# fetch_sequencer

Figure 1. Congestion heat map (fetch_sequencer).
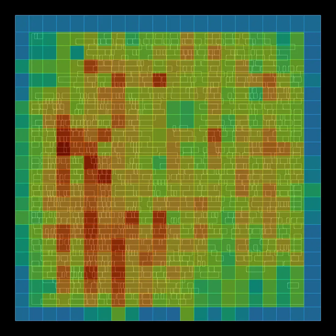

===== src/rtl/fetch_sequencer.sv =====
// Instruction-fetch controller: owns the PC, drives a 1-cycle-latency instruction memory and
// presents {pc, instr} to decode through a 2-entry buffer. Optional macro: FETCH_MISALIGN_TRAP_EN.
module fetch_sequencer #(
  parameter logic [31:0] RESET_PC = 32'h0000_0000,
  parameter int unsigned ADDR_W   = 30
) (
  input  logic              clock,
  input  logic              reset_n,
  input  logic              fetch_en,
  output logic [ADDR_W-1:0] imem_addr,
  output logic              imem_clken,
  input  logic [31:0]       imem_q,
  output logic              if_valid,
  output logic [31:0]       if_pc,
  output logic [31:0]       if_instr,
  input  logic              id_ready,
  input  logic              redirect_valid,
  input  logic [31:0]       redirect_pc,
  output logic              fetch_busy
`ifdef FETCH_MISALIGN_TRAP_EN
  ,
  output logic              if_misalign
`endif
);

  typedef enum logic {IDLE, RUN} state_t;

`ifdef FETCH_MISALIGN_TRAP_EN
  localparam int ENTRY_W = 65;
  localparam logic [31:0] NOP = 32'h0000_0013;
`else
  localparam int ENTRY_W = 64;
`endif

  state_t              state, state_nxt;
  logic [31:0]         pc, inflight_pc, redir_target;
  logic                inflight, kill, halt;
  logic [1:0]          count;
  logic [2:0]          occupancy;
  logic                pop, push, issue;
  logic [ENTRY_W-1:0]  entry [2];
  logic [ENTRY_W-1:0]  push_entry;

`ifdef FETCH_MISALIGN_TRAP_EN
  logic trap_pend, halted, redir_mis;

  assign redir_mis    = |redirect_pc[1:0];
  assign redir_target = redirect_pc;
  assign halt         = halted;
  // A pending trap owns the empty buffer the cycle after the redirect; no read can be in flight then.
  assign push         = (inflight & ~kill) | trap_pend;
  assign push_entry   = trap_pend ? {1'b1, pc, NOP} : {1'b0, inflight_pc, imem_q};
  assign if_misalign  = entry[0][64];

  always_ff @(posedge clock or negedge reset_n) begin
    if (!reset_n) begin
      trap_pend <= 1'b0;
      halted    <= 1'b0;
    end else begin
      trap_pend <= redirect_valid & redir_mis;
      if (redirect_valid) halted <= redir_mis;
    end
  end
`else
  assign redir_target = redirect_pc & 32'hFFFF_FFFC;
  assign halt         = 1'b0;
  assign push         = inflight & ~kill;
  assign push_entry   = {inflight_pc, imem_q};
`endif

  assign pop        = if_valid & id_ready;
  assign occupancy  = {1'b0, count} + {2'b00, inflight} - {2'b00, pop};
  assign issue      = (state == RUN) & fetch_en & ~redirect_valid & ~halt & (occupancy < 3'd2);
  assign imem_clken = issue;
  assign imem_addr  = pc[ADDR_W+1:2];
  assign if_valid   = (count != 2'd0);
  assign if_pc      = entry[0][63:32];
  assign if_instr   = entry[0][31:0];
  assign fetch_busy = inflight | (count != 2'd0);

  always_comb begin
    state_nxt = state;
    case (state)
      IDLE:    if (fetch_en)  state_nxt = RUN;
      RUN:     if (!fetch_en) state_nxt = IDLE;
      default: state_nxt = IDLE;
    endcase
  end

  // Issue stage: PC advance and one-cycle memory read tracking.
  always_ff @(posedge clock or negedge reset_n) begin
    if (!reset_n) begin
      state       <= IDLE;
      pc          <= RESET_PC;
      inflight    <= 1'b0;
      inflight_pc <= '0;
      kill        <= 1'b0;
    end else begin
      state    <= state_nxt;
      inflight <= issue;
      kill     <= redirect_valid & inflight;
      if (issue) inflight_pc <= pc;
      if (redirect_valid) pc <= redir_target;
      else if (issue)     pc <= pc + 32'd4;
    end
  end

  // Return stage: entry[0] is the head; a redirect flushes whatever arrives this cycle.
  always_ff @(posedge clock or negedge reset_n) begin
    if (!reset_n) begin
      count <= 2'd0;
      for (int i = 0; i < 2; i++) entry[i] <= '0;
    end else if (redirect_valid) begin
      count <= 2'd0;
    end else begin
      case ({push, pop})
        2'b10: begin
          if (count == 2'd0) entry[0] <= push_entry;
          else               entry[1] <= push_entry;
          count <= count + 2'd1;
        end
        2'b01: begin
          entry[0] <= entry[1];
          count    <= count - 2'd1;
        end
        2'b11: begin
          if (count == 2'd1) begin
            entry[0] <= push_entry;
          end else begin
            entry[0] <= entry[1];
            entry[1] <= push_entry;
          end
        end
        default: ;
      endcase
    end
  end

  a_no_overflow: assert property (@(posedge clock) disable iff (!reset_n)
    !(push && count == 2'd2));

endmodule

===== config.mk =====
export PLATFORM = sky130hd
export DESIGN_NAME = fetch_sequencer
export DESIGN_NICKNAME = d
export VERILOG_FILES = /design/src/rtl/fetch_sequencer.sv
export SDC_FILE = /design/constraint.sdc
export NUM_CORES = 1
export LEC_CHECK = 0
export CAP_MARGIN = 15
export CORE_MARGIN = 8
export CORE_UTILIZATION = 47
export DETAILED_ROUTE_END_ITERATION = 8
export GPL_TIMING_DRIVEN = 0
export PLACE_DENSITY = 0.76
export SLEW_MARGIN = 0
export SYNTH_ARGS = -nofsm -noshare
export SYNTH_HDL_FRONTEND = slang
export SYNTH_SLANG_ARGS = --single-unit
export TNS_END_PERCENT = 100

===== constraint.sdc =====
create_clock -name clock -period 3.2 [get_ports clock]
set_clock_uncertainty 0.1 [all_clocks]
set_input_delay 0.64 -clock clock [delete_from_list [all_inputs] [get_ports clock]]
set_output_delay 0.64 -clock clock [all_outputs]
set_load 0.1 [all_outputs]

# ber_test_seq

<file path="config.mk">
export PLATFORM = sky130hd
export DESIGN_NAME = ber_test_seq
export DESIGN_NICKNAME = d
export VERILOG_FILES = /design/src/rtl/ber_pkg.sv /design/src/rtl/ber_test_seq_down_counter.sv /design/src/rtl/ber_test_seq.sv
export SDC_FILE = /design/constraint.sdc
export NUM_CORES = 1
export LEC_CHECK = 0
export ABC_AREA = 1
export CORE_UTILIZATION = 50
export CTS_BUF_LIST = sky130_fd_sc_hd__clkbuf_16
export DETAILED_ROUTE_END_ITERATION = 10
export GPL_ROUTABILITY_DRIVEN = 0
export GPL_TIMING_DRIVEN = 1
export PLACE_DENSITY = 0.81
export SYNTH_ARGS = -nofsm -noshare
export SYNTH_HDL_FRONTEND = slang
export SYNTH_HIERARCHICAL = 1
export SYNTH_SLANG_ARGS = --single-unit
export TNS_END_PERCENT = 1
</file>
<file path="constraint.sdc">
create_clock -name clk -period 5.05 [get_ports clk]
set_clock_uncertainty 0.1 [all_clocks]
set_input_delay 1.01 -clock clk [delete_from_list [all_inputs] [get_ports clk]]
set_output_delay 1.01 -clock clk [all_outputs]
set_load 0.05 [all_outputs]
</file>
<file path="src/rtl/ber_pkg.sv">
// Shared definitions for the BER test sequencer: FSM state encodings,
// default counter width and the latency counter width.
package ber_pkg;

  typedef enum logic [2:0] {
    S_IDLE  = 3'd0,
    S_FLUSH = 3'd1,
    S_RUN   = 3'd2,
    S_DRAIN = 3'd3,
    S_DONE  = 3'd4
  } state_t;

  localparam int CNT_W_DEF = 32;
  // PIPE_LATENCY tops out at 255, so 8 bits cover every legal load value
  localparam int LAT_W     = 8;

endpackage

</file>
<file path="src/rtl/ber_test_seq_down_counter.sv">
// Loadable down-counter with a zero flag. Decrement stops at zero; load
// has priority over decrement. Used for the FLUSH/DRAIN latency window
// and for the RUN-state watchdog.
module seq_down_counter #(
  parameter int W = 8
) (
  input  logic         clk,
  input  logic         rst,
  input  logic         load_i,
  input  logic         dec_i,
  input  logic [W-1:0] load_val_i,
  output logic         zero_o
);

  logic [W-1:0] cnt_q, cnt_d;

  // next count: load wins, otherwise count down and hold at zero
  always_comb begin
    cnt_d = cnt_q;
    if (load_i)                  cnt_d = load_val_i;
    else if (dec_i && cnt_q != '0) cnt_d = cnt_q - 1'b1;
  end

  // count register
  always_ff @(posedge clk or posedge rst) begin
    if (rst) cnt_q <= '0;
    else     cnt_q <= cnt_d;
  end

  assign zero_o = (cnt_q == '0);

endmodule

</file>
<file path="src/rtl/ber_test_seq.sv">
// BER test sequencer: flushes the PRBS pipeline, counts checked bits and
// errors up to a target or error limit, drains the pipeline, then reports.
// Optional feature macro: BER_SEQ_TIMEOUT_EN adds a RUN-state watchdog
// and the timeout output.
module ber_test_seq
  import ber_pkg::*;
#(
  parameter int PIPE_LATENCY = 4,
  parameter int CNT_W        = CNT_W_DEF,
  parameter int TIMEOUT_CYC  = 1024
) (
  input  logic             clk,
  input  logic             rst,
  input  logic             start,
  input  logic             stop,
  input  logic [CNT_W-1:0] target_bits,
  input  logic [CNT_W-1:0] err_limit,
  input  logic             chk_bit_valid,
  input  logic             chk_bit_error,
  output logic             gen_en,
  output logic             chk_en,
  output logic             busy,
  output logic             done,
  output logic             err_abort,
  output logic [CNT_W-1:0] bit_count,
  output logic [CNT_W-1:0] err_count,
`ifdef BER_SEQ_TIMEOUT_EN
  output logic             timeout,
`endif
  output logic [2:0]       state_o
);

  // FLUSH and DRAIN each last exactly PIPE_LATENCY cycles: load N-1, leave on zero
  localparam logic [LAT_W-1:0] LAT_LOAD = LAT_W'(PIPE_LATENCY - 1);

  state_t           state_q, state_d;
  logic [CNT_W-1:0] bit_q, bit_d, err_q, err_d;
  logic [CNT_W-1:0] tgt_q, tgt_d, lim_q, lim_d;
  logic             abort_q, abort_d;
  logic             lat_load, lat_dec, lat_zero;
  logic             lim_hit;

`ifdef BER_SEQ_TIMEOUT_EN
  localparam int              WD_W    = $clog2(TIMEOUT_CYC + 1);
  localparam logic [WD_W-1:0] WD_LOAD = WD_W'(TIMEOUT_CYC - 1);
  logic timeout_q, timeout_d;
  logic wd_load, wd_dec, wd_zero;
`endif

  seq_down_counter #(.W(LAT_W)) u_lat (
    .clk        (clk),
    .rst        (rst),
    .load_i     (lat_load),
    .dec_i      (lat_dec),
    .load_val_i (LAT_LOAD),
    .zero_o     (lat_zero)
  );

`ifdef BER_SEQ_TIMEOUT_EN
  seq_down_counter #(.W(WD_W)) u_wd (
    .clk        (clk),
    .rst        (rst),
    .load_i     (wd_load),
    .dec_i      (wd_dec),
    .load_val_i (WD_LOAD),
    .zero_o     (wd_zero)
  );
`endif

  // next-state, counter updates and latency/watchdog control
  always_comb begin
    state_d  = state_q;
    bit_d    = bit_q;
    err_d    = err_q;
    tgt_d    = tgt_q;
    lim_d    = lim_q;
    abort_d  = abort_q;
    lat_load = 1'b0;
    lat_dec  = 1'b0;
    lim_hit  = 1'b0;
`ifdef BER_SEQ_TIMEOUT_EN
    timeout_d = timeout_q;
    wd_load   = 1'b0;
    wd_dec    = 1'b0;
`endif
    case (state_q)
      S_IDLE, S_DONE: begin
        if (start && target_bits != '0) begin
          state_d  = S_FLUSH;
          bit_d    = '0;
          err_d    = '0;
          tgt_d    = target_bits;
          lim_d    = err_limit;
          abort_d  = 1'b0;
          lat_load = 1'b1;
`ifdef BER_SEQ_TIMEOUT_EN
          timeout_d = 1'b0;
`endif
        end
      end
      S_FLUSH: begin
        if (stop) state_d = S_IDLE;
        else if (lat_zero) begin
          state_d = S_RUN;
`ifdef BER_SEQ_TIMEOUT_EN
          wd_load = 1'b1;
`endif
        end else lat_dec = 1'b1;
      end
      S_RUN: begin
        if (stop) state_d = S_IDLE;
        else begin
          // never count past the target; both counters saturate
          if (chk_bit_valid && bit_q != tgt_q) begin
            if (bit_q != '1) bit_d = bit_q + 1'b1;
            if (chk_bit_error && err_q != '1) err_d = err_q + 1'b1;
          end
          lim_hit = (lim_q != '0) && (err_d >= lim_q);
          if (bit_d == tgt_q || lim_hit) begin
            state_d  = S_DRAIN;
            abort_d  = lim_hit;
            lat_load = 1'b1;
          end
`ifdef BER_SEQ_TIMEOUT_EN
          else if (!chk_bit_valid && wd_zero) begin
            state_d   = S_DRAIN;
            timeout_d = 1'b1;
            lat_load  = 1'b1;
          end
          // any valid bit restarts the idle window
          wd_load = chk_bit_valid;
          wd_dec  = !chk_bit_valid;
`endif
        end
      end
      S_DRAIN: begin
        if (stop) state_d = S_IDLE;
        else if (lat_zero) state_d = S_DONE;
        else lat_dec = 1'b1;
      end
      default: state_d = S_IDLE;
    endcase
  end

  // state and run registers
  always_ff @(posedge clk or posedge rst) begin
    if (rst) begin
      state_q <= S_IDLE;
      bit_q   <= '0;
      err_q   <= '0;
      tgt_q   <= '0;
      lim_q   <= '0;
      abort_q <= 1'b0;
    end else begin
      state_q <= state_d;
      bit_q   <= bit_d;
      err_q   <= err_d;
      tgt_q   <= tgt_d;
      lim_q   <= lim_d;
      abort_q <= abort_d;
    end
  end

`ifdef BER_SEQ_TIMEOUT_EN
  // sticky timeout flag, cleared on start
  always_ff @(posedge clk or posedge rst) begin
    if (rst) timeout_q <= 1'b0;
    else     timeout_q <= timeout_d;
  end
  assign timeout = timeout_q;
`endif

  assign gen_en    = (state_q == S_FLUSH) || (state_q == S_RUN);
  assign chk_en    = (state_q == S_RUN);
  assign busy      = (state_q == S_FLUSH) || (state_q == S_RUN) || (state_q == S_DRAIN);
  assign done      = (state_q == S_DONE);
  assign err_abort = abort_q;
  assign bit_count = bit_q;
  assign err_count = err_q;
  assign state_o   = state_q;

endmodule

</file>

==> notes/layouts.md <==
Pictures saved along the way, in no particular order.

Metal 2.
The bar under the picture is 50 µm long. Cells faint in the background.
(a)
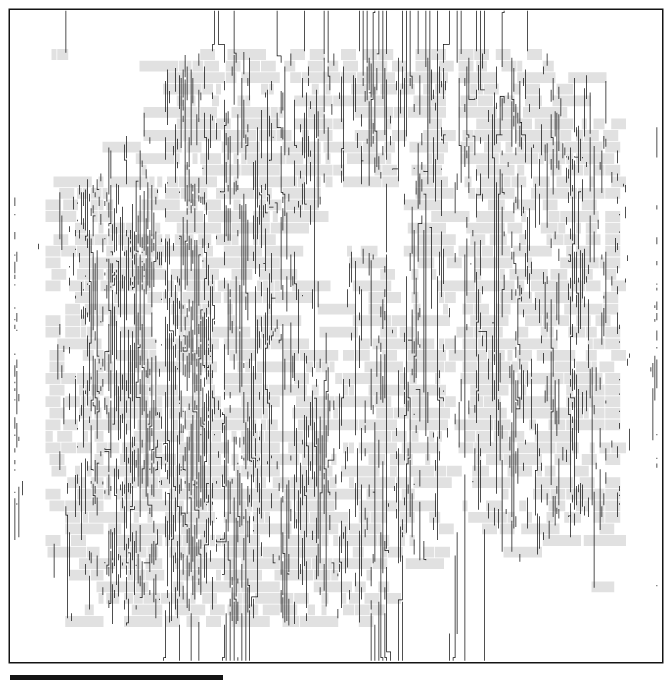
(b)
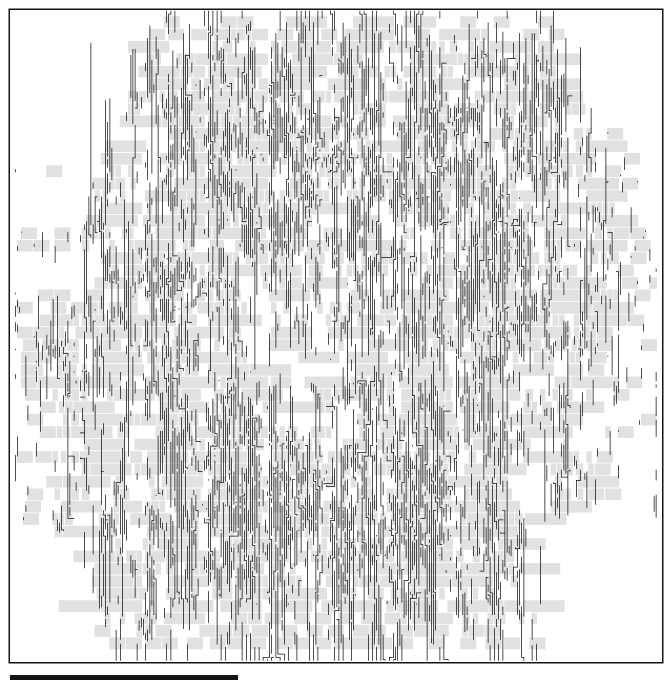
(a) comes from fetch_sequencer.
(b) comes from ber_test_seq.
Of these, largest die: (a)

Figure 2. Layout detail (fetch_sequencer).
The bar under the picture is 10 µm long. Window x 57 to 97, y 26 to 66 µm. Cells in gray, sequential cells in the stronger gray; small squares are vias.
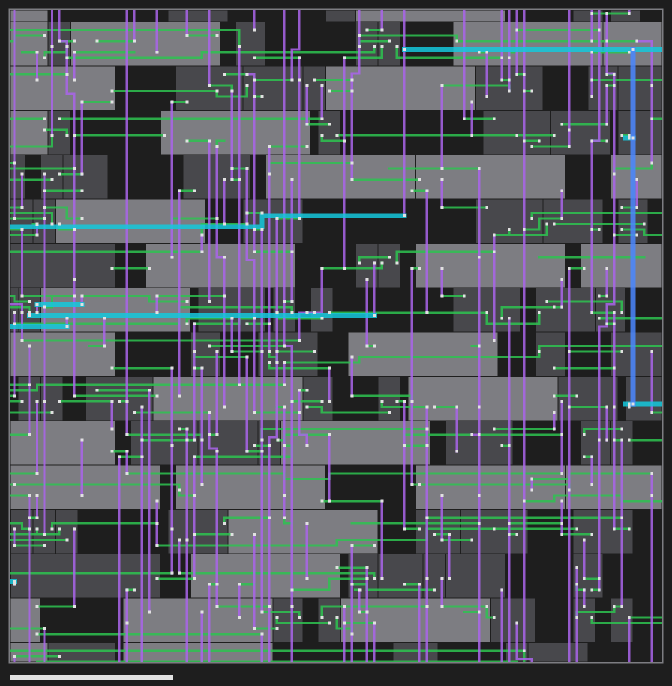
Key: cyan = met3; purple = met2; green = met1; blue = met4
Sequential cells in the window: 26. Netlist names of flops here include `entry` (10), `inflight_pc` (9), `if_pc` (7). 94 logic cells have their middle in the window. Most frequent: dfrtp_1 (26), nand2_1 (19), mux2_2 (11).

Figure 3. Sizing map (fetch_sequencer).
The bar under the picture is 50 µm long.
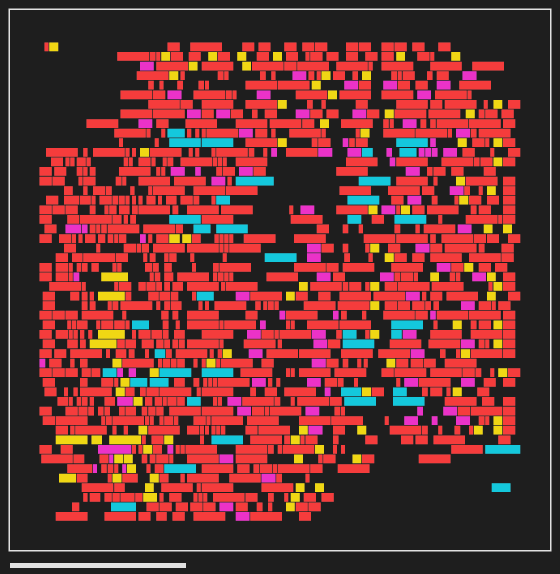
Key: red = drive 1 or less [cells 819, most used dfrtp_1]; cyan = drive 6 and up [cells 38, most used clkbuf_16]; magenta = drive 2 [cells 91, most used mux2_2]; yellow = drive 3 to 4 [cells 92, most used buf_4]
Non-Clock Buffer Count: 282
minimum setup slack in the final design: -0.344 ns
post-route cell area: 11600 µm²

## Picture notes: Figure 1
most used routing layer in global routing: met2
wire per inst: 17.4 µm
met1 track demand over resource in global routing: 25.8%

==> metrics.sh, fetch_sequencer <==
FAILING_CHECKS='negative setup slack'
POST_CTS.RESIZED_INSTANCES=14
MUX_AREA_SHARE_PCT=15.2
TIMING.CRITICAL_PATH.TO_TYPE='primary output'
DP.CELLS=1233
TOP_LAYOUT_CELL='sky130_fd_sc_hd__dfrtp_1'
TOP_AREA_SHARE_PCT=53.4
SEQ_CELL_COUNT=189
CLK-INSERTION-DELAY-LATE_NS=0.43
YOSYS_WARNINGS=0
SWSHARE_PCT=49.7
POST-DP-HPWL_MM=15.9
LAYOUT_SETUP_WS_NS=-0.344
YOSYSMOSTFREQUENTCELL='sky130_fd_sc_hd__dfrtp_1'
STATUS='finished with violations'
TAP-CELL-COUNT=234
DIE_AREA_UM2=23500
NUMBER_OF_BUFFERS_CREATED_BY_CTS=17
WORST_SETUP_PATH_STARTPOINT='count[1]'
DPL_WORST_SLACK_NS=-1.70
FINALSETUPVIOLATIONS=1
P_PER_CELL_AREA_nW_PER_UM2=1170
IOS=166
HOLD_BUFFERS=0
Figure 4. Congestion heat map (ber_test_seq).
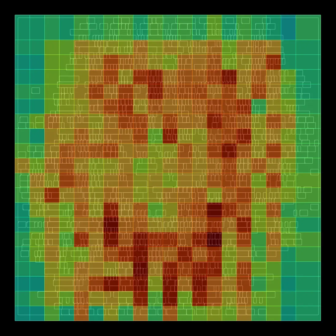
met1 track demand over resource in global routing: 39.7%
wire per inst: 15.1 µm
met3 track demand over resource: 4.36%
most used routing layer in global routing: met2
utilization after layout: 62.6%

==> metrics.sh, ber_test_seq <==
STATUS='completed'
INSTANCES_NO_FILL=1847
SEQUENTIAL_CELL_AREA_UM2=3500
DRT-PASS1-ITER-COUNT=5
SEQ_AREA_SHARE_PCT=28.8
FINALINSTANCEAREA_UM2=12200
CTS.REPORTEDPATHS.CLKPINSLEW_NS=0.06
DOMINANT-CELL-CLASS='logic gates'
COMPOUND_GATE_PORTION_OF_THE_SYNTHESIZED_AREA_PCT=9.63
DIE_AREA_UM2=20400
WORST_SETUP_PATH_STARTPOINT='err_count[0]'
WORSTMARGINPINSLEW_NS=0.937
RR_STARTPOINT='err_count[0]'
TIMING_WORST_SETUP_PATH_TYPE='flip-flop to flip-flop'
LAYOUT.NON_CLOCK_INVERTERS=227
WHS_NS=0.394
SIMPLE_GATE_SHARE_PCT=33.2
POST_SYNTH_MAIN_LOGIC_FAMILY='simple AND/OR/NAND/NOR gates'
LAYOUT_SETUP_WS_NS=0.405
DP.CELLS=1815
SYNTHESIZED_NETLIST_CELL_COUNT=1433
MET3WIRELENGTH_MM=2.10

# instruction_fetch_unit_flat

==> config.mk <==
export PLATFORM = sky130hd
export DESIGN_NAME = instruction_fetch_unit_flat
export DESIGN_NICKNAME = d
export VERILOG_FILES = /design/src/rtl/instruction_fetch_unit_if.sv /design/src/rtl/instruction_fetch_unit.sv /design/src/flat_wrapper.sv
export SDC_FILE = /design/constraint.sdc
export NUM_CORES = 1
export LEC_CHECK = 0
export CAP_MARGIN = 5
export CORE_ASPECT_RATIO = 1.1
export CORE_MARGIN = 4
export CORE_UTILIZATION = 39
export CTS_BUF_LIST = sky130_fd_sc_hd__clkbuf_8 sky130_fd_sc_hd__clkbuf_16
export DETAILED_ROUTE_END_ITERATION = 7
export PLACE_DENSITY_LB_ADDON = 0.08
export SETUP_SLACK_MARGIN = 0.1
export SLEW_MARGIN = 40
export SYNTH_ARGS = -nofsm -noshare
export SYNTH_HDL_FRONTEND = slang
export SYNTH_SLANG_ARGS = --single-unit
==> constraint.sdc <==
create_clock -name clk -period 2.5 [get_ports clk]
set_input_delay 0.375 -clock clk [delete_from_list [all_inputs] [get_ports clk]]
set_output_delay 0.375 -clock clk [all_outputs]
set_load 0.1 [all_outputs]
==> src/rtl/instruction_fetch_unit_if.sv <==
// Instruction fetch unit bus bundle.
// Groups the SRAM-like instruction bus and the instruction FIFO write port.
//   ibus_req / ibus_addr          : fetch request and 8-byte aligned address
//   ibus_addr_ok / ibus_data_ok   : address accepted / read data valid
//   ibus_rdata                    : [31:0] word at addr, [63:32] word at addr+4
//   fifo_write_en1/2, data1/2,
//   fifo_write_address1/2         : up to two instruction writes per beat
// master = fetch unit side, slave = bus/FIFO side.
interface instruction_fetch_unit_if;
   logic        ibus_req;
   logic [31:0] ibus_addr;
   logic        ibus_addr_ok;
   logic        ibus_data_ok;
   logic [63:0] ibus_rdata;
   logic        fifo_write_en1;
   logic        fifo_write_en2;
   logic [31:0] fifo_write_data1;
   logic [31:0] fifo_write_data2;
   logic [31:0] fifo_write_address1;
   logic [31:0] fifo_write_address2;

   modport master (
      output ibus_req, ibus_addr,
      input  ibus_addr_ok, ibus_data_ok, ibus_rdata,
      output fifo_write_en1, fifo_write_en2, fifo_write_data1, fifo_write_data2,
             fifo_write_address1, fifo_write_address2
   );

   modport slave (
      input  ibus_req, ibus_addr,
      output ibus_addr_ok, ibus_data_ok, ibus_rdata,
      input  fifo_write_en1, fifo_write_en2, fifo_write_data1, fifo_write_data2,
             fifo_write_address1, fifo_write_address2
   );
endinterface

==> src/rtl/instruction_fetch_unit.sv <==
// Instruction fetch unit: producer side of the dual-issue instruction FIFO.
// Holds the fetch PC, issues one 64-bit aligned fetch at a time and writes one
// or two instructions per returned beat into the FIFO. Backend redirects
// retarget the PC; a fetch in flight when a redirect arrives is dropped.
// Ports:
//   clk, rst          : clock, synchronous active-high reset
//   redirect_valid    : one-cycle redirect strobe
//   redirect_pc       : redirect target (bits [1:0] ignored)
//   fifo_full         : FIFO occupancy >= 14
//   fetch_count       : instructions written to the FIFO (wraps)
//   discard_count     : beats dropped due to redirect (wraps)
//   bus               : instruction bus + FIFO write port (master side)
module instruction_fetch_unit #(
   parameter logic [31:0] RESET_PC = 32'hBFC0_0000
) (
   input  logic                            clk,
   input  logic                            rst,
   input  logic                            redirect_valid,
   input  logic [31:0]                     redirect_pc,
   input  logic                            fifo_full,
   output logic [31:0]                     fetch_count,
   output logic [31:0]                     discard_count,
   instruction_fetch_unit_if.master        bus
);

   typedef enum logic [1:0] {S_IDLE, S_REQ, S_WAIT, S_DISCARD} state_e;

   state_e      state_q;
   logic [31:0] pc_q;
   logic [31:0] req_pc_q;
   logic [31:0] fetch_cnt_q;
   logic [31:0] disc_cnt_q;

   logic [31:0] redir_pc;
   logic        wr_beat;
   logic        wr_two;

   assign redir_pc = redirect_pc & 32'hFFFF_FFFC;

   // A beat is written only if it is still current in the data_ok cycle;
   // a coincident redirect makes it stale.
   assign wr_beat = (state_q == S_WAIT) && bus.ibus_data_ok && !redirect_valid;
   // An odd-word start PC only yields the upper word of the beat.
   assign wr_two  = wr_beat && !req_pc_q[2];

   always_ff @(posedge clk) begin
      if (rst) begin
         state_q     <= S_IDLE;
         pc_q        <= RESET_PC;
         req_pc_q    <= 32'd0;
         fetch_cnt_q <= 32'd0;
         disc_cnt_q  <= 32'd0;
      end else begin
         case (state_q)
            S_IDLE: begin
               // Mandatory idle cycle: fifo_full already reflects the last write.
               if (redirect_valid)  pc_q    <= redir_pc;
               else if (!fifo_full) state_q <= S_REQ;
            end
            S_REQ: begin
               if (bus.ibus_addr_ok) begin
                  if (redirect_valid) begin
                     pc_q    <= redir_pc;
                     state_q <= S_DISCARD;
                  end else begin
                     req_pc_q <= pc_q;
                     state_q  <= S_WAIT;
                  end
               end else if (redirect_valid) begin
                  // Not yet accepted: simply retarget the pending request.
                  pc_q <= redir_pc;
               end
            end
            S_WAIT: begin
               if (bus.ibus_data_ok) begin
                  if (redirect_valid) begin
                     pc_q       <= redir_pc;
                     disc_cnt_q <= disc_cnt_q + 32'd1;
                  end else begin
                     pc_q        <= {req_pc_q[31:3] + 29'd1, 3'b000};
                     fetch_cnt_q <= fetch_cnt_q + (wr_two ? 32'd2 : 32'd1);
                  end
                  state_q <= S_IDLE;
               end else if (redirect_valid) begin
                  pc_q    <= redir_pc;
                  state_q <= S_DISCARD;
               end
            end
            S_DISCARD: begin
               if (redirect_valid) pc_q <= redir_pc;
               if (bus.ibus_data_ok) begin
                  disc_cnt_q <= disc_cnt_q + 32'd1;
                  state_q    <= S_IDLE;
               end
            end
            default: state_q <= S_IDLE;
         endcase
      end
   end

   assign bus.ibus_req  = (state_q == S_REQ);
   assign bus.ibus_addr = {pc_q[31:3], 3'b000};

   always_comb begin
      bus.fifo_write_en1      = 1'b0;
      bus.fifo_write_en2      = 1'b0;
      bus.fifo_write_data1    = 32'd0;
      bus.fifo_write_data2    = 32'd0;
      bus.fifo_write_address1 = 32'd0;
      bus.fifo_write_address2 = 32'd0;
      if (wr_beat) begin
         bus.fifo_write_en1      = 1'b1;
         bus.fifo_write_address1 = req_pc_q;
         bus.fifo_write_data1    = req_pc_q[2] ? bus.ibus_rdata[63:32] : bus.ibus_rdata[31:0];
      end
      if (wr_two) begin
         bus.fifo_write_en2      = 1'b1;
         bus.fifo_write_data2    = bus.ibus_rdata[63:32];
         bus.fifo_write_address2 = req_pc_q + 32'd4;
      end
   end

   assign fetch_count   = fetch_cnt_q;
   assign discard_count = disc_cnt_q;

endmodule

==> src/flat_wrapper.sv <==
// flat-port wrapper written by rule: the top's interface ports become plain ports
module instruction_fetch_unit_flat 
#(
   parameter logic [31:0] RESET_PC = 32'hBFC0_0000
)
  (clk, rst, redirect_valid, redirect_pc, fifo_full, fetch_count, discard_count, bus_ibus_req, bus_ibus_addr, bus_ibus_addr_ok, bus_ibus_data_ok, bus_ibus_rdata, bus_fifo_write_en1, bus_fifo_write_en2, bus_fifo_write_data1, bus_fifo_write_data2, bus_fifo_write_address1, bus_fifo_write_address2);
  instruction_fetch_unit_if bus_i ();
  input  logic clk;
  input  logic rst;
  input  logic redirect_valid;
  input  logic [31:0] redirect_pc;
  input  logic fifo_full;
  output logic [31:0] fetch_count;
  output logic [31:0] discard_count;
  output wire logic [$bits(bus_i.ibus_req)-1:0] bus_ibus_req;
  output wire logic [$bits(bus_i.ibus_addr)-1:0] bus_ibus_addr;
  input wire logic [$bits(bus_i.ibus_addr_ok)-1:0] bus_ibus_addr_ok;
  input wire logic [$bits(bus_i.ibus_data_ok)-1:0] bus_ibus_data_ok;
  input wire logic [$bits(bus_i.ibus_rdata)-1:0] bus_ibus_rdata;
  output wire logic [$bits(bus_i.fifo_write_en1)-1:0] bus_fifo_write_en1;
  output wire logic [$bits(bus_i.fifo_write_en2)-1:0] bus_fifo_write_en2;
  output wire logic [$bits(bus_i.fifo_write_data1)-1:0] bus_fifo_write_data1;
  output wire logic [$bits(bus_i.fifo_write_data2)-1:0] bus_fifo_write_data2;
  output wire logic [$bits(bus_i.fifo_write_address1)-1:0] bus_fifo_write_address1;
  output wire logic [$bits(bus_i.fifo_write_address2)-1:0] bus_fifo_write_address2;
  assign bus_ibus_req = bus_i.ibus_req;
  assign bus_ibus_addr = bus_i.ibus_addr;
  assign bus_i.ibus_addr_ok = bus_ibus_addr_ok;
  assign bus_i.ibus_data_ok = bus_ibus_data_ok;
  assign bus_i.ibus_rdata = bus_ibus_rdata;
  assign bus_fifo_write_en1 = bus_i.fifo_write_en1;
  assign bus_fifo_write_en2 = bus_i.fifo_write_en2;
  assign bus_fifo_write_data1 = bus_i.fifo_write_data1;
  assign bus_fifo_write_data2 = bus_i.fifo_write_data2;
  assign bus_fifo_write_address1 = bus_i.fifo_write_address1;
  assign bus_fifo_write_address2 = bus_i.fifo_write_address2;
  instruction_fetch_unit #(.RESET_PC(RESET_PC)) u_core (.clk(clk), .rst(rst), .redirect_valid(redirect_valid), .redirect_pc(redirect_pc), .fifo_full(fifo_full), .fetch_count(fetch_count), .discard_count(discard_count), .bus(bus_i));
endmodule
# id_dispatch_queue_flat

[src/rtl/id_dispatch_queue_pkg.sv]
// Shared ID->ROB dispatch constants and bus types.
// The ROB stage imports the same package so both ends agree on widths.
package id_dispatch_queue_pkg;

  localparam int unsigned ID_PAYLOAD_W      = 160;
  localparam int unsigned DISPATCH_SEQ_W    = 6;
  localparam int unsigned ROB_ENTRIES_TOTAL = 16;
  localparam int unsigned ROB_FREE_W        = 2;
  localparam int unsigned DISPATCH_DEPTH    = 4;

  typedef logic [ID_PAYLOAD_W-1:0]   id_payload_t;
  typedef logic [DISPATCH_SEQ_W-1:0] dispatch_seq_t;
  typedef logic [ROB_FREE_W-1:0]     rob_free_t;

  // A dispatched bundle as the ROB sees it: payload tagged with its sequence number.
  typedef struct packed {
    dispatch_seq_t seq;
    id_payload_t   payload;
  } dispatch_bundle_t;

endpackage

[src/rtl/id_dispatch_queue_if.sv]
// Valid/ready handshake between ID, the dispatch queue and the ROB.
// master = the surrounding pipeline, slave = the queue itself.
interface id_dispatch_queue_if
  import id_dispatch_queue_pkg::*;
#(
  parameter int unsigned PAYLOAD_W = ID_PAYLOAD_W,
  parameter int unsigned SEQ_W     = DISPATCH_SEQ_W
);

  logic                 in_valid;
  logic                 in_ready;
  logic [PAYLOAD_W-1:0] in_payload;
  logic                 out_valid;
  logic                 out_ready;
  logic [PAYLOAD_W-1:0] out_payload;
  logic [SEQ_W-1:0]     out_seq;

  modport master (
    output in_valid,
    output in_payload,
    output out_ready,
    input  in_ready,
    input  out_valid,
    input  out_payload,
    input  out_seq
  );

  modport slave (
    input  in_valid,
    input  in_payload,
    input  out_ready,
    output in_ready,
    output out_valid,
    output out_payload,
    output out_seq
  );

endinterface

[src/rtl/id_dispatch_queue_credit.sv]
// ROB-entry credit counter: decrements on dispatch, increments on retire,
// reloads on flush, saturates at MAX_CREDITS with a sticky overflow flag.
module dispatch_credit_counter
  import id_dispatch_queue_pkg::*;
#(
  parameter int unsigned MAX_CREDITS = ROB_ENTRIES_TOTAL
) (
  input  logic                         clk,
  input  logic                         rst,
  input  logic                         flush,
  input  logic                         dec,
  input  rob_free_t                    inc,
  output logic [$clog2(MAX_CREDITS):0] credits,
  output logic                         credit_err
);

  localparam int unsigned CREDIT_W = $clog2(MAX_CREDITS) + 1;
  localparam int unsigned SUM_W    = CREDIT_W + 1;

  logic [SUM_W-1:0] sum_c;
  logic             over_c;

  // dec is only ever asserted with credits != 0, so the sum cannot go negative.
  assign sum_c  = SUM_W'(credits) + SUM_W'(inc) - SUM_W'(dec);
  assign over_c = (sum_c > SUM_W'(MAX_CREDITS));

  always_ff @(posedge clk) begin
    if (rst) begin
      credits    <= CREDIT_W'(MAX_CREDITS);
      credit_err <= 1'b0;
    end else if (flush) begin
      credits    <= CREDIT_W'(MAX_CREDITS);
    end else if (over_c) begin
      credits    <= CREDIT_W'(MAX_CREDITS);
      credit_err <= 1'b1;
    end else begin
      credits    <= CREDIT_W'(sum_c);
    end
  end

endmodule

[src/rtl/id_dispatch_queue.sv]
// ID->ROB decoupling FIFO that releases bundles only against ROB credits
// and tags each released bundle with a wrapping dispatch sequence number.
module id_dispatch_queue
  import id_dispatch_queue_pkg::*;
#(
  parameter int unsigned DEPTH       = DISPATCH_DEPTH,
  parameter int unsigned PAYLOAD_W   = ID_PAYLOAD_W,
  parameter int unsigned ROB_ENTRIES = ROB_ENTRIES_TOTAL,
  parameter int unsigned SEQ_W       = DISPATCH_SEQ_W
) (
  input  logic                          clk,
  input  logic                          rst,
  input  logic                          flush,
  id_dispatch_queue_if.slave            bus,
  input  rob_free_t                     rob_free_cnt,
  output logic [$clog2(DEPTH):0]        count,
  output logic [$clog2(ROB_ENTRIES):0]  credits,
  output logic                          credit_err
);

  localparam int unsigned PTR_W = $clog2(DEPTH);
  localparam int unsigned CNT_W = PTR_W + 1;

  logic [PAYLOAD_W-1:0] mem [DEPTH];
  logic [PTR_W-1:0]     head;
  logic [PTR_W-1:0]     tail;
  logic [SEQ_W-1:0]     seq;
  logic                 enq_c;
  logic                 deq_c;

  // Handshake flags come only from registered state; no path from out_ready to in_ready.
  assign bus.in_ready  = (count != CNT_W'(DEPTH));
  assign bus.out_valid = (count != '0) && (credits != '0);

  // A flush cycle discards both handshakes, even if they looked accepted.
  assign enq_c = bus.in_valid && bus.in_ready && !flush;
  assign deq_c = bus.out_valid && bus.out_ready && !flush;

  assign bus.out_payload = (count != '0) ? mem[head] : '0;
  assign bus.out_seq     = seq;

  always_ff @(posedge clk) begin
    if (rst) begin
      head  <= '0;
      tail  <= '0;
      count <= '0;
      seq   <= '0;
    end else if (flush) begin
      head  <= '0;
      tail  <= '0;
      count <= '0;
    end else begin
      if (enq_c) begin
        tail <= tail + PTR_W'(1);
      end
      if (deq_c) begin
        head <= head + PTR_W'(1);
        seq  <= seq + SEQ_W'(1);
      end
      if (enq_c && !deq_c) begin
        count <= count + CNT_W'(1);
      end else if (deq_c && !enq_c) begin
        count <= count - CNT_W'(1);
      end
    end
  end

  // Storage is never cleared; only the pointers define what is live.
  always_ff @(posedge clk) begin
    if (enq_c) begin
      mem[tail] <= bus.in_payload;
    end
  end

  dispatch_credit_counter #(
    .MAX_CREDITS (ROB_ENTRIES)
  ) u_credit (
    .clk        (clk),
    .rst        (rst),
    .flush      (flush),
    .dec        (deq_c),
    .inc        (rob_free_cnt),
    .credits    (credits),
    .credit_err (credit_err)
  );

endmodule

[src/flat_wrapper.sv]
// flat-port wrapper written by rule: the top's interface ports become plain ports
module id_dispatch_queue_flat import id_dispatch_queue_pkg::*;
#(
  parameter int unsigned DEPTH       = DISPATCH_DEPTH,
  parameter int unsigned PAYLOAD_W   = ID_PAYLOAD_W,
  parameter int unsigned ROB_ENTRIES = ROB_ENTRIES_TOTAL,
  parameter int unsigned SEQ_W       = DISPATCH_SEQ_W
)
  (clk, rst, flush, rob_free_cnt, count, credits, credit_err, bus_in_valid, bus_in_payload, bus_out_ready, bus_in_ready, bus_out_valid, bus_out_payload, bus_out_seq);
  id_dispatch_queue_if #(.PAYLOAD_W(PAYLOAD_W), .SEQ_W(SEQ_W)) bus_i ();
  input  logic clk;
  input  logic rst;
  input  logic flush;
  input  rob_free_t rob_free_cnt;
  output logic [$clog2(DEPTH):0] count;
  output logic [$clog2(ROB_ENTRIES):0] credits;
  output logic credit_err;
  input wire logic [$bits(bus_i.in_valid)-1:0] bus_in_valid;
  input wire logic [$bits(bus_i.in_payload)-1:0] bus_in_payload;
  input wire logic [$bits(bus_i.out_ready)-1:0] bus_out_ready;
  output wire logic [$bits(bus_i.in_ready)-1:0] bus_in_ready;
  output wire logic [$bits(bus_i.out_valid)-1:0] bus_out_valid;
  output wire logic [$bits(bus_i.out_payload)-1:0] bus_out_payload;
  output wire logic [$bits(bus_i.out_seq)-1:0] bus_out_seq;
  assign bus_i.in_valid = bus_in_valid;
  assign bus_i.in_payload = bus_in_payload;
  assign bus_i.out_ready = bus_out_ready;
  assign bus_in_ready = bus_i.in_ready;
  assign bus_out_valid = bus_i.out_valid;
  assign bus_out_payload = bus_i.out_payload;
  assign bus_out_seq = bus_i.out_seq;
  id_dispatch_queue #(.DEPTH(DEPTH), .PAYLOAD_W(PAYLOAD_W), .ROB_ENTRIES(ROB_ENTRIES), .SEQ_W(SEQ_W)) u_core (.clk(clk), .rst(rst), .flush(flush), .bus(bus_i), .rob_free_cnt(rob_free_cnt), .count(count), .credits(credits), .credit_err(credit_err));
endmodule
[config.mk]
export PLATFORM = sky130hd
export DESIGN_NAME = id_dispatch_queue_flat
export DESIGN_NICKNAME = d
export VERILOG_FILES = /design/src/rtl/id_dispatch_queue_pkg.sv /design/src/rtl/id_dispatch_queue_if.sv /design/src/rtl/id_dispatch_queue_credit.sv /design/src/rtl/id_dispatch_queue.sv /design/src/flat_wrapper.sv
export SDC_FILE = /design/constraint.sdc
export NUM_CORES = 1
export LEC_CHECK = 0
export CORE_UTILIZATION = 45
export DETAILED_ROUTE_END_ITERATION = 16
export HOLD_SLACK_MARGIN = 0.02
export PLACE_DENSITY = 0.68
export SYNTH_ARGS = -nofsm -noshare
export SYNTH_HDL_FRONTEND = slang
export SYNTH_SLANG_ARGS = --single-unit
[constraint.sdc]
create_clock -name clk -period 11.4 [get_ports clk]
set_input_delay 3.42 -clock clk [delete_from_list [all_inputs] [get_ports clk]]
set_output_delay 3.42 -clock clk [all_outputs]
set_load 0.02 [all_outputs]
# alpha_scheduler

<file path="src/rtl/turbo_pkg.sv">
// Shared turbo-decoder types: alpha scheduler FSM encoding, metric vectors and HALF constants.
package turbo_pkg;

    localparam int BITS   = 16;
    localparam int STATES = 4;

    typedef logic [BITS-1:0] metric_t;
    typedef metric_t [STATES-1:0] alpha_vec_t;

    localparam metric_t HALF_ZERO    = 16'h0000;
    localparam metric_t HALF_NEG_INF = 16'hFC00;

    typedef enum logic [2:0] {
        S_IDLE,
        S_INIT,
        S_READ,
        S_ISSUE,
        S_WAIT,
        S_WRITE,
        S_DONE
    } alpha_sched_state_t;

endpackage

</file>
<file path="src/rtl/alpha_scheduler.sv">
// Forward (alpha) recursion sequencer: steps an external alpha_element through one block,
// feeding each result back as previousAlpha and writing every alpha vector to memory.
module alpha_scheduler #(
    parameter int                BITS           = 16,
    parameter int                STATES         = 4,
    parameter int                OUTPUT_SYMBOLS = 4,
    parameter int                ADDR_BITS      = 10,
    parameter logic [BITS-1:0]   ZERO_METRIC    = 16'h0000,
    parameter logic [BITS-1:0]   NEG_METRIC     = 16'hFC00
) (
    input  logic                                 clk,
    input  logic                                 rst_n,
    input  logic                                 start,
    input  logic                                 abort,
    input  logic [ADDR_BITS-1:0]                 block_len,
    output logic                                 busy,
    output logic                                 done,
    output logic                                 err,
    output logic                                 bm_rd_en,
    output logic [ADDR_BITS-1:0]                 bm_rd_addr,
    input  logic [OUTPUT_SYMBOLS-1:0][BITS-1:0]  bm_rd_data,
    output logic                                 elem_in_valid,
    output logic [OUTPUT_SYMBOLS-1:0][BITS-1:0]  elem_branch_metric,
    output logic [STATES-1:0][BITS-1:0]          elem_prev_alpha,
    input  logic                                 elem_out_valid,
    input  logic [STATES-1:0][BITS-1:0]          elem_alpha,
    output logic                                 alpha_wr_en,
    output logic [ADDR_BITS-1:0]                 alpha_wr_addr,
    output logic [STATES-1:0][BITS-1:0]          alpha_wr_data
);

    import turbo_pkg::*;

    function automatic logic [STATES-1:0][BITS-1:0] init_alpha();
        logic [STATES-1:0][BITS-1:0] v;
        for (int s = 0; s < STATES; s++) begin
            v[s] = (s == 0) ? ZERO_METRIC : NEG_METRIC;
        end
        return v;
    endfunction

    alpha_sched_state_t            state_q, state_d;
    logic [ADDR_BITS-1:0]          k_q, k_d;
    logic [ADDR_BITS-1:0]          len_q, len_d;
    logic [ADDR_BITS-1:0]          k_inc;
    logic [STATES-1:0][BITS-1:0]   alpha_q, alpha_d;
    logic [STATES-1:0][BITS-1:0]   wdata_q, wdata_d;
    logic                          err_q, err_d;

    assign k_inc           = k_q + ADDR_BITS'(1);
    assign elem_prev_alpha = alpha_q;
    assign err             = err_q;

    always_ff @(posedge clk) begin
        if (!rst_n) begin
            state_q <= S_IDLE;
            k_q     <= '0;
            len_q   <= '0;
            alpha_q <= '0;
            wdata_q <= '0;
            err_q   <= 1'b0;
        end else begin
            state_q <= state_d;
            k_q     <= k_d;
            len_q   <= len_d;
            alpha_q <= alpha_d;
            wdata_q <= wdata_d;
            err_q   <= err_d;
        end
    end

    always_comb begin
        state_d            = state_q;
        k_d                = k_q;
        len_d              = len_q;
        alpha_d            = alpha_q;
        wdata_d            = wdata_q;
        err_d              = err_q;
        busy               = (state_q != S_IDLE) && (state_q != S_DONE);
        done               = 1'b0;
        bm_rd_en           = 1'b0;
        bm_rd_addr         = '0;
        elem_in_valid      = 1'b0;
        elem_branch_metric = '0;
        alpha_wr_en        = 1'b0;
        alpha_wr_addr      = '0;
        alpha_wr_data      = wdata_q;

        case (state_q)
            S_IDLE: begin
                if (start) begin
                    len_d   = block_len;
                    err_d   = 1'b0;
                    k_d     = '0;
                    state_d = S_INIT;
                end
            end
            S_INIT: begin
                alpha_d       = init_alpha();
                alpha_wr_en   = 1'b1;
                alpha_wr_data = init_alpha();
                state_d       = (len_q == '0) ? S_DONE : S_READ;
            end
            S_READ: begin
                bm_rd_en   = 1'b1;
                bm_rd_addr = k_q;
                state_d    = S_ISSUE;
            end
            S_ISSUE: begin
                elem_in_valid      = 1'b1;
                elem_branch_metric = bm_rd_data;
                state_d            = S_WAIT;
            end
            S_WAIT: begin
                if (elem_out_valid) begin
                    alpha_d = elem_alpha;
                    wdata_d = elem_alpha;
                    state_d = S_WRITE;
                end
            end
            S_WRITE: begin
                alpha_wr_en   = 1'b1;
                alpha_wr_addr = k_inc;
                if (k_inc == len_q) begin
                    state_d = S_DONE;
                end else begin
                    k_d     = k_inc;
                    state_d = S_READ;
                end
            end
            S_DONE: begin
                done    = 1'b1;
                state_d = S_IDLE;
            end
            default: state_d = S_IDLE;
        endcase

        // Abort cancels everything the current state would have done, including its strobes.
        if (abort && (state_q != S_IDLE)) begin
            state_d       = S_IDLE;
            k_d           = k_q;
            alpha_d       = alpha_q;
            wdata_d       = wdata_q;
            done          = 1'b0;
            bm_rd_en      = 1'b0;
            elem_in_valid = 1'b0;
            alpha_wr_en   = 1'b0;
        end

        // A result outside WAIT (e.g. late after abort) is flagged and never captured.
        if (elem_out_valid && (state_q != S_WAIT)) begin
            err_d = 1'b1;
        end
    end

endmodule
</file>
<file path="config.mk">
export PLATFORM = sky130hd
export DESIGN_NAME = alpha_scheduler
export DESIGN_NICKNAME = d
export VERILOG_FILES = /design/src/rtl/turbo_pkg.sv /design/src/rtl/alpha_scheduler.sv
export SDC_FILE = /design/constraint.sdc
export NUM_CORES = 1
export LEC_CHECK = 0
export CORE_AREA = 5 5 112 193
export CTS_CLUSTER_DIAMETER = 60
export DETAILED_ROUTE_END_ITERATION = 8
export DIE_AREA = 0 0 117 198
export MAX_ROUTING_LAYER = met4
export PLACE_DENSITY = 0.75
export SETUP_SLACK_MARGIN = 0.5
export SLEW_MARGIN = 30
export SYNTH_ARGS = -nofsm -noshare
export SYNTH_HDL_FRONTEND = slang
export SYNTH_SLANG_ARGS = --single-unit
</file>
<file path="constraint.sdc">
create_clock -name clk -period 2.2 [get_ports clk]
set_clock_uncertainty 0.2 [all_clocks]
set_input_delay 0.44 -clock clk [delete_from_list [all_inputs] [get_ports clk]]
set_output_delay 0.44 -clock clk [all_outputs]
set_load 0.005 [all_outputs]
</file>
# cop0_regfile

[config.mk]
export PLATFORM = sky130hd
export DESIGN_NAME = cop0_regfile
export DESIGN_NICKNAME = d
export VERILOG_FILES = /design/src/rtl/cop0_pkg.sv /design/src/rtl/cop0_timer.sv /design/src/rtl/cop0_regfile.sv
export SDC_FILE = /design/constraint.sdc
export NUM_CORES = 1
export LEC_CHECK = 0
export ABC_AREA = 1
export CAP_MARGIN = 5
export CORE_MARGIN = 1.5
export CORE_UTILIZATION = 43
export DETAILED_ROUTE_END_ITERATION = 6
export GPL_TIMING_DRIVEN = 0
export PLACE_DENSITY_LB_ADDON = 0.08
export SKIP_CTS_REPAIR_TIMING = 1
export SLEW_MARGIN = 5
export SYNTH_ARGS = -nofsm -noshare
export SYNTH_HDL_FRONTEND = slang
export SYNTH_SLANG_ARGS = --single-unit
[constraint.sdc]
create_clock -name clk -period 1.92 [get_ports clk]
set_input_delay 0.384 -clock clk [delete_from_list [all_inputs] [get_ports clk]]
set_output_delay 0.384 -clock clk [all_outputs]
set_load 0.05 [all_outputs]
[src/rtl/cop0_pkg.sv]
// Shared CP0 definitions: register addresses, field positions, exception codes, reset values.
// Latency: n/a (constants and a pure function only).
// Backpressure: n/a.
package cop0_pkg;

    // Register addresses as {rd, sel}
    localparam logic [7:0] A_BADVADDR = {5'd8,  3'd0};
    localparam logic [7:0] A_COUNT    = {5'd9,  3'd0};
    localparam logic [7:0] A_COMPARE  = {5'd11, 3'd0};
    localparam logic [7:0] A_STATUS   = {5'd12, 3'd0};
    localparam logic [7:0] A_CAUSE    = {5'd13, 3'd0};
    localparam logic [7:0] A_EPC      = {5'd14, 3'd0};
    localparam logic [7:0] A_EBASE    = {5'd15, 3'd1};

    // Field positions
    localparam int IE_BIT    = 0;
    localparam int EXL_BIT   = 1;
    localparam int ERL_BIT   = 2;
    localparam int BEV_BIT   = 22;
    localparam int BD_BIT    = 31;
    localparam int TI_BIT    = 30;
    localparam int IP_HI     = 15;
    localparam int IP_LO     = 8;
    localparam int IP_HW_LO  = 10;
    localparam int IM_HI     = 15;
    localparam int IM_LO     = 8;
    localparam int EXC_HI    = 6;
    localparam int EXC_LO    = 2;

    typedef enum logic [4:0] {
        EXC_INT  = 5'd0,
        EXC_ADEL = 5'd4,
        EXC_ADES = 5'd5,
        EXC_SYS  = 5'd8,
        EXC_BP   = 5'd9,
        EXC_RI   = 5'd10,
        EXC_OV   = 5'd12
    } exc_code_e;

    localparam logic [31:0] STATUS_RST_DEF = 32'h0040_0004;
    localparam logic [31:0] EBASE_RST_DEF  = 32'h8000_0000;
    localparam logic [31:0] ZERO_RST       = 32'h0000_0000;

    // Bits set in the mask take the new data, the rest keep the old value.
    function automatic logic [31:0] merge(input logic [31:0] old_val,
                                          input logic [31:0] new_val,
                                          input logic [31:0] mask);
        return (old_val & ~mask) | (new_val & mask);
    endfunction

endpackage

[src/rtl/cop0_timer.sv]
// Count/Compare timer: prescaler, Count, Compare and the timer-interrupt flag TI.
// Latency: writes and TI updates take effect on the next clk edge.
// Backpressure: none; write strobes are always accepted.
module cop0_timer #(
    parameter int COUNT_DIV = 2
) (
    input  logic        clk,
    input  logic        reset_n,
    input  logic        count_we,
    input  logic [31:0] count_wdata,
    input  logic        compare_we,
    input  logic [31:0] compare_wdata,
    output logic [31:0] count,
    output logic [31:0] compare,
    output logic        ti
);

    localparam logic [3:0] DIV_LAST = 4'(COUNT_DIV - 1);

    logic [3:0]  div;
    logic        wrap;
    logic [31:0] count_inc;

    assign wrap      = (div == DIV_LAST);
    assign count_inc = count + 32'd1;

    // Prescaler, Count, Compare and TI; Count writes restart the prescaler, Compare writes clear TI.
    always_ff @(posedge clk or negedge reset_n) begin
        if (!reset_n) begin
            div     <= 4'd0;
            count   <= 32'd0;
            compare <= 32'd0;
            ti      <= 1'b0;
        end else begin
            if (count_we) begin
                count <= count_wdata;
                div   <= 4'd0;
            end else if (wrap) begin
                count <= count_inc;
                div   <= 4'd0;
            end else begin
                div   <= div + 4'd1;
            end
            if (compare_we) begin
                compare <= compare_wdata;
            end
            if (compare_we) begin
                ti <= 1'b0;
            end else if (!count_we && wrap && (count_inc == compare)) begin
                ti <= 1'b1;
            end
        end
    end

endmodule

[src/rtl/cop0_regfile.sv]
// Architectural CP0 register bank: masked MTC0 writes, MFC0 reads, exception/ERET commits, timer, interrupt flag.
// Latency: writes land on the next clk edge; rdata and int_pending are combinational from registered state.
// Backpressure: none; every commit is taken in the cycle it is presented. Timer enabled by macro COP0_TIMER_EN.
module cop0_regfile
    import cop0_pkg::*;
#(
    parameter int          COUNT_DIV  = 2,
    parameter logic [31:0] STATUS_RST = STATUS_RST_DEF,
    parameter logic [31:0] EBASE_RST  = EBASE_RST_DEF
) (
    input  logic        clk,
    input  logic        reset_n,
    input  logic        we,
    input  logic [4:0]  rd,
    input  logic [2:0]  sel,
    input  logic [31:0] wdata,
    input  logic [31:0] wmask,
    output logic [31:0] rdata,
    input  logic        exc_valid,
    input  logic [4:0]  exc_code,
    input  logic [31:0] exc_epc,
    input  logic        exc_bd,
    input  logic        exc_bad_we,
    input  logic [31:0] exc_badvaddr,
    input  logic        eret,
    input  logic [5:0]  hw_int,
    output logic [31:0] status_o,
    output logic [31:0] cause_o,
    output logic [31:0] epc_o,
    output logic [31:0] ebase_o,
    output logic        int_pending
);

    if (COUNT_DIV < 1 || COUNT_DIV > 16) begin : g_bad_div
        $error("COUNT_DIV must be in 1..16");
    end

    logic [31:0] status_q, cause_q, epc_q, badvaddr_q, ebase_q;
    logic [31:0] status_d, cause_d, epc_d, badvaddr_d, ebase_d;
    logic [31:0] cause_v;
    logic [31:0] count, compare;
    logic        ti;
    logic [7:0]  addr;
    logic        wr;

    assign addr = {rd, sel};
    // An exception commit swallows any MTC0 in the same cycle.
    assign wr   = we & ~exc_valid;

    // TI lives in the timer; cause_q[30] is held at 0 so the OR yields the architectural view.
    assign cause_v = cause_q | ({31'd0, ti} << TI_BIT);

`ifdef COP0_TIMER_EN
    cop0_timer #(.COUNT_DIV(COUNT_DIV)) u_timer (
        .clk           (clk),
        .reset_n       (reset_n),
        .count_we      (wr && (addr == A_COUNT)),
        .count_wdata   (merge(count, wdata, wmask)),
        .compare_we    (wr && (addr == A_COMPARE)),
        .compare_wdata (merge(compare, wdata, wmask)),
        .count         (count),
        .compare       (compare),
        .ti            (ti)
    );
`else
    assign count   = 32'd0;
    assign compare = 32'd0;
    assign ti      = 1'b0;
`endif

    // Next-state: MTC0 first, then exception or ERET on top, then hardware IP sampling.
    always_comb begin
        status_d   = status_q;
        cause_d    = cause_q;
        epc_d      = epc_q;
        badvaddr_d = badvaddr_q;
        ebase_d    = ebase_q;
        if (wr) begin
            case (addr)
                A_STATUS:   status_d   = merge(status_q, wdata, wmask);
                A_CAUSE:    cause_d    = merge(cause_q, wdata, wmask);
                A_EPC:      epc_d      = merge(epc_q, wdata, wmask);
                A_BADVADDR: badvaddr_d = merge(badvaddr_q, wdata, wmask);
                A_EBASE:    ebase_d    = merge(ebase_q, wdata, wmask);
                default:    ;
            endcase
        end
        if (exc_valid) begin
            cause_d[EXC_HI:EXC_LO] = exc_code;
            // A nested exception keeps the original return point.
            if (!status_q[EXL_BIT]) begin
                epc_d          = exc_epc;
                cause_d[BD_BIT] = exc_bd;
            end
            status_d[EXL_BIT] = 1'b1;
            if (exc_bad_we) begin
                badvaddr_d = exc_badvaddr;
            end
        end else if (eret) begin
            if (status_d[ERL_BIT]) begin
                status_d[ERL_BIT] = 1'b0;
            end else begin
                status_d[EXL_BIT] = 1'b0;
            end
        end
        cause_d[IP_HI:IP_HW_LO] = {hw_int[5] | ti, hw_int[4:0]};
        cause_d[TI_BIT]         = 1'b0;
    end

    // Architectural register state.
    always_ff @(posedge clk or negedge reset_n) begin
        if (!reset_n) begin
            status_q   <= STATUS_RST;
            cause_q    <= ZERO_RST;
            epc_q      <= ZERO_RST;
            badvaddr_q <= ZERO_RST;
            ebase_q    <= EBASE_RST;
        end else begin
            status_q   <= status_d;
            cause_q    <= cause_d;
            epc_q      <= epc_d;
            badvaddr_q <= badvaddr_d;
            ebase_q    <= ebase_d;
        end
    end

    // MFC0 read mux; shows pre-edge values, unimplemented addresses read 0.
    always_comb begin
        rdata = 32'd0;
        case (addr)
            A_BADVADDR: rdata = badvaddr_q;
            A_COUNT:    rdata = count;
            A_COMPARE:  rdata = compare;
            A_STATUS:   rdata = status_q;
            A_CAUSE:    rdata = cause_v;
            A_EPC:      rdata = epc_q;
            A_EBASE:    rdata = ebase_q;
            default:    rdata = 32'd0;
        endcase
    end

    assign status_o    = status_q;
    assign cause_o     = cause_v;
    assign epc_o       = epc_q;
    assign ebase_o     = ebase_q;
    assign int_pending = status_q[IE_BIT] & ~status_q[EXL_BIT] & ~status_q[ERL_BIT]
                       & (|(cause_v[IP_HI:IP_LO] & status_q[IM_HI:IM_LO]));

endmodule


==> layout pictures side by side <==
Layout detail.
panel A
The bar under the picture is 10 µm long. Window x 99 to 139, y 52 to 92 µm. Cells in gray, sequential cells in the stronger gray; small squares are vias.
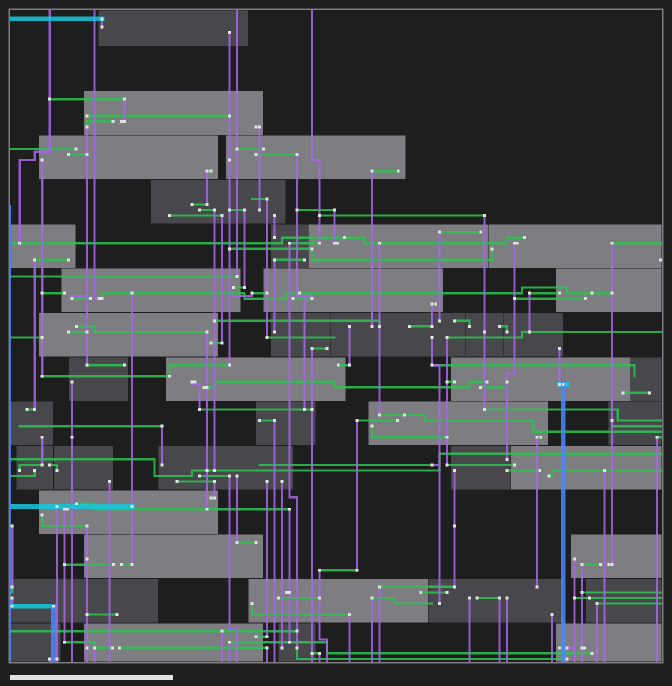
panel B
The bar under the picture is 10 µm long. Window x 54 to 94, y 25 to 65 µm. Cells in gray, sequential cells in the stronger gray; small squares are vias.
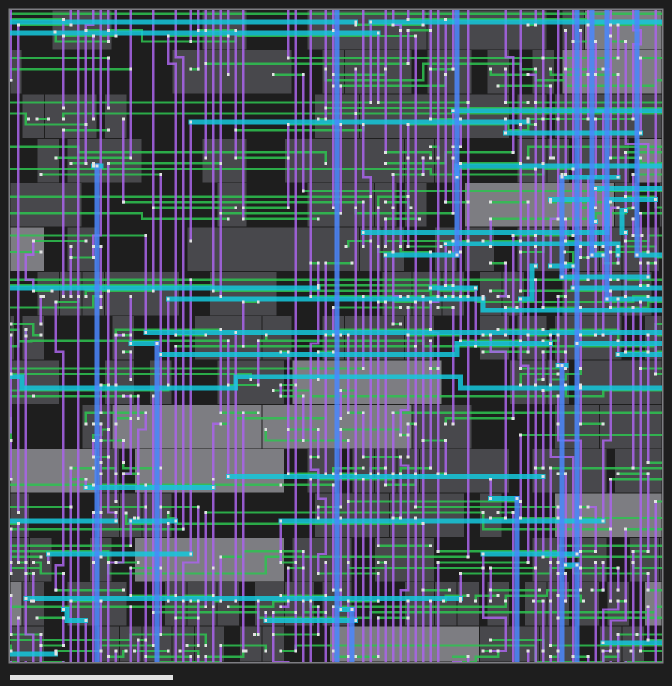
panel C
The bar under the picture is 10 µm long. Window x 51 to 91, y 26 to 66 µm. Cells in gray, sequential cells in the stronger gray; small squares are vias.
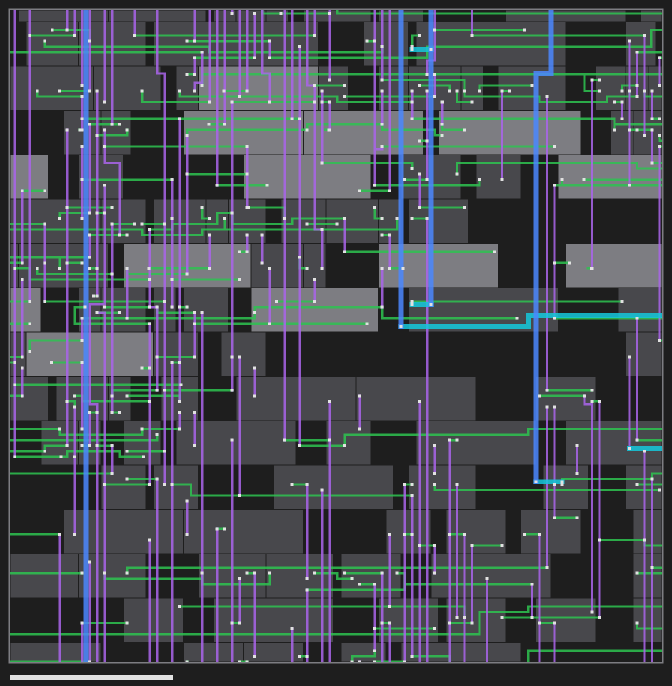
panel D
The bar under the picture is 10 µm long. Window x 38 to 78, y 39 to 79 µm. Cells in gray, sequential cells in the stronger gray; small squares are vias.
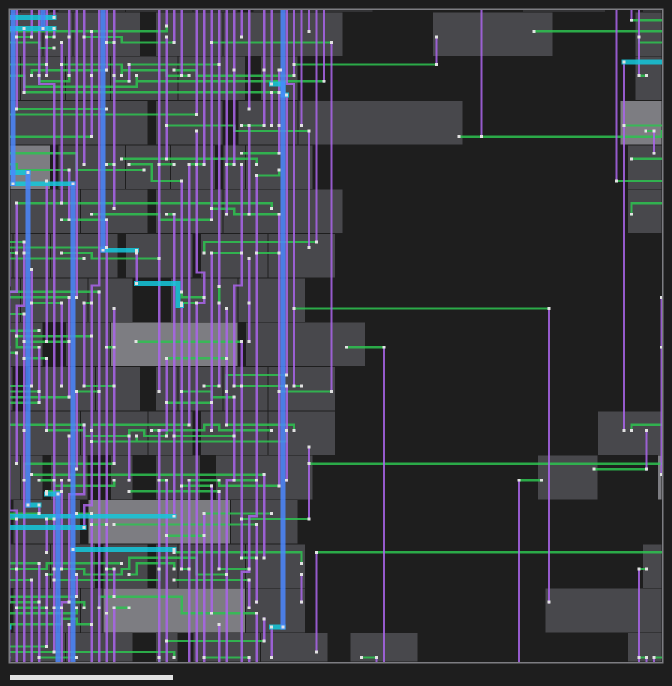
| picture | from |
|---|---|
| panel C | instruction_fetch_unit_flat |
| panel D | alpha_scheduler |
| panel B | cop0_regfile |
| panel A | id_dispatch_queue_flat |

Key to panel D:
Key: blue = met4; purple = met2; cyan = met3; green = met1
Netlist names of flops here include `k_q` (3). 77 logic cells have their middle in the window. Most frequent: buf_6 (25), buf_4 (13), nand2_1 (7). Sequential cells in the window: 3.

Figure 5. Sizing map (id_dispatch_queue_flat).
The bar under the picture is 50 µm long.
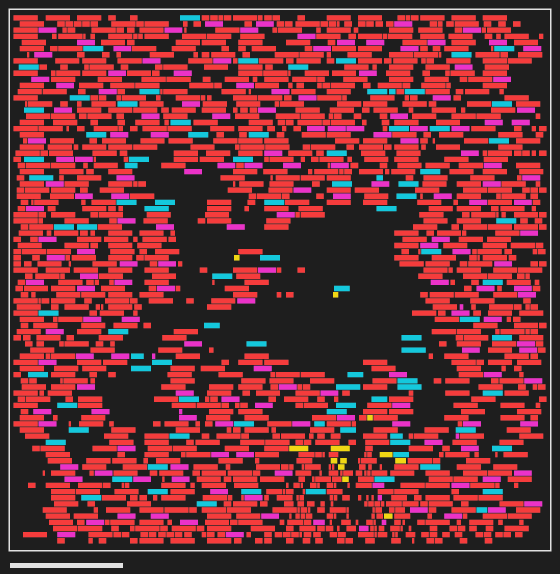
Key: cyan = drive 6 and up [cells 91, most used clkbuf_16]; yellow = drive 3 to 4 [cells 12, most used and2_4]; magenta = drive 2 [cells 169, most used mux4_2]; red = drive 1 or less [cells 1287, most used edfxtp_1]
area added between synthesis and finish: 25.8%
post-route cell area: 31700 µm²

Figure 6. Congestion heat map (id_dispatch_queue_flat).
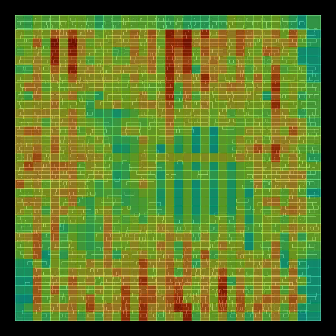
utilization after layout: 57.5%
met3 track demand over resource: 5.09%
wire per inst: 22.5 µm
all-layer global routing usage: 18.3%

==> metrics.sh, id_dispatch_queue_flat <==
CTSHTREEMAXLEVEL=3
SYNTHESIZED_NETLIST_CELL_COUNT=1141
CLOCK_NETWORK_AREA_SHARE_PCT=6.99
HOLD_END='u_core.u_credit.credit_err'
FINALSETUPVIOLATIONS=0
SEQ_CELL_COUNT=661
LAYOUT.BUFFER.NONCLOCK.AREA_SHARE_PCT=11.3
CLOCK_TREE_FROM_TRITONCTS='done'
CLOCKPOWERSHARE_PCT=40.1
GP_CONGESTION=0.733
STATUS='completed'
REGTOREGENDPOINT='u_core.u_credit.credits[3]'
FINALCLOCKSKEW_NS=0.0135
WHS_NS=0.504
POST_CTS.RESIZED_INSTANCES=0
INSERTEDDIODECOUNT=3
NUMBER_OF_ANTENNA_VIOLATIONS_AT_THE_FIRST_CHECK_IN_GLOBAL_ROUTING=10
CRIT_PATH_START_KIND='flip-flop'
CP.ARRIVAL_NS=3.50
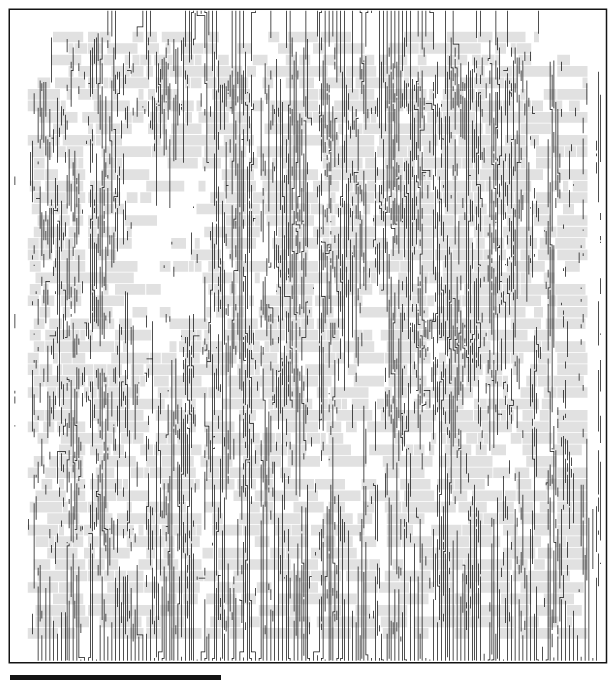
Figure 7: instruction_fetch_unit_flat, metal 2.
The bar under the picture is 50 µm long. Cells faint in the background.
The layer carries 15100 µm of wire. The wires run mostly vertical.
total routed wirelength: 30.2 mm
GR Layer Usage met2: 45.7%

Figure 8. Congestion heat map (instruction_fetch_unit_flat).
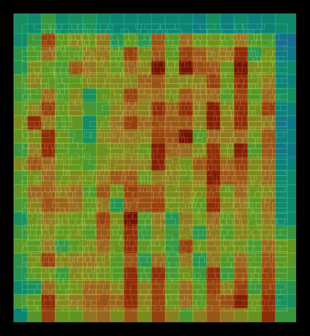
wire per inst: 19.1 µm
most used routing layer in global routing: met2

==> metrics.sh, instruction_fetch_unit_flat <==
STATUS='completed'
DETAIL_ROUTE.WIRELENGTH.MET1_MM=12.3
TIMING_WORST_SETUP_PATH_TYPE='flip-flop to primary output'
NUMBER_OF_BUFFERS_CREATED_BY_CTS=17
RR_WORST_DEPTH=10
POST-DP-HPWL_MM=22.0
MAX-SLEW-MARGIN-REL_PCT=56.0
WORST_HOLD_CHECK_PATH_TYPE='primary input to flip-flop'
IR_DROP_mV=0.436
P_COMB_mW=0.891
RRSETUPSLACK_NS=0.20
CRITICAL_PATH_PEAK_FANOUT=7
WHS_NS=0.386
EDF_COUNT=0
LAYOUT-AREA-OVERHEAD-VS-SYNTH_PCT=80.3
YOSYS-STAT-AREA_UM2=7620
MET3WIRELENGTH_MM=2.11
POST_CTS.RESIZED_INSTANCES=28
NUMBER_OF_FILLER_INSTANCES_IN_THE_FINAL_LAYOUT=1454
SEQ_AREA_SHARE_PCT=19.5
YOSYS.AREA_SHARE.XOR_XNOR_PCT=11.4
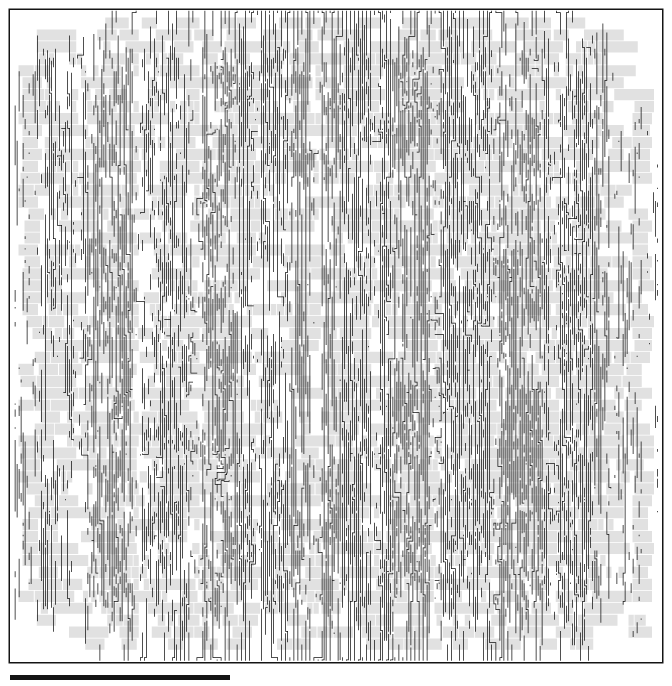
Figure 9: cop0_regfile, metal 2.
The bar under the picture is 50 µm long. Cells faint in the background.
The longest straight run is 72.4 µm. The layer carries 19300 µm of wire.
GR Layer Usage met2: 54.7%
total routed wirelength: 42.1 mm
DR vias: 11000

==> metrics.sh, cop0_regfile <==
CTS_ROOT_BUFFER='sky130_fd_sc_hd__clkbuf_16'
WHS_NS=-0.0556
FLOORPLAN.DIE.HEIGHT_UM=148
SYNTH_AREA_UM2=9100
FINAL-HOLD-VIOLATION-COUNT=38
FINALCLOCKSKEW_NS=0.00956
PLACEMENT.IO_BUFFERS=312
STATUS='finished with violations'
FAILING_CHECKS='negative hold slack, negative setup slack'
POWER_FRAC_SEQ_PCT=39.3
CAP_VIOLATIONS=0
TAP-CELL-COUNT=275
TOP_AREA_SHARE_PCT=42.9
FINALSETUPVIOLATIONS=33
SWSHARE_PCT=33.3
WORSTSETUPPATHDEPTH=11
LAYOUT_SETUP_WS_NS=-0.148
Figure 10. Sizing map (alpha_scheduler).
The bar under the picture is 20 µm long.
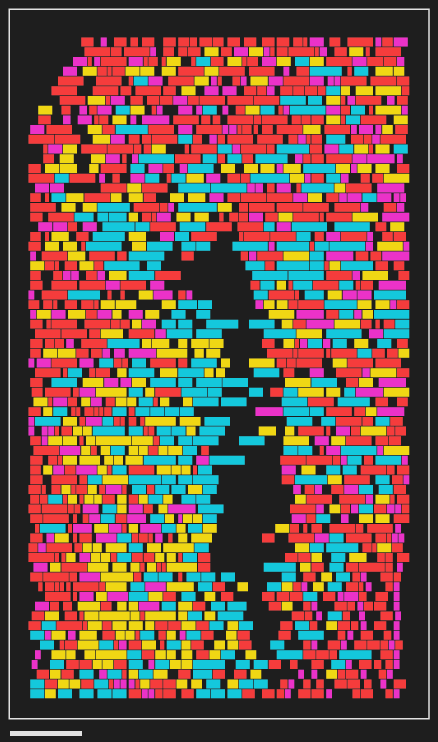
Key: magenta = drive 2 [cells 249, most used buf_2]; yellow = drive 3 to 4 [cells 290, most used nand2_4]; cyan = drive 6 and up [cells 259, most used buf_6]; red = drive 1 or less [cells 604, most used clkdlybuf4s50_1]

Figure 11. The metal 1 layer (alpha_scheduler).
The bar under the picture is 20 µm long. Supply wires on this layer in gray. Cells faint in the background.
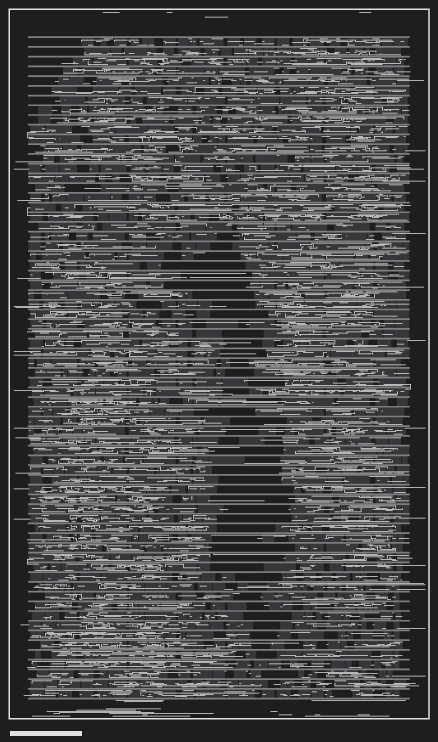
The wires run mostly horizontal. The layer holds 34% of the routed length. 1361 nets have wire on it.
DR vias: 8675
met1 track demand over resource in global routing: 27.3%
total routed wirelength: 37.9 mm

==> metrics.sh, alpha_scheduler <==
WORST_PATH_MOST_REPEATED_CELL='sky130_fd_sc_hd__buf_6'
HOLD_BUFFERS=0
DRT-VIAS-PER-INSTANCE=5.27
POST-ROUTE-MIN-PERIOD_NS=2.54
FAILING_CHECKS='negative setup slack'
SEQ_CELL_COUNT=152
MAX-SLEW-MARGIN-REL_PCT=69.8
MET2WIRELENGTH_MM=20.1
GP_CONGESTION=0.944
LAYOUT_SETUP_WS_NS=-0.345
CLOCK_NETWORK_AREA_SHARE_PCT=3.88
TOTALNEGATIVESETUPSLACK_NS=-38.69
SWSHARE_PCT=29.2
MUX_AREA_SHARE_PCT=1.15
STATUS='finished with violations'
WORST_SETUP_PATH_STARTPOINT='state_q[2]'
FINALSETUPVIOLATIONS=284
LAYOUT_TOP_CELLS='sky130_fd_sc_hd__buf_6 (158), sky130_fd_sc_hd__clkdlybuf4s50_1 (140), sky130_fd_sc_hd__dfxtp_1 (129)'

# sdpram_read_arbiter

Figure 12. Congestion heat map (sdpram_read_arbiter).
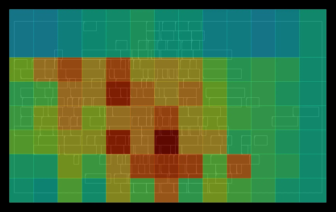

[src/rtl/sdpram_read_arbiter.sv]
// Round-robin arbiter sharing one SDPRAM read port between scanout (0) and rasterizer (1).
// Bursts are issued one word per cycle; responses are tagged to their owner one cycle later.
module sdpram_read_arbiter #(
   parameter  int DATA_W = 32,
   parameter  int DEPTH  = 16,
   parameter  int LEN_W  = 8,
   localparam int ADDR_W = $clog2(DEPTH)
) (
   input  logic              clock,
   input  logic              resetN,
   input  logic              req0Valid,
   input  logic [ADDR_W-1:0] req0Addr,
   input  logic [LEN_W-1:0]  req0Len,
   output logic              req0Ready,
   input  logic              req1Valid,
   input  logic [ADDR_W-1:0] req1Addr,
   input  logic [LEN_W-1:0]  req1Len,
   output logic              req1Ready,
   output logic              rdEn,
   output logic [ADDR_W-1:0] rdAddr,
   input  logic [DATA_W-1:0] rdData,
   output logic              rsp0Valid,
   output logic              rsp1Valid,
   output logic              rspLast,
   output logic [DATA_W-1:0] rspData,
   output logic              busy
);

   typedef enum logic {IDLE, BURST} state_e;

   state_e             state_q, state_d;
   logic               last_grant_q, last_grant_d;
   logic               owner_q, owner_d;
   logic [ADDR_W-1:0]  next_addr_q, next_addr_d;
   logic [LEN_W-1:0]   beats_q, beats_d;
   logic               rsp0_q, rsp0_d;
   logic               rsp1_q, rsp1_d;
   logic               last_q, last_d;

   logic               gnt0, gnt1;
   logic               rd_en;
   logic [ADDR_W-1:0]  rd_addr;
   logic               issue_owner;
   logic               issue_last;
   logic               sel;
   logic [ADDR_W-1:0]  sel_addr;
   logic [LEN_W-1:0]   sel_len;

   // Explicit compare so the wrap is correct for non-power-of-two depths.
   function automatic logic [ADDR_W-1:0] wrap_inc(input logic [ADDR_W-1:0] a);
      if (a == ADDR_W'(DEPTH - 1)) return '0;
      return a + ADDR_W'(1);
   endfunction

   always_comb begin
      state_d      = state_q;
      last_grant_d = last_grant_q;
      owner_d      = owner_q;
      next_addr_d  = next_addr_q;
      beats_d      = beats_q;
      gnt0         = 1'b0;
      gnt1         = 1'b0;
      rd_en        = 1'b0;
      rd_addr      = next_addr_q;
      issue_owner  = owner_q;
      issue_last   = 1'b0;
      // A lone request wins; on a tie the requester that did not win last time wins.
      sel          = !(req0Valid && (!req1Valid || last_grant_q));
      sel_addr     = sel ? req1Addr : req0Addr;
      sel_len      = sel ? req1Len  : req0Len;

      case (state_q)
         IDLE: begin
            if (req0Valid || req1Valid) begin
               gnt0         = !sel;
               gnt1         = sel;
               rd_en        = 1'b1;
               rd_addr      = sel_addr;
               issue_owner  = sel;
               issue_last   = (sel_len == '0);
               owner_d      = sel;
               last_grant_d = sel;
               next_addr_d  = wrap_inc(sel_addr);
               beats_d      = sel_len;
               state_d      = (sel_len == '0) ? IDLE : BURST;
            end
         end
         BURST: begin
            rd_en       = 1'b1;
            rd_addr     = next_addr_q;
            next_addr_d = wrap_inc(next_addr_q);
            beats_d     = beats_q - LEN_W'(1);
            issue_last  = (beats_q == LEN_W'(1));
            state_d     = issue_last ? IDLE : BURST;
         end
         default: state_d = IDLE;
      endcase

      rsp0_d = rd_en && !issue_owner;
      rsp1_d = rd_en && issue_owner;
      last_d = rd_en && issue_last;
   end

   always_ff @(posedge clock or negedge resetN) begin
      if (!resetN) begin
         state_q      <= IDLE;
         last_grant_q <= 1'b1;
         rsp0_q       <= 1'b0;
         rsp1_q       <= 1'b0;
         last_q       <= 1'b0;
      end else begin
         state_q      <= state_d;
         last_grant_q <= last_grant_d;
         rsp0_q       <= rsp0_d;
         rsp1_q       <= rsp1_d;
         last_q       <= last_d;
      end
   end

   // Burst bookkeeping is always reloaded by a grant before BURST uses it.
   always_ff @(posedge clock) begin
      owner_q     <= owner_d;
      next_addr_q <= next_addr_d;
      beats_q     <= beats_d;
   end

   assign req0Ready = gnt0 && resetN;
   assign req1Ready = gnt1 && resetN;
   assign rdEn      = rd_en && resetN;
   assign rdAddr    = rd_addr;
   assign rsp0Valid = rsp0_q;
   assign rsp1Valid = rsp1_q;
   assign rspLast   = last_q;
   assign rspData   = rdData;
   assign busy      = (state_q == BURST);

endmodule
[config.mk]
export PLATFORM = sky130hd
export DESIGN_NAME = sdpram_read_arbiter
export DESIGN_NICKNAME = d
export VERILOG_FILES = /design/src/rtl/sdpram_read_arbiter.sv
export SDC_FILE = /design/constraint.sdc
export NUM_CORES = 1
export LEC_CHECK = 0
export CAP_MARGIN = 5
export CORE_ASPECT_RATIO = 0.6
export CORE_MARGIN = 1
export CORE_UTILIZATION = 33
export CTS_CLUSTER_DIAMETER = 100
export DETAILED_ROUTE_END_ITERATION = 6
export PLACE_DENSITY = 0.76
export SYNTH_ARGS = -nofsm -noshare
export SYNTH_HDL_FRONTEND = slang
export SYNTH_SLANG_ARGS = --single-unit
[constraint.sdc]
create_clock -name clock -period 2.2 [get_ports clock]
set_input_delay 0.44 -clock clock [delete_from_list [all_inputs] [get_ports clock]]
set_output_delay 0.44 -clock clock [all_outputs]
set_load 0.05 [all_outputs]
# mem_port_arbiter_flat

===== src/rtl/mem_arb_pkg.sv =====
// Shared constants for the two-master memory port arbiter: FSM state codes
// and one-hot requester IDs.
package mem_arb_pkg;
  localparam logic [1:0] S_IDLE   = 2'd0;
  localparam logic [1:0] S_ACCESS = 2'd1;
  localparam logic [1:0] S_WAIT   = 2'd2;
  localparam logic [1:0] S_ACK    = 2'd3;

  localparam logic [1:0] REQ_NONE = 2'b00;
  localparam logic [1:0] REQ_0    = 2'b01;
  localparam logic [1:0] REQ_1    = 2'b10;
endpackage


===== src/rtl/mem_port_arbiter_if.sv =====
// Memory-side bus of the arbiter: registered address/write data/write enable
// out, synchronous read data back in.
interface mem_port_arbiter_if #(
  parameter int ADDR_W = 32,
  parameter int DATA_W = 32
);
  logic [ADDR_W-1:0] mem_address;
  logic [DATA_W-1:0] mem_data_out;
  logic [DATA_W-1:0] mem_data_in;
  logic              mem_we;

  modport master (output mem_address, mem_data_out, mem_we, input mem_data_in);
  modport slave  (input mem_address, mem_data_out, mem_we, output mem_data_in);
endinterface


===== src/rtl/mem_port_arbiter_rr_pick2.sv =====
// Two-way winner select (round-robin or fixed priority) plus the pointer that
// remembers which requester is favoured on the next tie.
module rr_pick2
  import mem_arb_pkg::*;
#(
  parameter bit FIXED_PRI = 1'b0
) (
  input  logic       clk,
  input  logic       resetn,
  input  logic [1:0] req_i,
  input  logic       upd_i,
  input  logic       owner1_i,
  output logic [1:0] win_o
);
  logic ptr_q, ptr_d;  // 1 = requester 1 wins the next tie

  always_comb begin
    win_o = REQ_NONE;
    if (req_i == 2'b11)  win_o = (!FIXED_PRI && ptr_q) ? REQ_1 : REQ_0;
    else if (req_i[0])   win_o = REQ_0;
    else if (req_i[1])   win_o = REQ_1;
  end

  always_comb begin
    ptr_d = ptr_q;
    if (upd_i) ptr_d = !owner1_i;
  end

  always_ff @(posedge clk) begin
    if (!resetn) ptr_q <= 1'b0;
    else         ptr_q <= ptr_d;
  end
endmodule


===== src/rtl/mem_port_arbiter.sv =====
// Shares one synchronous-read memory port between two masters, one
// transaction at a time: ACCESS, MEM_LAT wait cycles, one-cycle ACK, IDLE.
module mem_port_arbiter
  import mem_arb_pkg::*;
#(
  parameter int ADDR_W    = 32,
  parameter int DATA_W    = 32,
  parameter int MEM_LAT   = 1,
  parameter bit FIXED_PRI = 1'b0
) (
  input  logic              clk,
  input  logic              resetn,
  input  logic [1:0]        req_i,
  input  logic [1:0]        we_i,
  input  logic [ADDR_W-1:0] addr0_i,
  input  logic [ADDR_W-1:0] addr1_i,
  input  logic [DATA_W-1:0] wdata0_i,
  input  logic [DATA_W-1:0] wdata1_i,
  output logic [1:0]        gnt_o,
  output logic [1:0]        ack_o,
  output logic [DATA_W-1:0] rdata_o,
  mem_port_arbiter_if.master mem
);
  localparam int CNT_W = $clog2(MEM_LAT + 1);

  logic [1:0]        state_q, state_d;
  logic [CNT_W-1:0]  cnt_q, cnt_d;
  logic [1:0]        gnt_q, gnt_d, ack_q, ack_d, win;
  logic              wr_q, wr_d, mem_we_q, mem_we_d, upd;
  logic [ADDR_W-1:0] addr_q, addr_d;
  logic [DATA_W-1:0] wdata_q, wdata_d, rdata_q, rdata_d;

  rr_pick2 #(.FIXED_PRI(FIXED_PRI)) u_pick (
    .clk(clk), .resetn(resetn), .req_i(req_i),
    .upd_i(upd), .owner1_i(gnt_q[1]), .win_o(win)
  );

  always_comb begin
    state_d  = state_q;
    cnt_d    = cnt_q;
    gnt_d    = gnt_q;
    ack_d    = ack_q;
    wr_d     = wr_q;
    mem_we_d = 1'b0;
    addr_d   = addr_q;
    wdata_d  = wdata_q;
    rdata_d  = rdata_q;
    upd      = 1'b0;
    case (state_q)
      S_IDLE: if (win != REQ_NONE) begin
        gnt_d    = win;
        wr_d     = |(we_i & win);
        mem_we_d = |(we_i & win);
        addr_d   = win[1] ? addr1_i  : addr0_i;
        wdata_d  = win[1] ? wdata1_i : wdata0_i;
        state_d  = S_ACCESS;
      end
      S_ACCESS: begin
        cnt_d   = CNT_W'(MEM_LAT - 1);
        state_d = S_WAIT;
      end
      S_WAIT: if (cnt_q == '0) begin
        // Read data is valid MEM_LAT cycles after the address went out.
        if (!wr_q) rdata_d = mem.mem_data_in;
        ack_d   = gnt_q;
        state_d = S_ACK;
      end else begin
        cnt_d = cnt_q - CNT_W'(1);
      end
      S_ACK: begin
        gnt_d   = REQ_NONE;
        ack_d   = REQ_NONE;
        upd     = 1'b1;
        state_d = S_IDLE;
      end
      default: state_d = S_IDLE;
    endcase
  end

  always_ff @(posedge clk) begin
    if (!resetn) begin
      state_q  <= S_IDLE;
      cnt_q    <= '0;
      gnt_q    <= '0;
      ack_q    <= '0;
      wr_q     <= 1'b0;
      mem_we_q <= 1'b0;
      addr_q   <= '0;
      wdata_q  <= '0;
      rdata_q  <= '0;
    end else begin
      state_q  <= state_d;
      cnt_q    <= cnt_d;
      gnt_q    <= gnt_d;
      ack_q    <= ack_d;
      wr_q     <= wr_d;
      mem_we_q <= mem_we_d;
      addr_q   <= addr_d;
      wdata_q  <= wdata_d;
      rdata_q  <= rdata_d;
    end
  end

  assign gnt_o            = gnt_q;
  assign ack_o            = ack_q;
  assign rdata_o          = rdata_q;
  assign mem.mem_address  = addr_q;
  assign mem.mem_data_out = wdata_q;
  assign mem.mem_we       = mem_we_q;
endmodule


===== src/flat_wrapper.sv =====
// flat-port wrapper written by rule: the top's interface ports become plain ports
module mem_port_arbiter_flat import mem_arb_pkg::*;
#(
  parameter int ADDR_W    = 32,
  parameter int DATA_W    = 32,
  parameter int MEM_LAT   = 1,
  parameter bit FIXED_PRI = 1'b0
)
  (clk, resetn, req_i, we_i, addr0_i, addr1_i, wdata0_i, wdata1_i, gnt_o, ack_o, rdata_o, mem_mem_address, mem_mem_data_out, mem_mem_we, mem_mem_data_in);
  mem_port_arbiter_if #(.ADDR_W(ADDR_W), .DATA_W(DATA_W)) mem_i ();
  input  logic clk;
  input  logic resetn;
  input  logic [1:0] req_i;
  input  logic [1:0] we_i;
  input  logic [ADDR_W-1:0] addr0_i;
  input  logic [ADDR_W-1:0] addr1_i;
  input  logic [DATA_W-1:0] wdata0_i;
  input  logic [DATA_W-1:0] wdata1_i;
  output logic [1:0] gnt_o;
  output logic [1:0] ack_o;
  output logic [DATA_W-1:0] rdata_o;
  output wire logic [$bits(mem_i.mem_address)-1:0] mem_mem_address;
  output wire logic [$bits(mem_i.mem_data_out)-1:0] mem_mem_data_out;
  output wire logic [$bits(mem_i.mem_we)-1:0] mem_mem_we;
  input wire logic [$bits(mem_i.mem_data_in)-1:0] mem_mem_data_in;
  assign mem_mem_address = mem_i.mem_address;
  assign mem_mem_data_out = mem_i.mem_data_out;
  assign mem_mem_we = mem_i.mem_we;
  assign mem_i.mem_data_in = mem_mem_data_in;
  mem_port_arbiter #(.ADDR_W(ADDR_W), .DATA_W(DATA_W), .MEM_LAT(MEM_LAT), .FIXED_PRI(FIXED_PRI)) u_core (.clk(clk), .resetn(resetn), .req_i(req_i), .we_i(we_i), .addr0_i(addr0_i), .addr1_i(addr1_i), .wdata0_i(wdata0_i), .wdata1_i(wdata1_i), .gnt_o(gnt_o), .ack_o(ack_o), .rdata_o(rdata_o), .mem(mem_i));
endmodule

===== config.mk =====
export PLATFORM = sky130hd
export DESIGN_NAME = mem_port_arbiter_flat
export DESIGN_NICKNAME = d
export VERILOG_FILES = /design/src/rtl/mem_arb_pkg.sv /design/src/rtl/mem_port_arbiter_if.sv /design/src/rtl/mem_port_arbiter_rr_pick2.sv /design/src/rtl/mem_port_arbiter.sv /design/src/flat_wrapper.sv
export SDC_FILE = /design/constraint.sdc
export NUM_CORES = 1
export LEC_CHECK = 0
export CELL_PAD_IN_SITES_DETAIL_PLACEMENT = 1
export CELL_PAD_IN_SITES_GLOBAL_PLACEMENT = 1
export CORE_MARGIN = 1.5
export CORE_UTILIZATION = 28
export DETAILED_ROUTE_END_ITERATION = 16
export HOLD_SLACK_MARGIN = 0.1
export PLACE_DENSITY = 0.83
export SLEW_MARGIN = 20
export SYNTH_ARGS = -nofsm -noshare
export SYNTH_HDL_FRONTEND = slang
export SYNTH_SLANG_ARGS = --single-unit

===== constraint.sdc =====
create_clock -name clk -period 3.36 [get_ports clk]
set_input_delay 1.008 -clock clk [delete_from_list [all_inputs] [get_ports clk]]
set_output_delay 1.008 -clock clk [all_outputs]
set_load 0.02 [all_outputs]

# riscv_alu_arbiter

==> src/rtl/riscv_alu_pkg.sv <==
// Shared ALU definitions: op code encoding and pipeline latency.
// Imported by the ALU and by every block that feeds it.
package riscv_alu_pkg;

  localparam int ALU_LAT = 3;

  typedef enum logic [3:0] {
    ALU_ADD  = 4'd0,
    ALU_SUB  = 4'd1,
    ALU_SLL  = 4'd2,
    ALU_XOR  = 4'd3,
    ALU_SRL  = 4'd4,
    ALU_SRA  = 4'd5,
    ALU_OR   = 4'd6,
    ALU_AND  = 4'd7,
    ALU_SLT  = 4'd8,
    ALU_SLTU = 4'd9
  } alu_op_e;

endpackage

==> src/rtl/riscv_rr_arb2.sv <==
// Two-way round-robin arbiter with last-grant state, reusable for any
// shared single-issue unit. Grants are combinational, at most one per cycle.
module riscv_rr_arb2 (
  input  logic       clk,
  input  logic       rst_n,
  input  logic       en,
  input  logic [1:0] req,
  output logic [1:0] gnt
);

  logic prio;  // port that wins the next conflict

  // NOTE: every always_comb output gets a default first so no latch is inferred.
  always_comb begin
    gnt = '0;
    if (en) begin
      if (req == 2'b11) gnt[prio] = 1'b1;
      else              gnt       = req;
    end
  end

  // NOTE: sequential state uses non-blocking assignments only.
  always_ff @(posedge clk or negedge rst_n) begin
    if (!rst_n)    prio <= 1'b0;
    else if (|gnt) prio <= gnt[0];
  end

endmodule

==> src/rtl/riscv_alu_arbiter.sv <==
// Shares one fixed-latency pipelined ALU between two issue ports. A shadow
// pipe tracks owner and tag per ALU stage so results route back in order.
module riscv_alu_arbiter #(
  parameter int TAG_W   = 5,
  parameter int ALU_LAT = riscv_alu_pkg::ALU_LAT
) (
  input  logic             clk,
  input  logic             rst_n,
  input  logic             req0_valid,
  output logic             req0_ready,
  input  logic [31:0]      req0_a,
  input  logic [31:0]      req0_b,
  input  logic [3:0]       req0_op,
  input  logic [TAG_W-1:0] req0_tag,
  input  logic             req1_valid,
  output logic             req1_ready,
  input  logic [31:0]      req1_a,
  input  logic [31:0]      req1_b,
  input  logic [3:0]       req1_op,
  input  logic [TAG_W-1:0] req1_tag,
  input  logic             flush,
  output logic [31:0]      alu_operand_a,
  output logic [31:0]      alu_operand_b,
  output logic [3:0]       alu_op,
  output logic             alu_valid_in,
  input  logic [31:0]      alu_result,
  input  logic             alu_valid_out,
  output logic             resp0_valid,
  output logic [31:0]      resp0_result,
  output logic [TAG_W-1:0] resp0_tag,
  output logic             resp1_valid,
  output logic [31:0]      resp1_result,
  output logic [TAG_W-1:0] resp1_tag,
  output logic [2:0]       inflight,
  output logic             err
);

  localparam int TAIL = ALU_LAT - 1;

  logic [1:0]         gnt;
  logic               issue;
  logic               win;
  logic               resp_fire;
  logic [ALU_LAT-1:0] sh_issued;
  logic [ALU_LAT-1:0] sh_live;
  logic [ALU_LAT-1:0] sh_port;
  logic [TAG_W-1:0]   sh_tag [ALU_LAT];

  // Reset also masks grants so ready/valid drop the moment rst_n falls.
  riscv_rr_arb2 u_arb (
    .clk   (clk),
    .rst_n (rst_n),
    .en    (rst_n & ~flush),
    .req   ({req1_valid, req0_valid}),
    .gnt   (gnt)
  );

  assign req0_ready    = gnt[0];
  assign req1_ready    = gnt[1];
  assign issue         = |gnt;
  assign win           = gnt[1];
  assign alu_valid_in  = issue;
  assign alu_operand_a = win ? req1_a  : req0_a;
  assign alu_operand_b = win ? req1_b  : req0_b;
  assign alu_op        = win ? req1_op : req0_op;

  // Flush kills ownership but keeps 'issued', so the ALU's late results
  // are still expected (no err) and simply discarded.
  assign resp_fire = alu_valid_out & sh_live[TAIL] & ~flush;

  always_ff @(posedge clk or negedge rst_n) begin
    if (!rst_n) begin
      sh_issued   <= '0;
      sh_live     <= '0;
      resp0_valid <= 1'b0;
      resp1_valid <= 1'b0;
      err         <= 1'b0;
    end else begin
      sh_issued   <= {sh_issued[ALU_LAT-2:0], issue};
      sh_live     <= flush ? '0 : {sh_live[ALU_LAT-2:0], issue};
      resp0_valid <= resp_fire & ~sh_port[TAIL];
      resp1_valid <= resp_fire &  sh_port[TAIL];
      err         <= err | (alu_valid_out != sh_issued[TAIL]);
    end
  end

  // NOTE: data-only registers carry no reset; their valid bits gate every use.
  always_ff @(posedge clk) begin
    sh_port   <= {sh_port[ALU_LAT-2:0], win};
    sh_tag[0] <= win ? req1_tag : req0_tag;
    for (int i = 1; i < ALU_LAT; i++) sh_tag[i] <= sh_tag[i-1];
    if (resp_fire && !sh_port[TAIL]) begin
      resp0_result <= alu_result;
      resp0_tag    <= sh_tag[TAIL];
    end
    if (resp_fire && sh_port[TAIL]) begin
      resp1_result <= alu_result;
      resp1_tag    <= sh_tag[TAIL];
    end
  end

  always_comb begin
    inflight = '0;
    for (int i = 0; i < ALU_LAT; i++) inflight = inflight + 3'(sh_live[i]);
    inflight = inflight + 3'(resp0_valid) + 3'(resp1_valid);
  end

endmodule

==> config.mk <==
export PLATFORM = sky130hd
export DESIGN_NAME = riscv_alu_arbiter
export DESIGN_NICKNAME = d
export VERILOG_FILES = /design/src/rtl/riscv_alu_pkg.sv /design/src/rtl/riscv_rr_arb2.sv /design/src/rtl/riscv_alu_arbiter.sv
export SDC_FILE = /design/constraint.sdc
export NUM_CORES = 1
export LEC_CHECK = 0
export CAP_MARGIN = 30
export CORE_AREA = 2 2 132 134
export DETAILED_ROUTE_END_ITERATION = 6
export DIE_AREA = 0 0 134 136
export GPL_ROUTABILITY_DRIVEN = 0
export HOLD_SLACK_MARGIN = 0.02
export SETUP_SLACK_MARGIN = 0.2
export SYNTH_ARGS = -nofsm -noshare
export SYNTH_HDL_FRONTEND = slang
export SYNTH_SLANG_ARGS = --single-unit
==> constraint.sdc <==
create_clock -name clk -period 4.6 [get_ports clk]
set_clock_uncertainty 0.05 [all_clocks]
set_input_delay 0.69 -clock clk [delete_from_list [all_inputs] [get_ports clk]]
set_output_delay 0.69 -clock clk [all_outputs]
set_load 0.01 [all_outputs]
# serial_adder

File: src/rtl/adder_pkg.sv
// Shared types and limits for the bit-serial adder.
package adder_pkg;

  // Controller states of the serial adder.
  typedef enum logic [1:0] {
    IDLE = 2'd0,
    RUN  = 2'd1,
    DONE = 2'd2
  } state_e;

  // Widest operand the adder is allowed to be built with.
  localparam int ADDER_MAX_WIDTH = 32;

endpackage : adder_pkg

File: src/rtl/full_adder.sv
// Single-bit full adder: the combinational core of the serial adder.
module full_adder (
  input  logic a,
  input  logic b,
  input  logic ci,
  output logic s,
  output logic co
);

  assign s  = a ^ b ^ ci;
  assign co = (a & b) | (a & ci) | (b & ci);

endmodule : full_adder

File: src/rtl/serial_adder.sv
// Bit-serial adder: adds a + b + cin one bit per clock, LSB first,
// through a single full adder and one registered carry.
// Optional feature macro: SERIAL_ADDER_SUB_EN adds a 'sub' input
// (a - b) and an 'ovf' signed-overflow output.
module serial_adder
  import adder_pkg::*;
#(
  parameter int WIDTH = 8
) (
  input  logic             CLK,
  input  logic             RST_N,
  input  logic             start,
  input  logic [WIDTH-1:0] a,
  input  logic [WIDTH-1:0] b,
  input  logic             cin,
`ifdef SERIAL_ADDER_SUB_EN
  input  logic             sub,
  output logic             ovf,
`endif
  output logic             busy,
  output logic             done,
  output logic [WIDTH-1:0] sum,
  output logic             cout
);

  localparam int CW = (WIDTH > 1) ? $clog2(WIDTH) : 1;
  localparam logic [CW-1:0] LAST_BIT = CW'(WIDTH - 1);

  if (WIDTH < 2 || WIDTH > ADDER_MAX_WIDTH) begin : g_bad_width
    $error("serial_adder: WIDTH must be in 2..32");
  end

  state_e           state_q, state_d;
  logic [WIDTH-1:0] a_sh_q, a_sh_d;
  logic [WIDTH-1:0] b_sh_q, b_sh_d;
  logic [WIDTH-1:0] sum_q, sum_d;
  logic             carry_q, carry_d;
  logic [CW-1:0]    cnt_q, cnt_d;
  logic             cout_q, cout_d;
  logic             busy_q, busy_d;
  logic             done_q, done_d;
  logic             ovf_q, ovf_d;
  logic             load_s;
  logic [WIDTH-1:0] b_ld_s;
  logic             c_ld_s;
  logic             fa_s;
  logic             fa_co;

  full_adder u_fa (
    .a  (a_sh_q[0]),
    .b  (b_sh_q[0]),
    .ci (carry_q),
    .s  (fa_s),
    .co (fa_co)
  );

  // Effective B operand and initial carry seen at operand acceptance.
  always_comb begin
`ifdef SERIAL_ADDER_SUB_EN
    b_ld_s = sub ? ~b : b;
    c_ld_s = sub ? 1'b1 : cin;
`else
    b_ld_s = b;
    c_ld_s = cin;
`endif
  end

  // Next-state logic: accept operands, shift one bit per RUN cycle, finish in DONE.
  always_comb begin
    state_d = state_q;
    a_sh_d  = a_sh_q;
    b_sh_d  = b_sh_q;
    sum_d   = sum_q;
    carry_d = carry_q;
    cnt_d   = cnt_q;
    cout_d  = cout_q;
    ovf_d   = ovf_q;
    load_s  = 1'b0;

    case (state_q)
      IDLE: begin
        if (start) begin
          load_s = 1'b1;
        end else begin
          state_d = IDLE;
        end
      end
      RUN: begin
        sum_d   = {fa_s, sum_q[WIDTH-1:1]};
        a_sh_d  = {1'b0, a_sh_q[WIDTH-1:1]};
        b_sh_d  = {1'b0, b_sh_q[WIDTH-1:1]};
        carry_d = fa_co;
        cnt_d   = cnt_q + {{(CW-1){1'b0}}, 1'b1};
        if (cnt_q == LAST_BIT) begin
          // Last bit: the bits in flight are the sign bits of a, b-effective and sum.
          state_d = DONE;
          cout_d  = fa_co;
          ovf_d   = ~(a_sh_q[0] ^ b_sh_q[0]) & (a_sh_q[0] ^ fa_s);
        end else begin
          state_d = RUN;
        end
      end
      DONE: begin
        if (start) begin
          load_s = 1'b1;
        end else begin
          state_d = IDLE;
        end
      end
      default: begin
        state_d = IDLE;
      end
    endcase

    // Operand capture shared by IDLE and DONE; sum/cout stay held until RUN.
    if (load_s) begin
      state_d = RUN;
      a_sh_d  = a;
      b_sh_d  = b_ld_s;
      carry_d = c_ld_s;
      cnt_d   = {CW{1'b0}};
    end else begin
      cnt_d   = cnt_d;
    end

    busy_d = (state_d == RUN);
    done_d = (state_d == DONE);
  end

  // State and datapath registers with asynchronous active-low reset.
  always_ff @(posedge CLK or negedge RST_N) begin
    if (!RST_N) begin
      state_q <= IDLE;
      a_sh_q  <= {WIDTH{1'b0}};
      b_sh_q  <= {WIDTH{1'b0}};
      sum_q   <= {WIDTH{1'b0}};
      carry_q <= 1'b0;
      cnt_q   <= {CW{1'b0}};
      cout_q  <= 1'b0;
      ovf_q   <= 1'b0;
      busy_q  <= 1'b0;
      done_q  <= 1'b0;
    end else begin
      state_q <= state_d;
      a_sh_q  <= a_sh_d;
      b_sh_q  <= b_sh_d;
      sum_q   <= sum_d;
      carry_q <= carry_d;
      cnt_q   <= cnt_d;
      cout_q  <= cout_d;
      ovf_q   <= ovf_d;
      busy_q  <= busy_d;
      done_q  <= done_d;
    end
  end

  assign busy = busy_q;
  assign done = done_q;
  assign sum  = sum_q;
  assign cout = cout_q;

`ifdef SERIAL_ADDER_SUB_EN
  assign ovf = ovf_q;
`else
  logic unused_ovf_s;
  assign unused_ovf_s = ovf_q;
`endif

endmodule : serial_adder

File: config.mk
export PLATFORM = sky130hd
export DESIGN_NAME = serial_adder
export DESIGN_NICKNAME = d
export VERILOG_FILES = /design/src/rtl/adder_pkg.sv /design/src/rtl/full_adder.sv /design/src/rtl/serial_adder.sv
export SDC_FILE = /design/constraint.sdc
export NUM_CORES = 1
export LEC_CHECK = 0
export CORE_AREA = 2 2 61 63
export DETAILED_ROUTE_END_ITERATION = 10
export DIE_AREA = 0 0 63 65
export PLACE_DENSITY = 0.76
export SLEW_MARGIN = 20
export SYNTH_ARGS = -nofsm -noshare
export SYNTH_HDL_FRONTEND = slang
export SYNTH_HIERARCHICAL = 1
export SYNTH_SLANG_ARGS = --single-unit
export TNS_END_PERCENT = 100
File: constraint.sdc
create_clock -name CLK -period 1.73 [get_ports CLK]
set_input_delay 0.173 -clock CLK [delete_from_list [all_inputs] [get_ports CLK]]
set_output_delay 0.173 -clock CLK [all_outputs]
set_load 0.05 [all_outputs]
Figure 13. Congestion heat map (riscv_alu_arbiter).
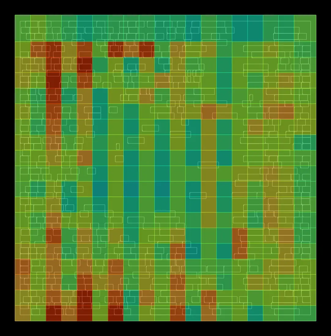
all-layer global routing usage: 14.9%
most used routing layer in global routing: met2
GR Layer Usage met2: 26.2%
wire per inst: 18.1 µm
utilization after layout: 47.9%

==> metrics.sh, riscv_alu_arbiter <==
NUMBER_OF_FILLER_INSTANCES_IN_THE_FINAL_LAYOUT=1452
AVGSYNTHCELLAREA_UM2=19.9
SYNTH_AREA_UM2=4140
STATUS='completed'
RR_STARTPOINT='sh_live[2]'
TOP_AREA_SHARE_PCT=53.6
EDF_COUNT=74
POST_CTS.RESIZED_INSTANCES=0
CAP_VIOLATIONS=0
YOSYS.AREA_SHARE.XOR_XNOR_PCT=0.211
LAYOUT_SETUP_WS_NS=0.973
YOSYS.AREA.TOP_TYPE='sky130_fd_sc_hd__edfxtp_1'
CLOCKBUFFERDEPTH=2
LKG_PWR_nW=3.14
TIMING_MAX_TRANSITION_VIOLATIONS_FINAL=0
HOLD_END='sh_tag[0][14]'
SIGNAL_BUFFERS=339
POST-DP-HPWL_MM=11.6
SYNTHESIZED_NETLIST_CELL_COUNT=208
MIN-DELAY-START='sh_tag[0][9]'
INITIALDRTVIOLATIONCOUNT=62
CLOCKPOWERSHARE_PCT=34.3
POST_SYNTH_MAIN_LOGIC_FAMILY='multiplexers'
CLOCK_TREE_FROM_TRITONCTS='done'
POST_SYNTH_MAIN_AREA_CONTRIBUTORS='sky130_fd_sc_hd__edfxtp_1 (54%), sky130_fd_sc_hd__mux2_4 (21%), sky130_fd_sc_hd__dfxtp_1 (8.7%)'
CP.ARRIVAL_NS=2.89
POWER_FRAC_SEQ_PCT=47.1
CRITICAL_PATH.CELL_CHAIN='clkdlybuf4s50_1, buf_4, nor2b_4, nand3_4, buf_12, mux2_4, clkdlybuf4s50_1'
DOMINANT-CELL-CLASS='non-clock buffers'
LAYOUT-AREA-OVERHEAD-VS-SYNTH_PCT=95.0
Figure 14. Congestion heat map (serial_adder).
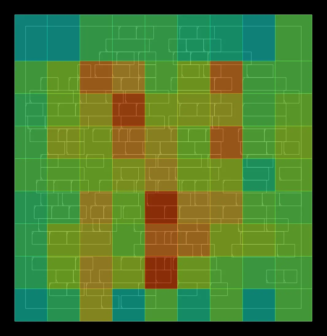
met1 track demand over resource in global routing: 18.5%
most used routing layer in global routing: met2
utilization after layout: 59.4%
met3 track demand over resource: 4.69%

Figure 15. Metal 2 (serial_adder).
The bar under the picture is 20 µm long. Cells faint in the background.
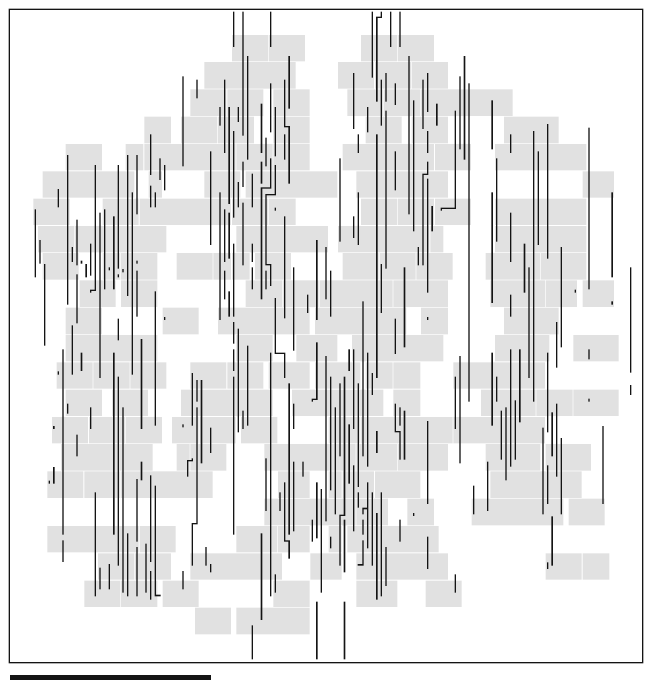
The layer carries 1480 µm of wire. 156 nets have wire on it.

==> metrics.sh, serial_adder <==
TOTALNEGATIVESETUPSLACK_NS=0
TIMING.CRITICAL_PATH.TO_TYPE='primary output'
SYNTHESIZED_NETLIST_CELL_COUNT=118
CRITPATHREQUIREDTIME_NS=1.56
P_PER_CELL_AREA_nW_PER_UM2=1700
COMB_AREA_SHARE_PCT=37.8
SIGNAL_BUFFERS=35
FF_TYPE='sky130_fd_sc_hd__dfrtp_1'
NUMBER_OF_FILLER_INSTANCES_IN_THE_FINAL_LAYOUT=305
WHS_NS=0.242
COMPOUND_GATE_PORTION_OF_THE_SYNTHESIZED_AREA_PCT=2.16
DR_VIAS=1062
GRT_MAX_DEGREE=34
GLOBAL_ROUTE.USAGE.TOTAL_PCT=16.2
MUX_AREA_SHARE_PCT=38.5
WARNING_COUNT=26
INSERTEDDIODECOUNT=0
STATUS='completed'
YOSYSMOSTFREQUENTCELL='sky130_fd_sc_hd__mux2i_1'
LAYOUT.BUFFER.NONCLOCK.AREA_SHARE_PCT=17.2
ADDER_CELL_SHARE_OF_THE_SYNTHESIZED_AREA_PCT=2.68
LAYOUT_SETUP_WS_NS=0.0575
WORST_SETUP_PATH_STARTPOINT='cout'
POWER_FRAC_SEQ_PCT=38.7
TIMING_WORST_SETUP_PATH_TYPE='flip-flop to primary output'
POST-DP-HPWL_MM=2.06
YS_CELLS=118
REGTOREGENDPOINT='cnt_q[2]'
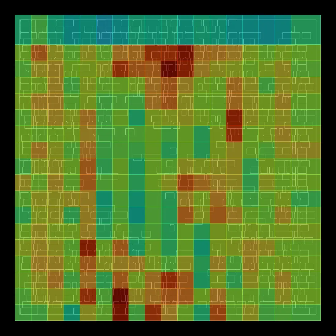
Figure 16: mem_port_arbiter_flat, congestion heat map.
wire per inst: 17.8 µm
utilization after layout: 47.8%
GR Layer Usage met2: 35.4%

==> metrics.sh, mem_port_arbiter_flat <==
WHS_NS=0.455
TOP_LAYOUT_CELL='sky130_fd_sc_hd__clkdlybuf4s50_1'
WORST_SETUP_PATH_STARTPOINT='u_core.gnt_o[1]'
SEQUENTIALPOWER_mW=1.84
TIMING.CRITICAL_PATH.TO_TYPE='primary output'
YOSYS_REGISTER_BITS=105
DRT_DRC_VIOLATIONS_LEFT=0
TIMING_WORST_SETUP_PATH_TYPE='flip-flop to primary output'
LAYOUT.CLOCK_BUFFERS=12
STATUS='completed'
NUMBER_OF_FILLER_INSTANCES_IN_THE_FINAL_LAYOUT=1876
DETAIL_ROUTE.WIRELENGTH.MET1_MM=7.26
YOSYS.AREA_SHARE.XOR_XNOR_PCT=0
POST-ROUTE-PERIOD-UTIL_PCT=71.6
DRIVE_ABOVE_1_SHARE_PCT=3.94
SWSHARE_PCT=38.4
Figure 17. The metal 1 layer (sdpram_read_arbiter).
The bar under the picture is 20 µm long. Supply wires on this layer in gray. Cells faint in the background.
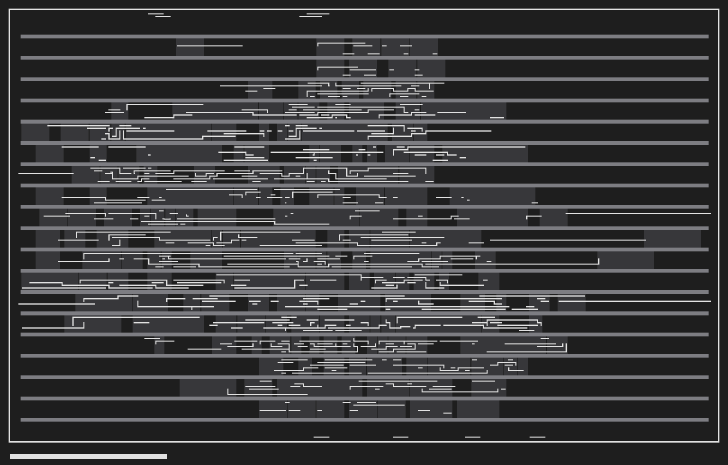
The layer holds 46% of the routed length. The longest straight run is 28.5 µm. The wires run mostly horizontal. The layer carries 1790 µm of wire. 206 nets have wire on it.
total routed wirelength: 3.93 mm
DR vias: 1315

## Picture notes: Figure 12
GR Layer Usage met2: 26.6%
utilization after layout: 47.1%

==> metrics.sh, sdpram_read_arbiter <==
STATUS='finished with violations'
FAILING_CHECKS='negative setup slack'
SEQ_AREA_SHARE_PCT=25.0
HIGHEST_LAYER='met4'
LAYOUT_SETUP_WS_NS=-0.00268
YOSYS.AREA_SHARE.XOR_XNOR_PCT=3.96
POSTSYNTHNETCOUNT=232
MET3WIRELENGTH_UM=395
SYNTH_AREA_UM2=1550
SEQ_CELL_COUNT=18
FINALSETUPVIOLATIONS=1
CTS.REPAIR_TIMING.SETUP_BUFFER_COUNT=2
WORST_HOLD_CHECK_PATH_TYPE='primary input to asynchronous set/reset pin'
CTSHTREEMAXLEVEL=1
WORSTSETUPPATHDEPTH=5
YOSYS_REGISTER_BITS=18
DOMINANT-CELL-CLASS='logic gates'
DRT-VIAS-PER-INSTANCE=5.30
MULTI_INPUT_COMB_AREA_UM2=793
WORST_PATH_MOST_REPEATED_CELL='sky130_fd_sc_hd__mux2_4'
POWER.CLOCK.TOTAL_mW=0.270
SYNTH.CELLS.MOST_FREQUENT='sky130_fd_sc_hd__buf_4 (33), sky130_fd_sc_hd__edfxtp_1 (12), sky130_fd_sc_hd__nor2_1 (10), sky130_fd_sc_hd__nand2_1 (8)'
CRITICAL_PATH.CELL_CHAIN='nand2b_4, nand2_4, mux2_4, mux2_4, buf_8'
COMBPWRFRAC_PCT=61.0
LARGEST_REGISTER='beats_q'
TAP-CELL-COUNT=60
FINALNETCOUNT=253
SYNTHESIZED_NETLIST_CELL_COUNT=168


==> gallery <==
Sizing map.
image #1
The bar under the picture is 20 µm long.
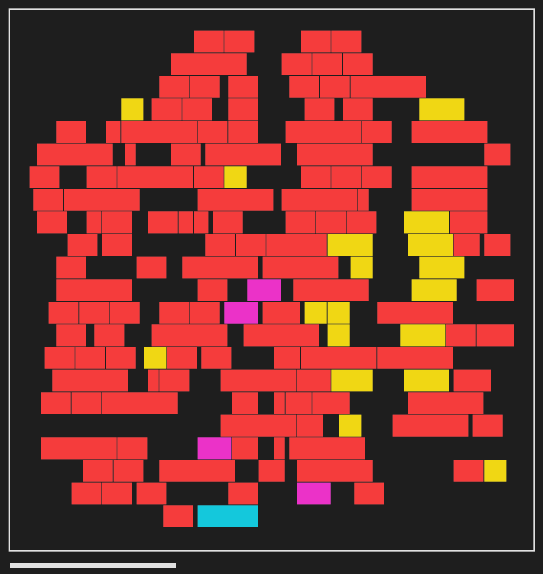
image #2
The bar under the picture is 50 µm long.
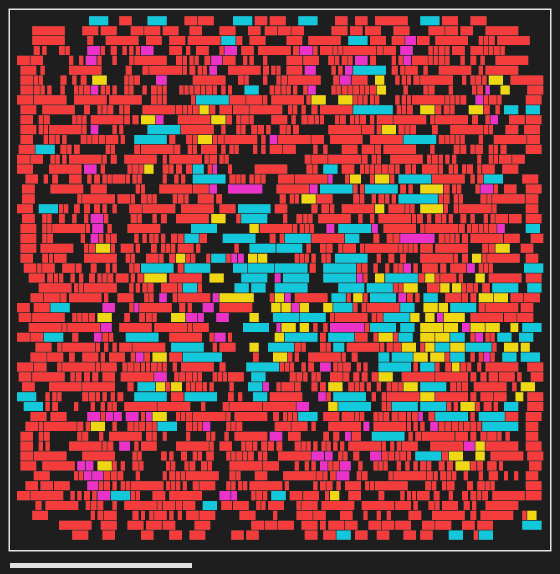
image #3
The bar under the picture is 50 µm long.
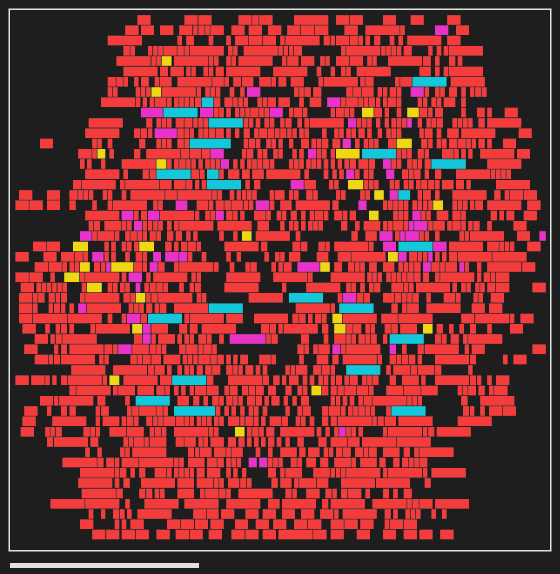
image #4
The bar under the picture is 50 µm long.
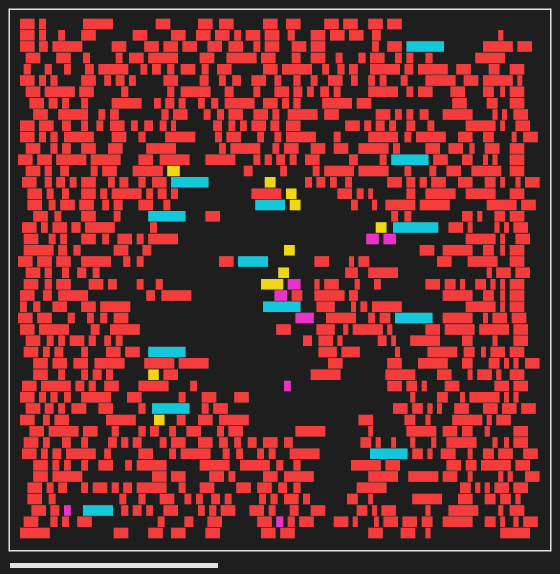
image #5
The bar under the picture is 20 µm long.
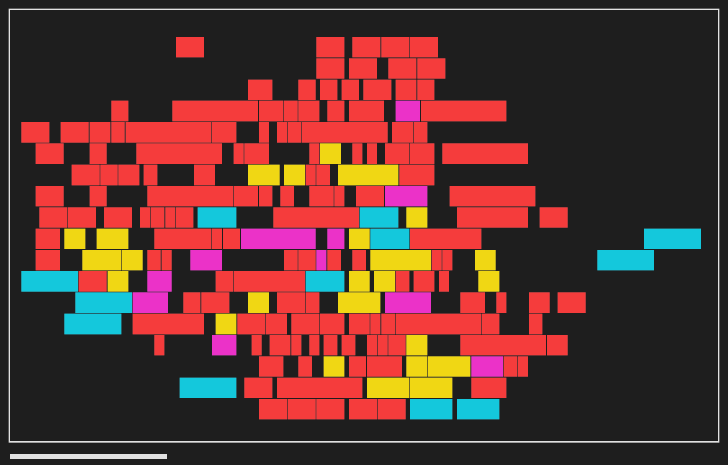
image #6
The bar under the picture is 50 µm long.
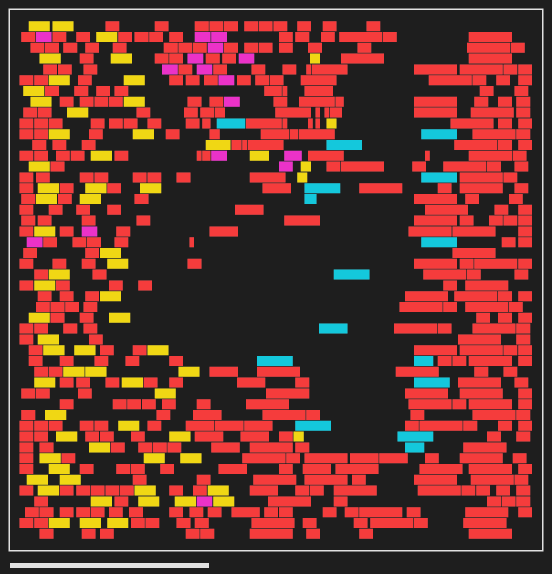
- smallest die: image #1
- fewest cells: image #1
- image #3 = ber_test_seq
- image #2 = cop0_regfile
- image #1 = serial_adder
- image #5 = sdpram_read_arbiter
- image #6 = riscv_alu_arbiter
- image #4 = mem_port_arbiter_flat


==> layout pictures side by side <==
Metal 2.
shot_01.png
The bar under the picture is 20 µm long. Cells faint in the background.
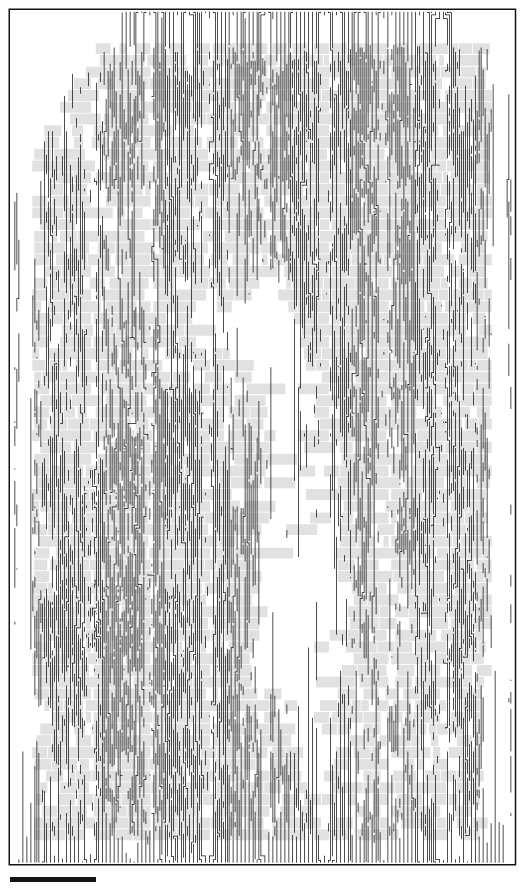
shot_02.png
The bar under the picture is 20 µm long. Cells faint in the background.
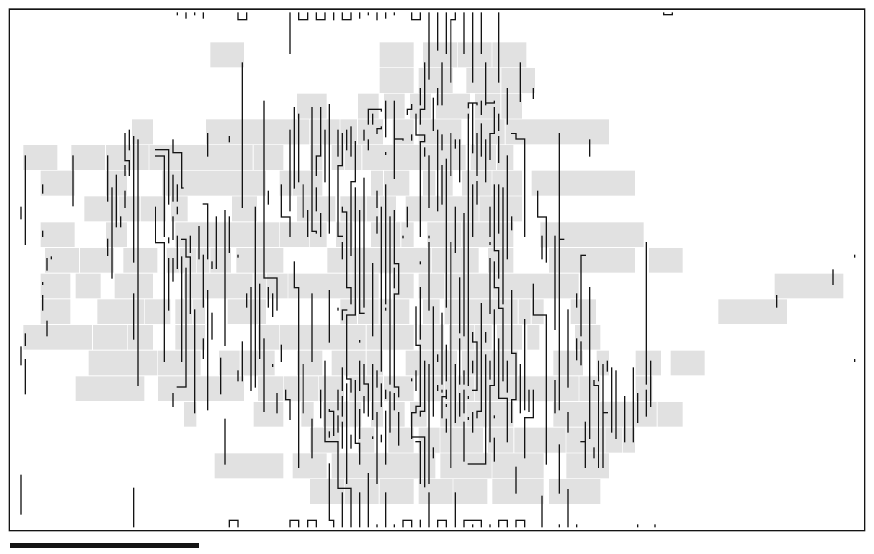
shot_03.png
The bar under the picture is 50 µm long. Cells faint in the background.
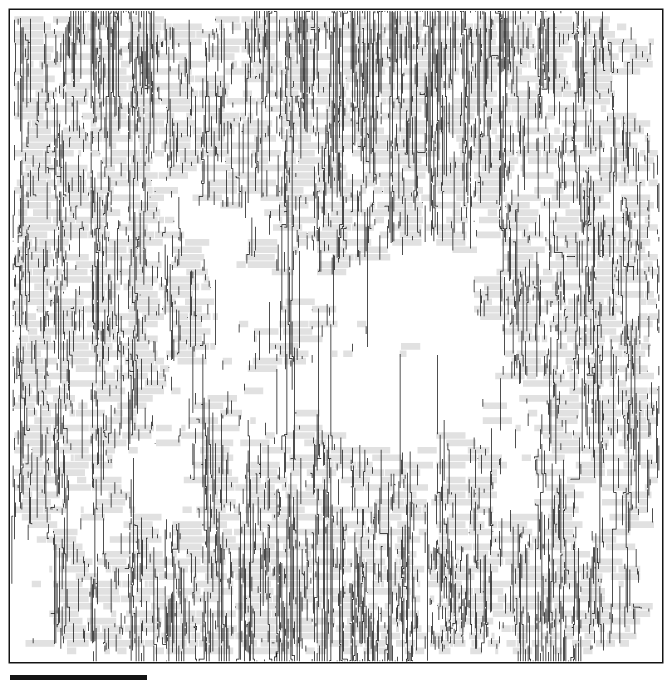
shot_04.png
The bar under the picture is 50 µm long. Cells faint in the background.
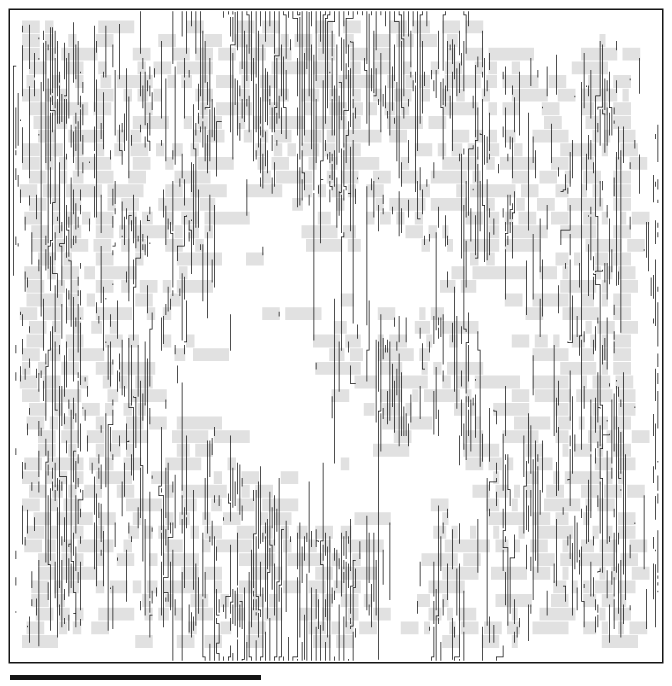
shot_05.png
The bar under the picture is 50 µm long. Cells faint in the background.
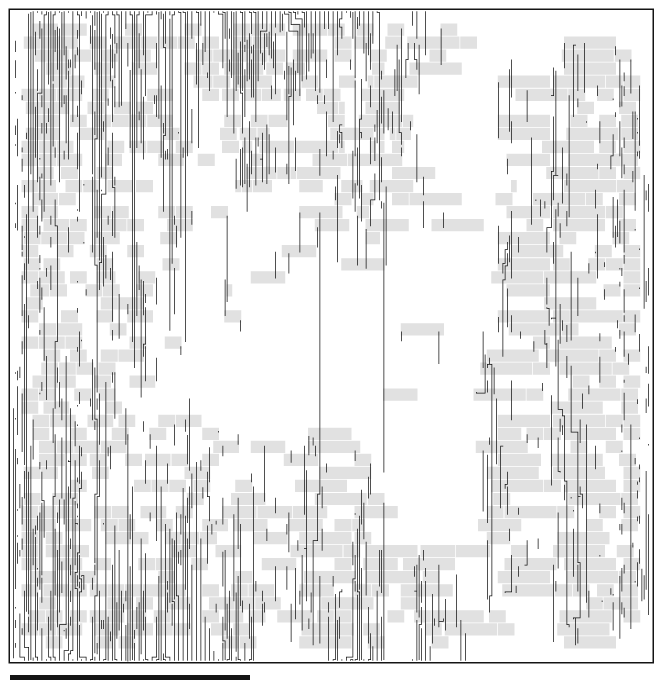
The one with the smallest die is shot_02.png.
The one with the largest die is shot_03.png.
| picture | from |
|---|---|
| shot_04.png | mem_port_arbiter_flat |
| shot_02.png | sdpram_read_arbiter |
| shot_05.png | riscv_alu_arbiter |
| shot_03.png | id_dispatch_queue_flat |
| shot_01.png | alpha_scheduler |

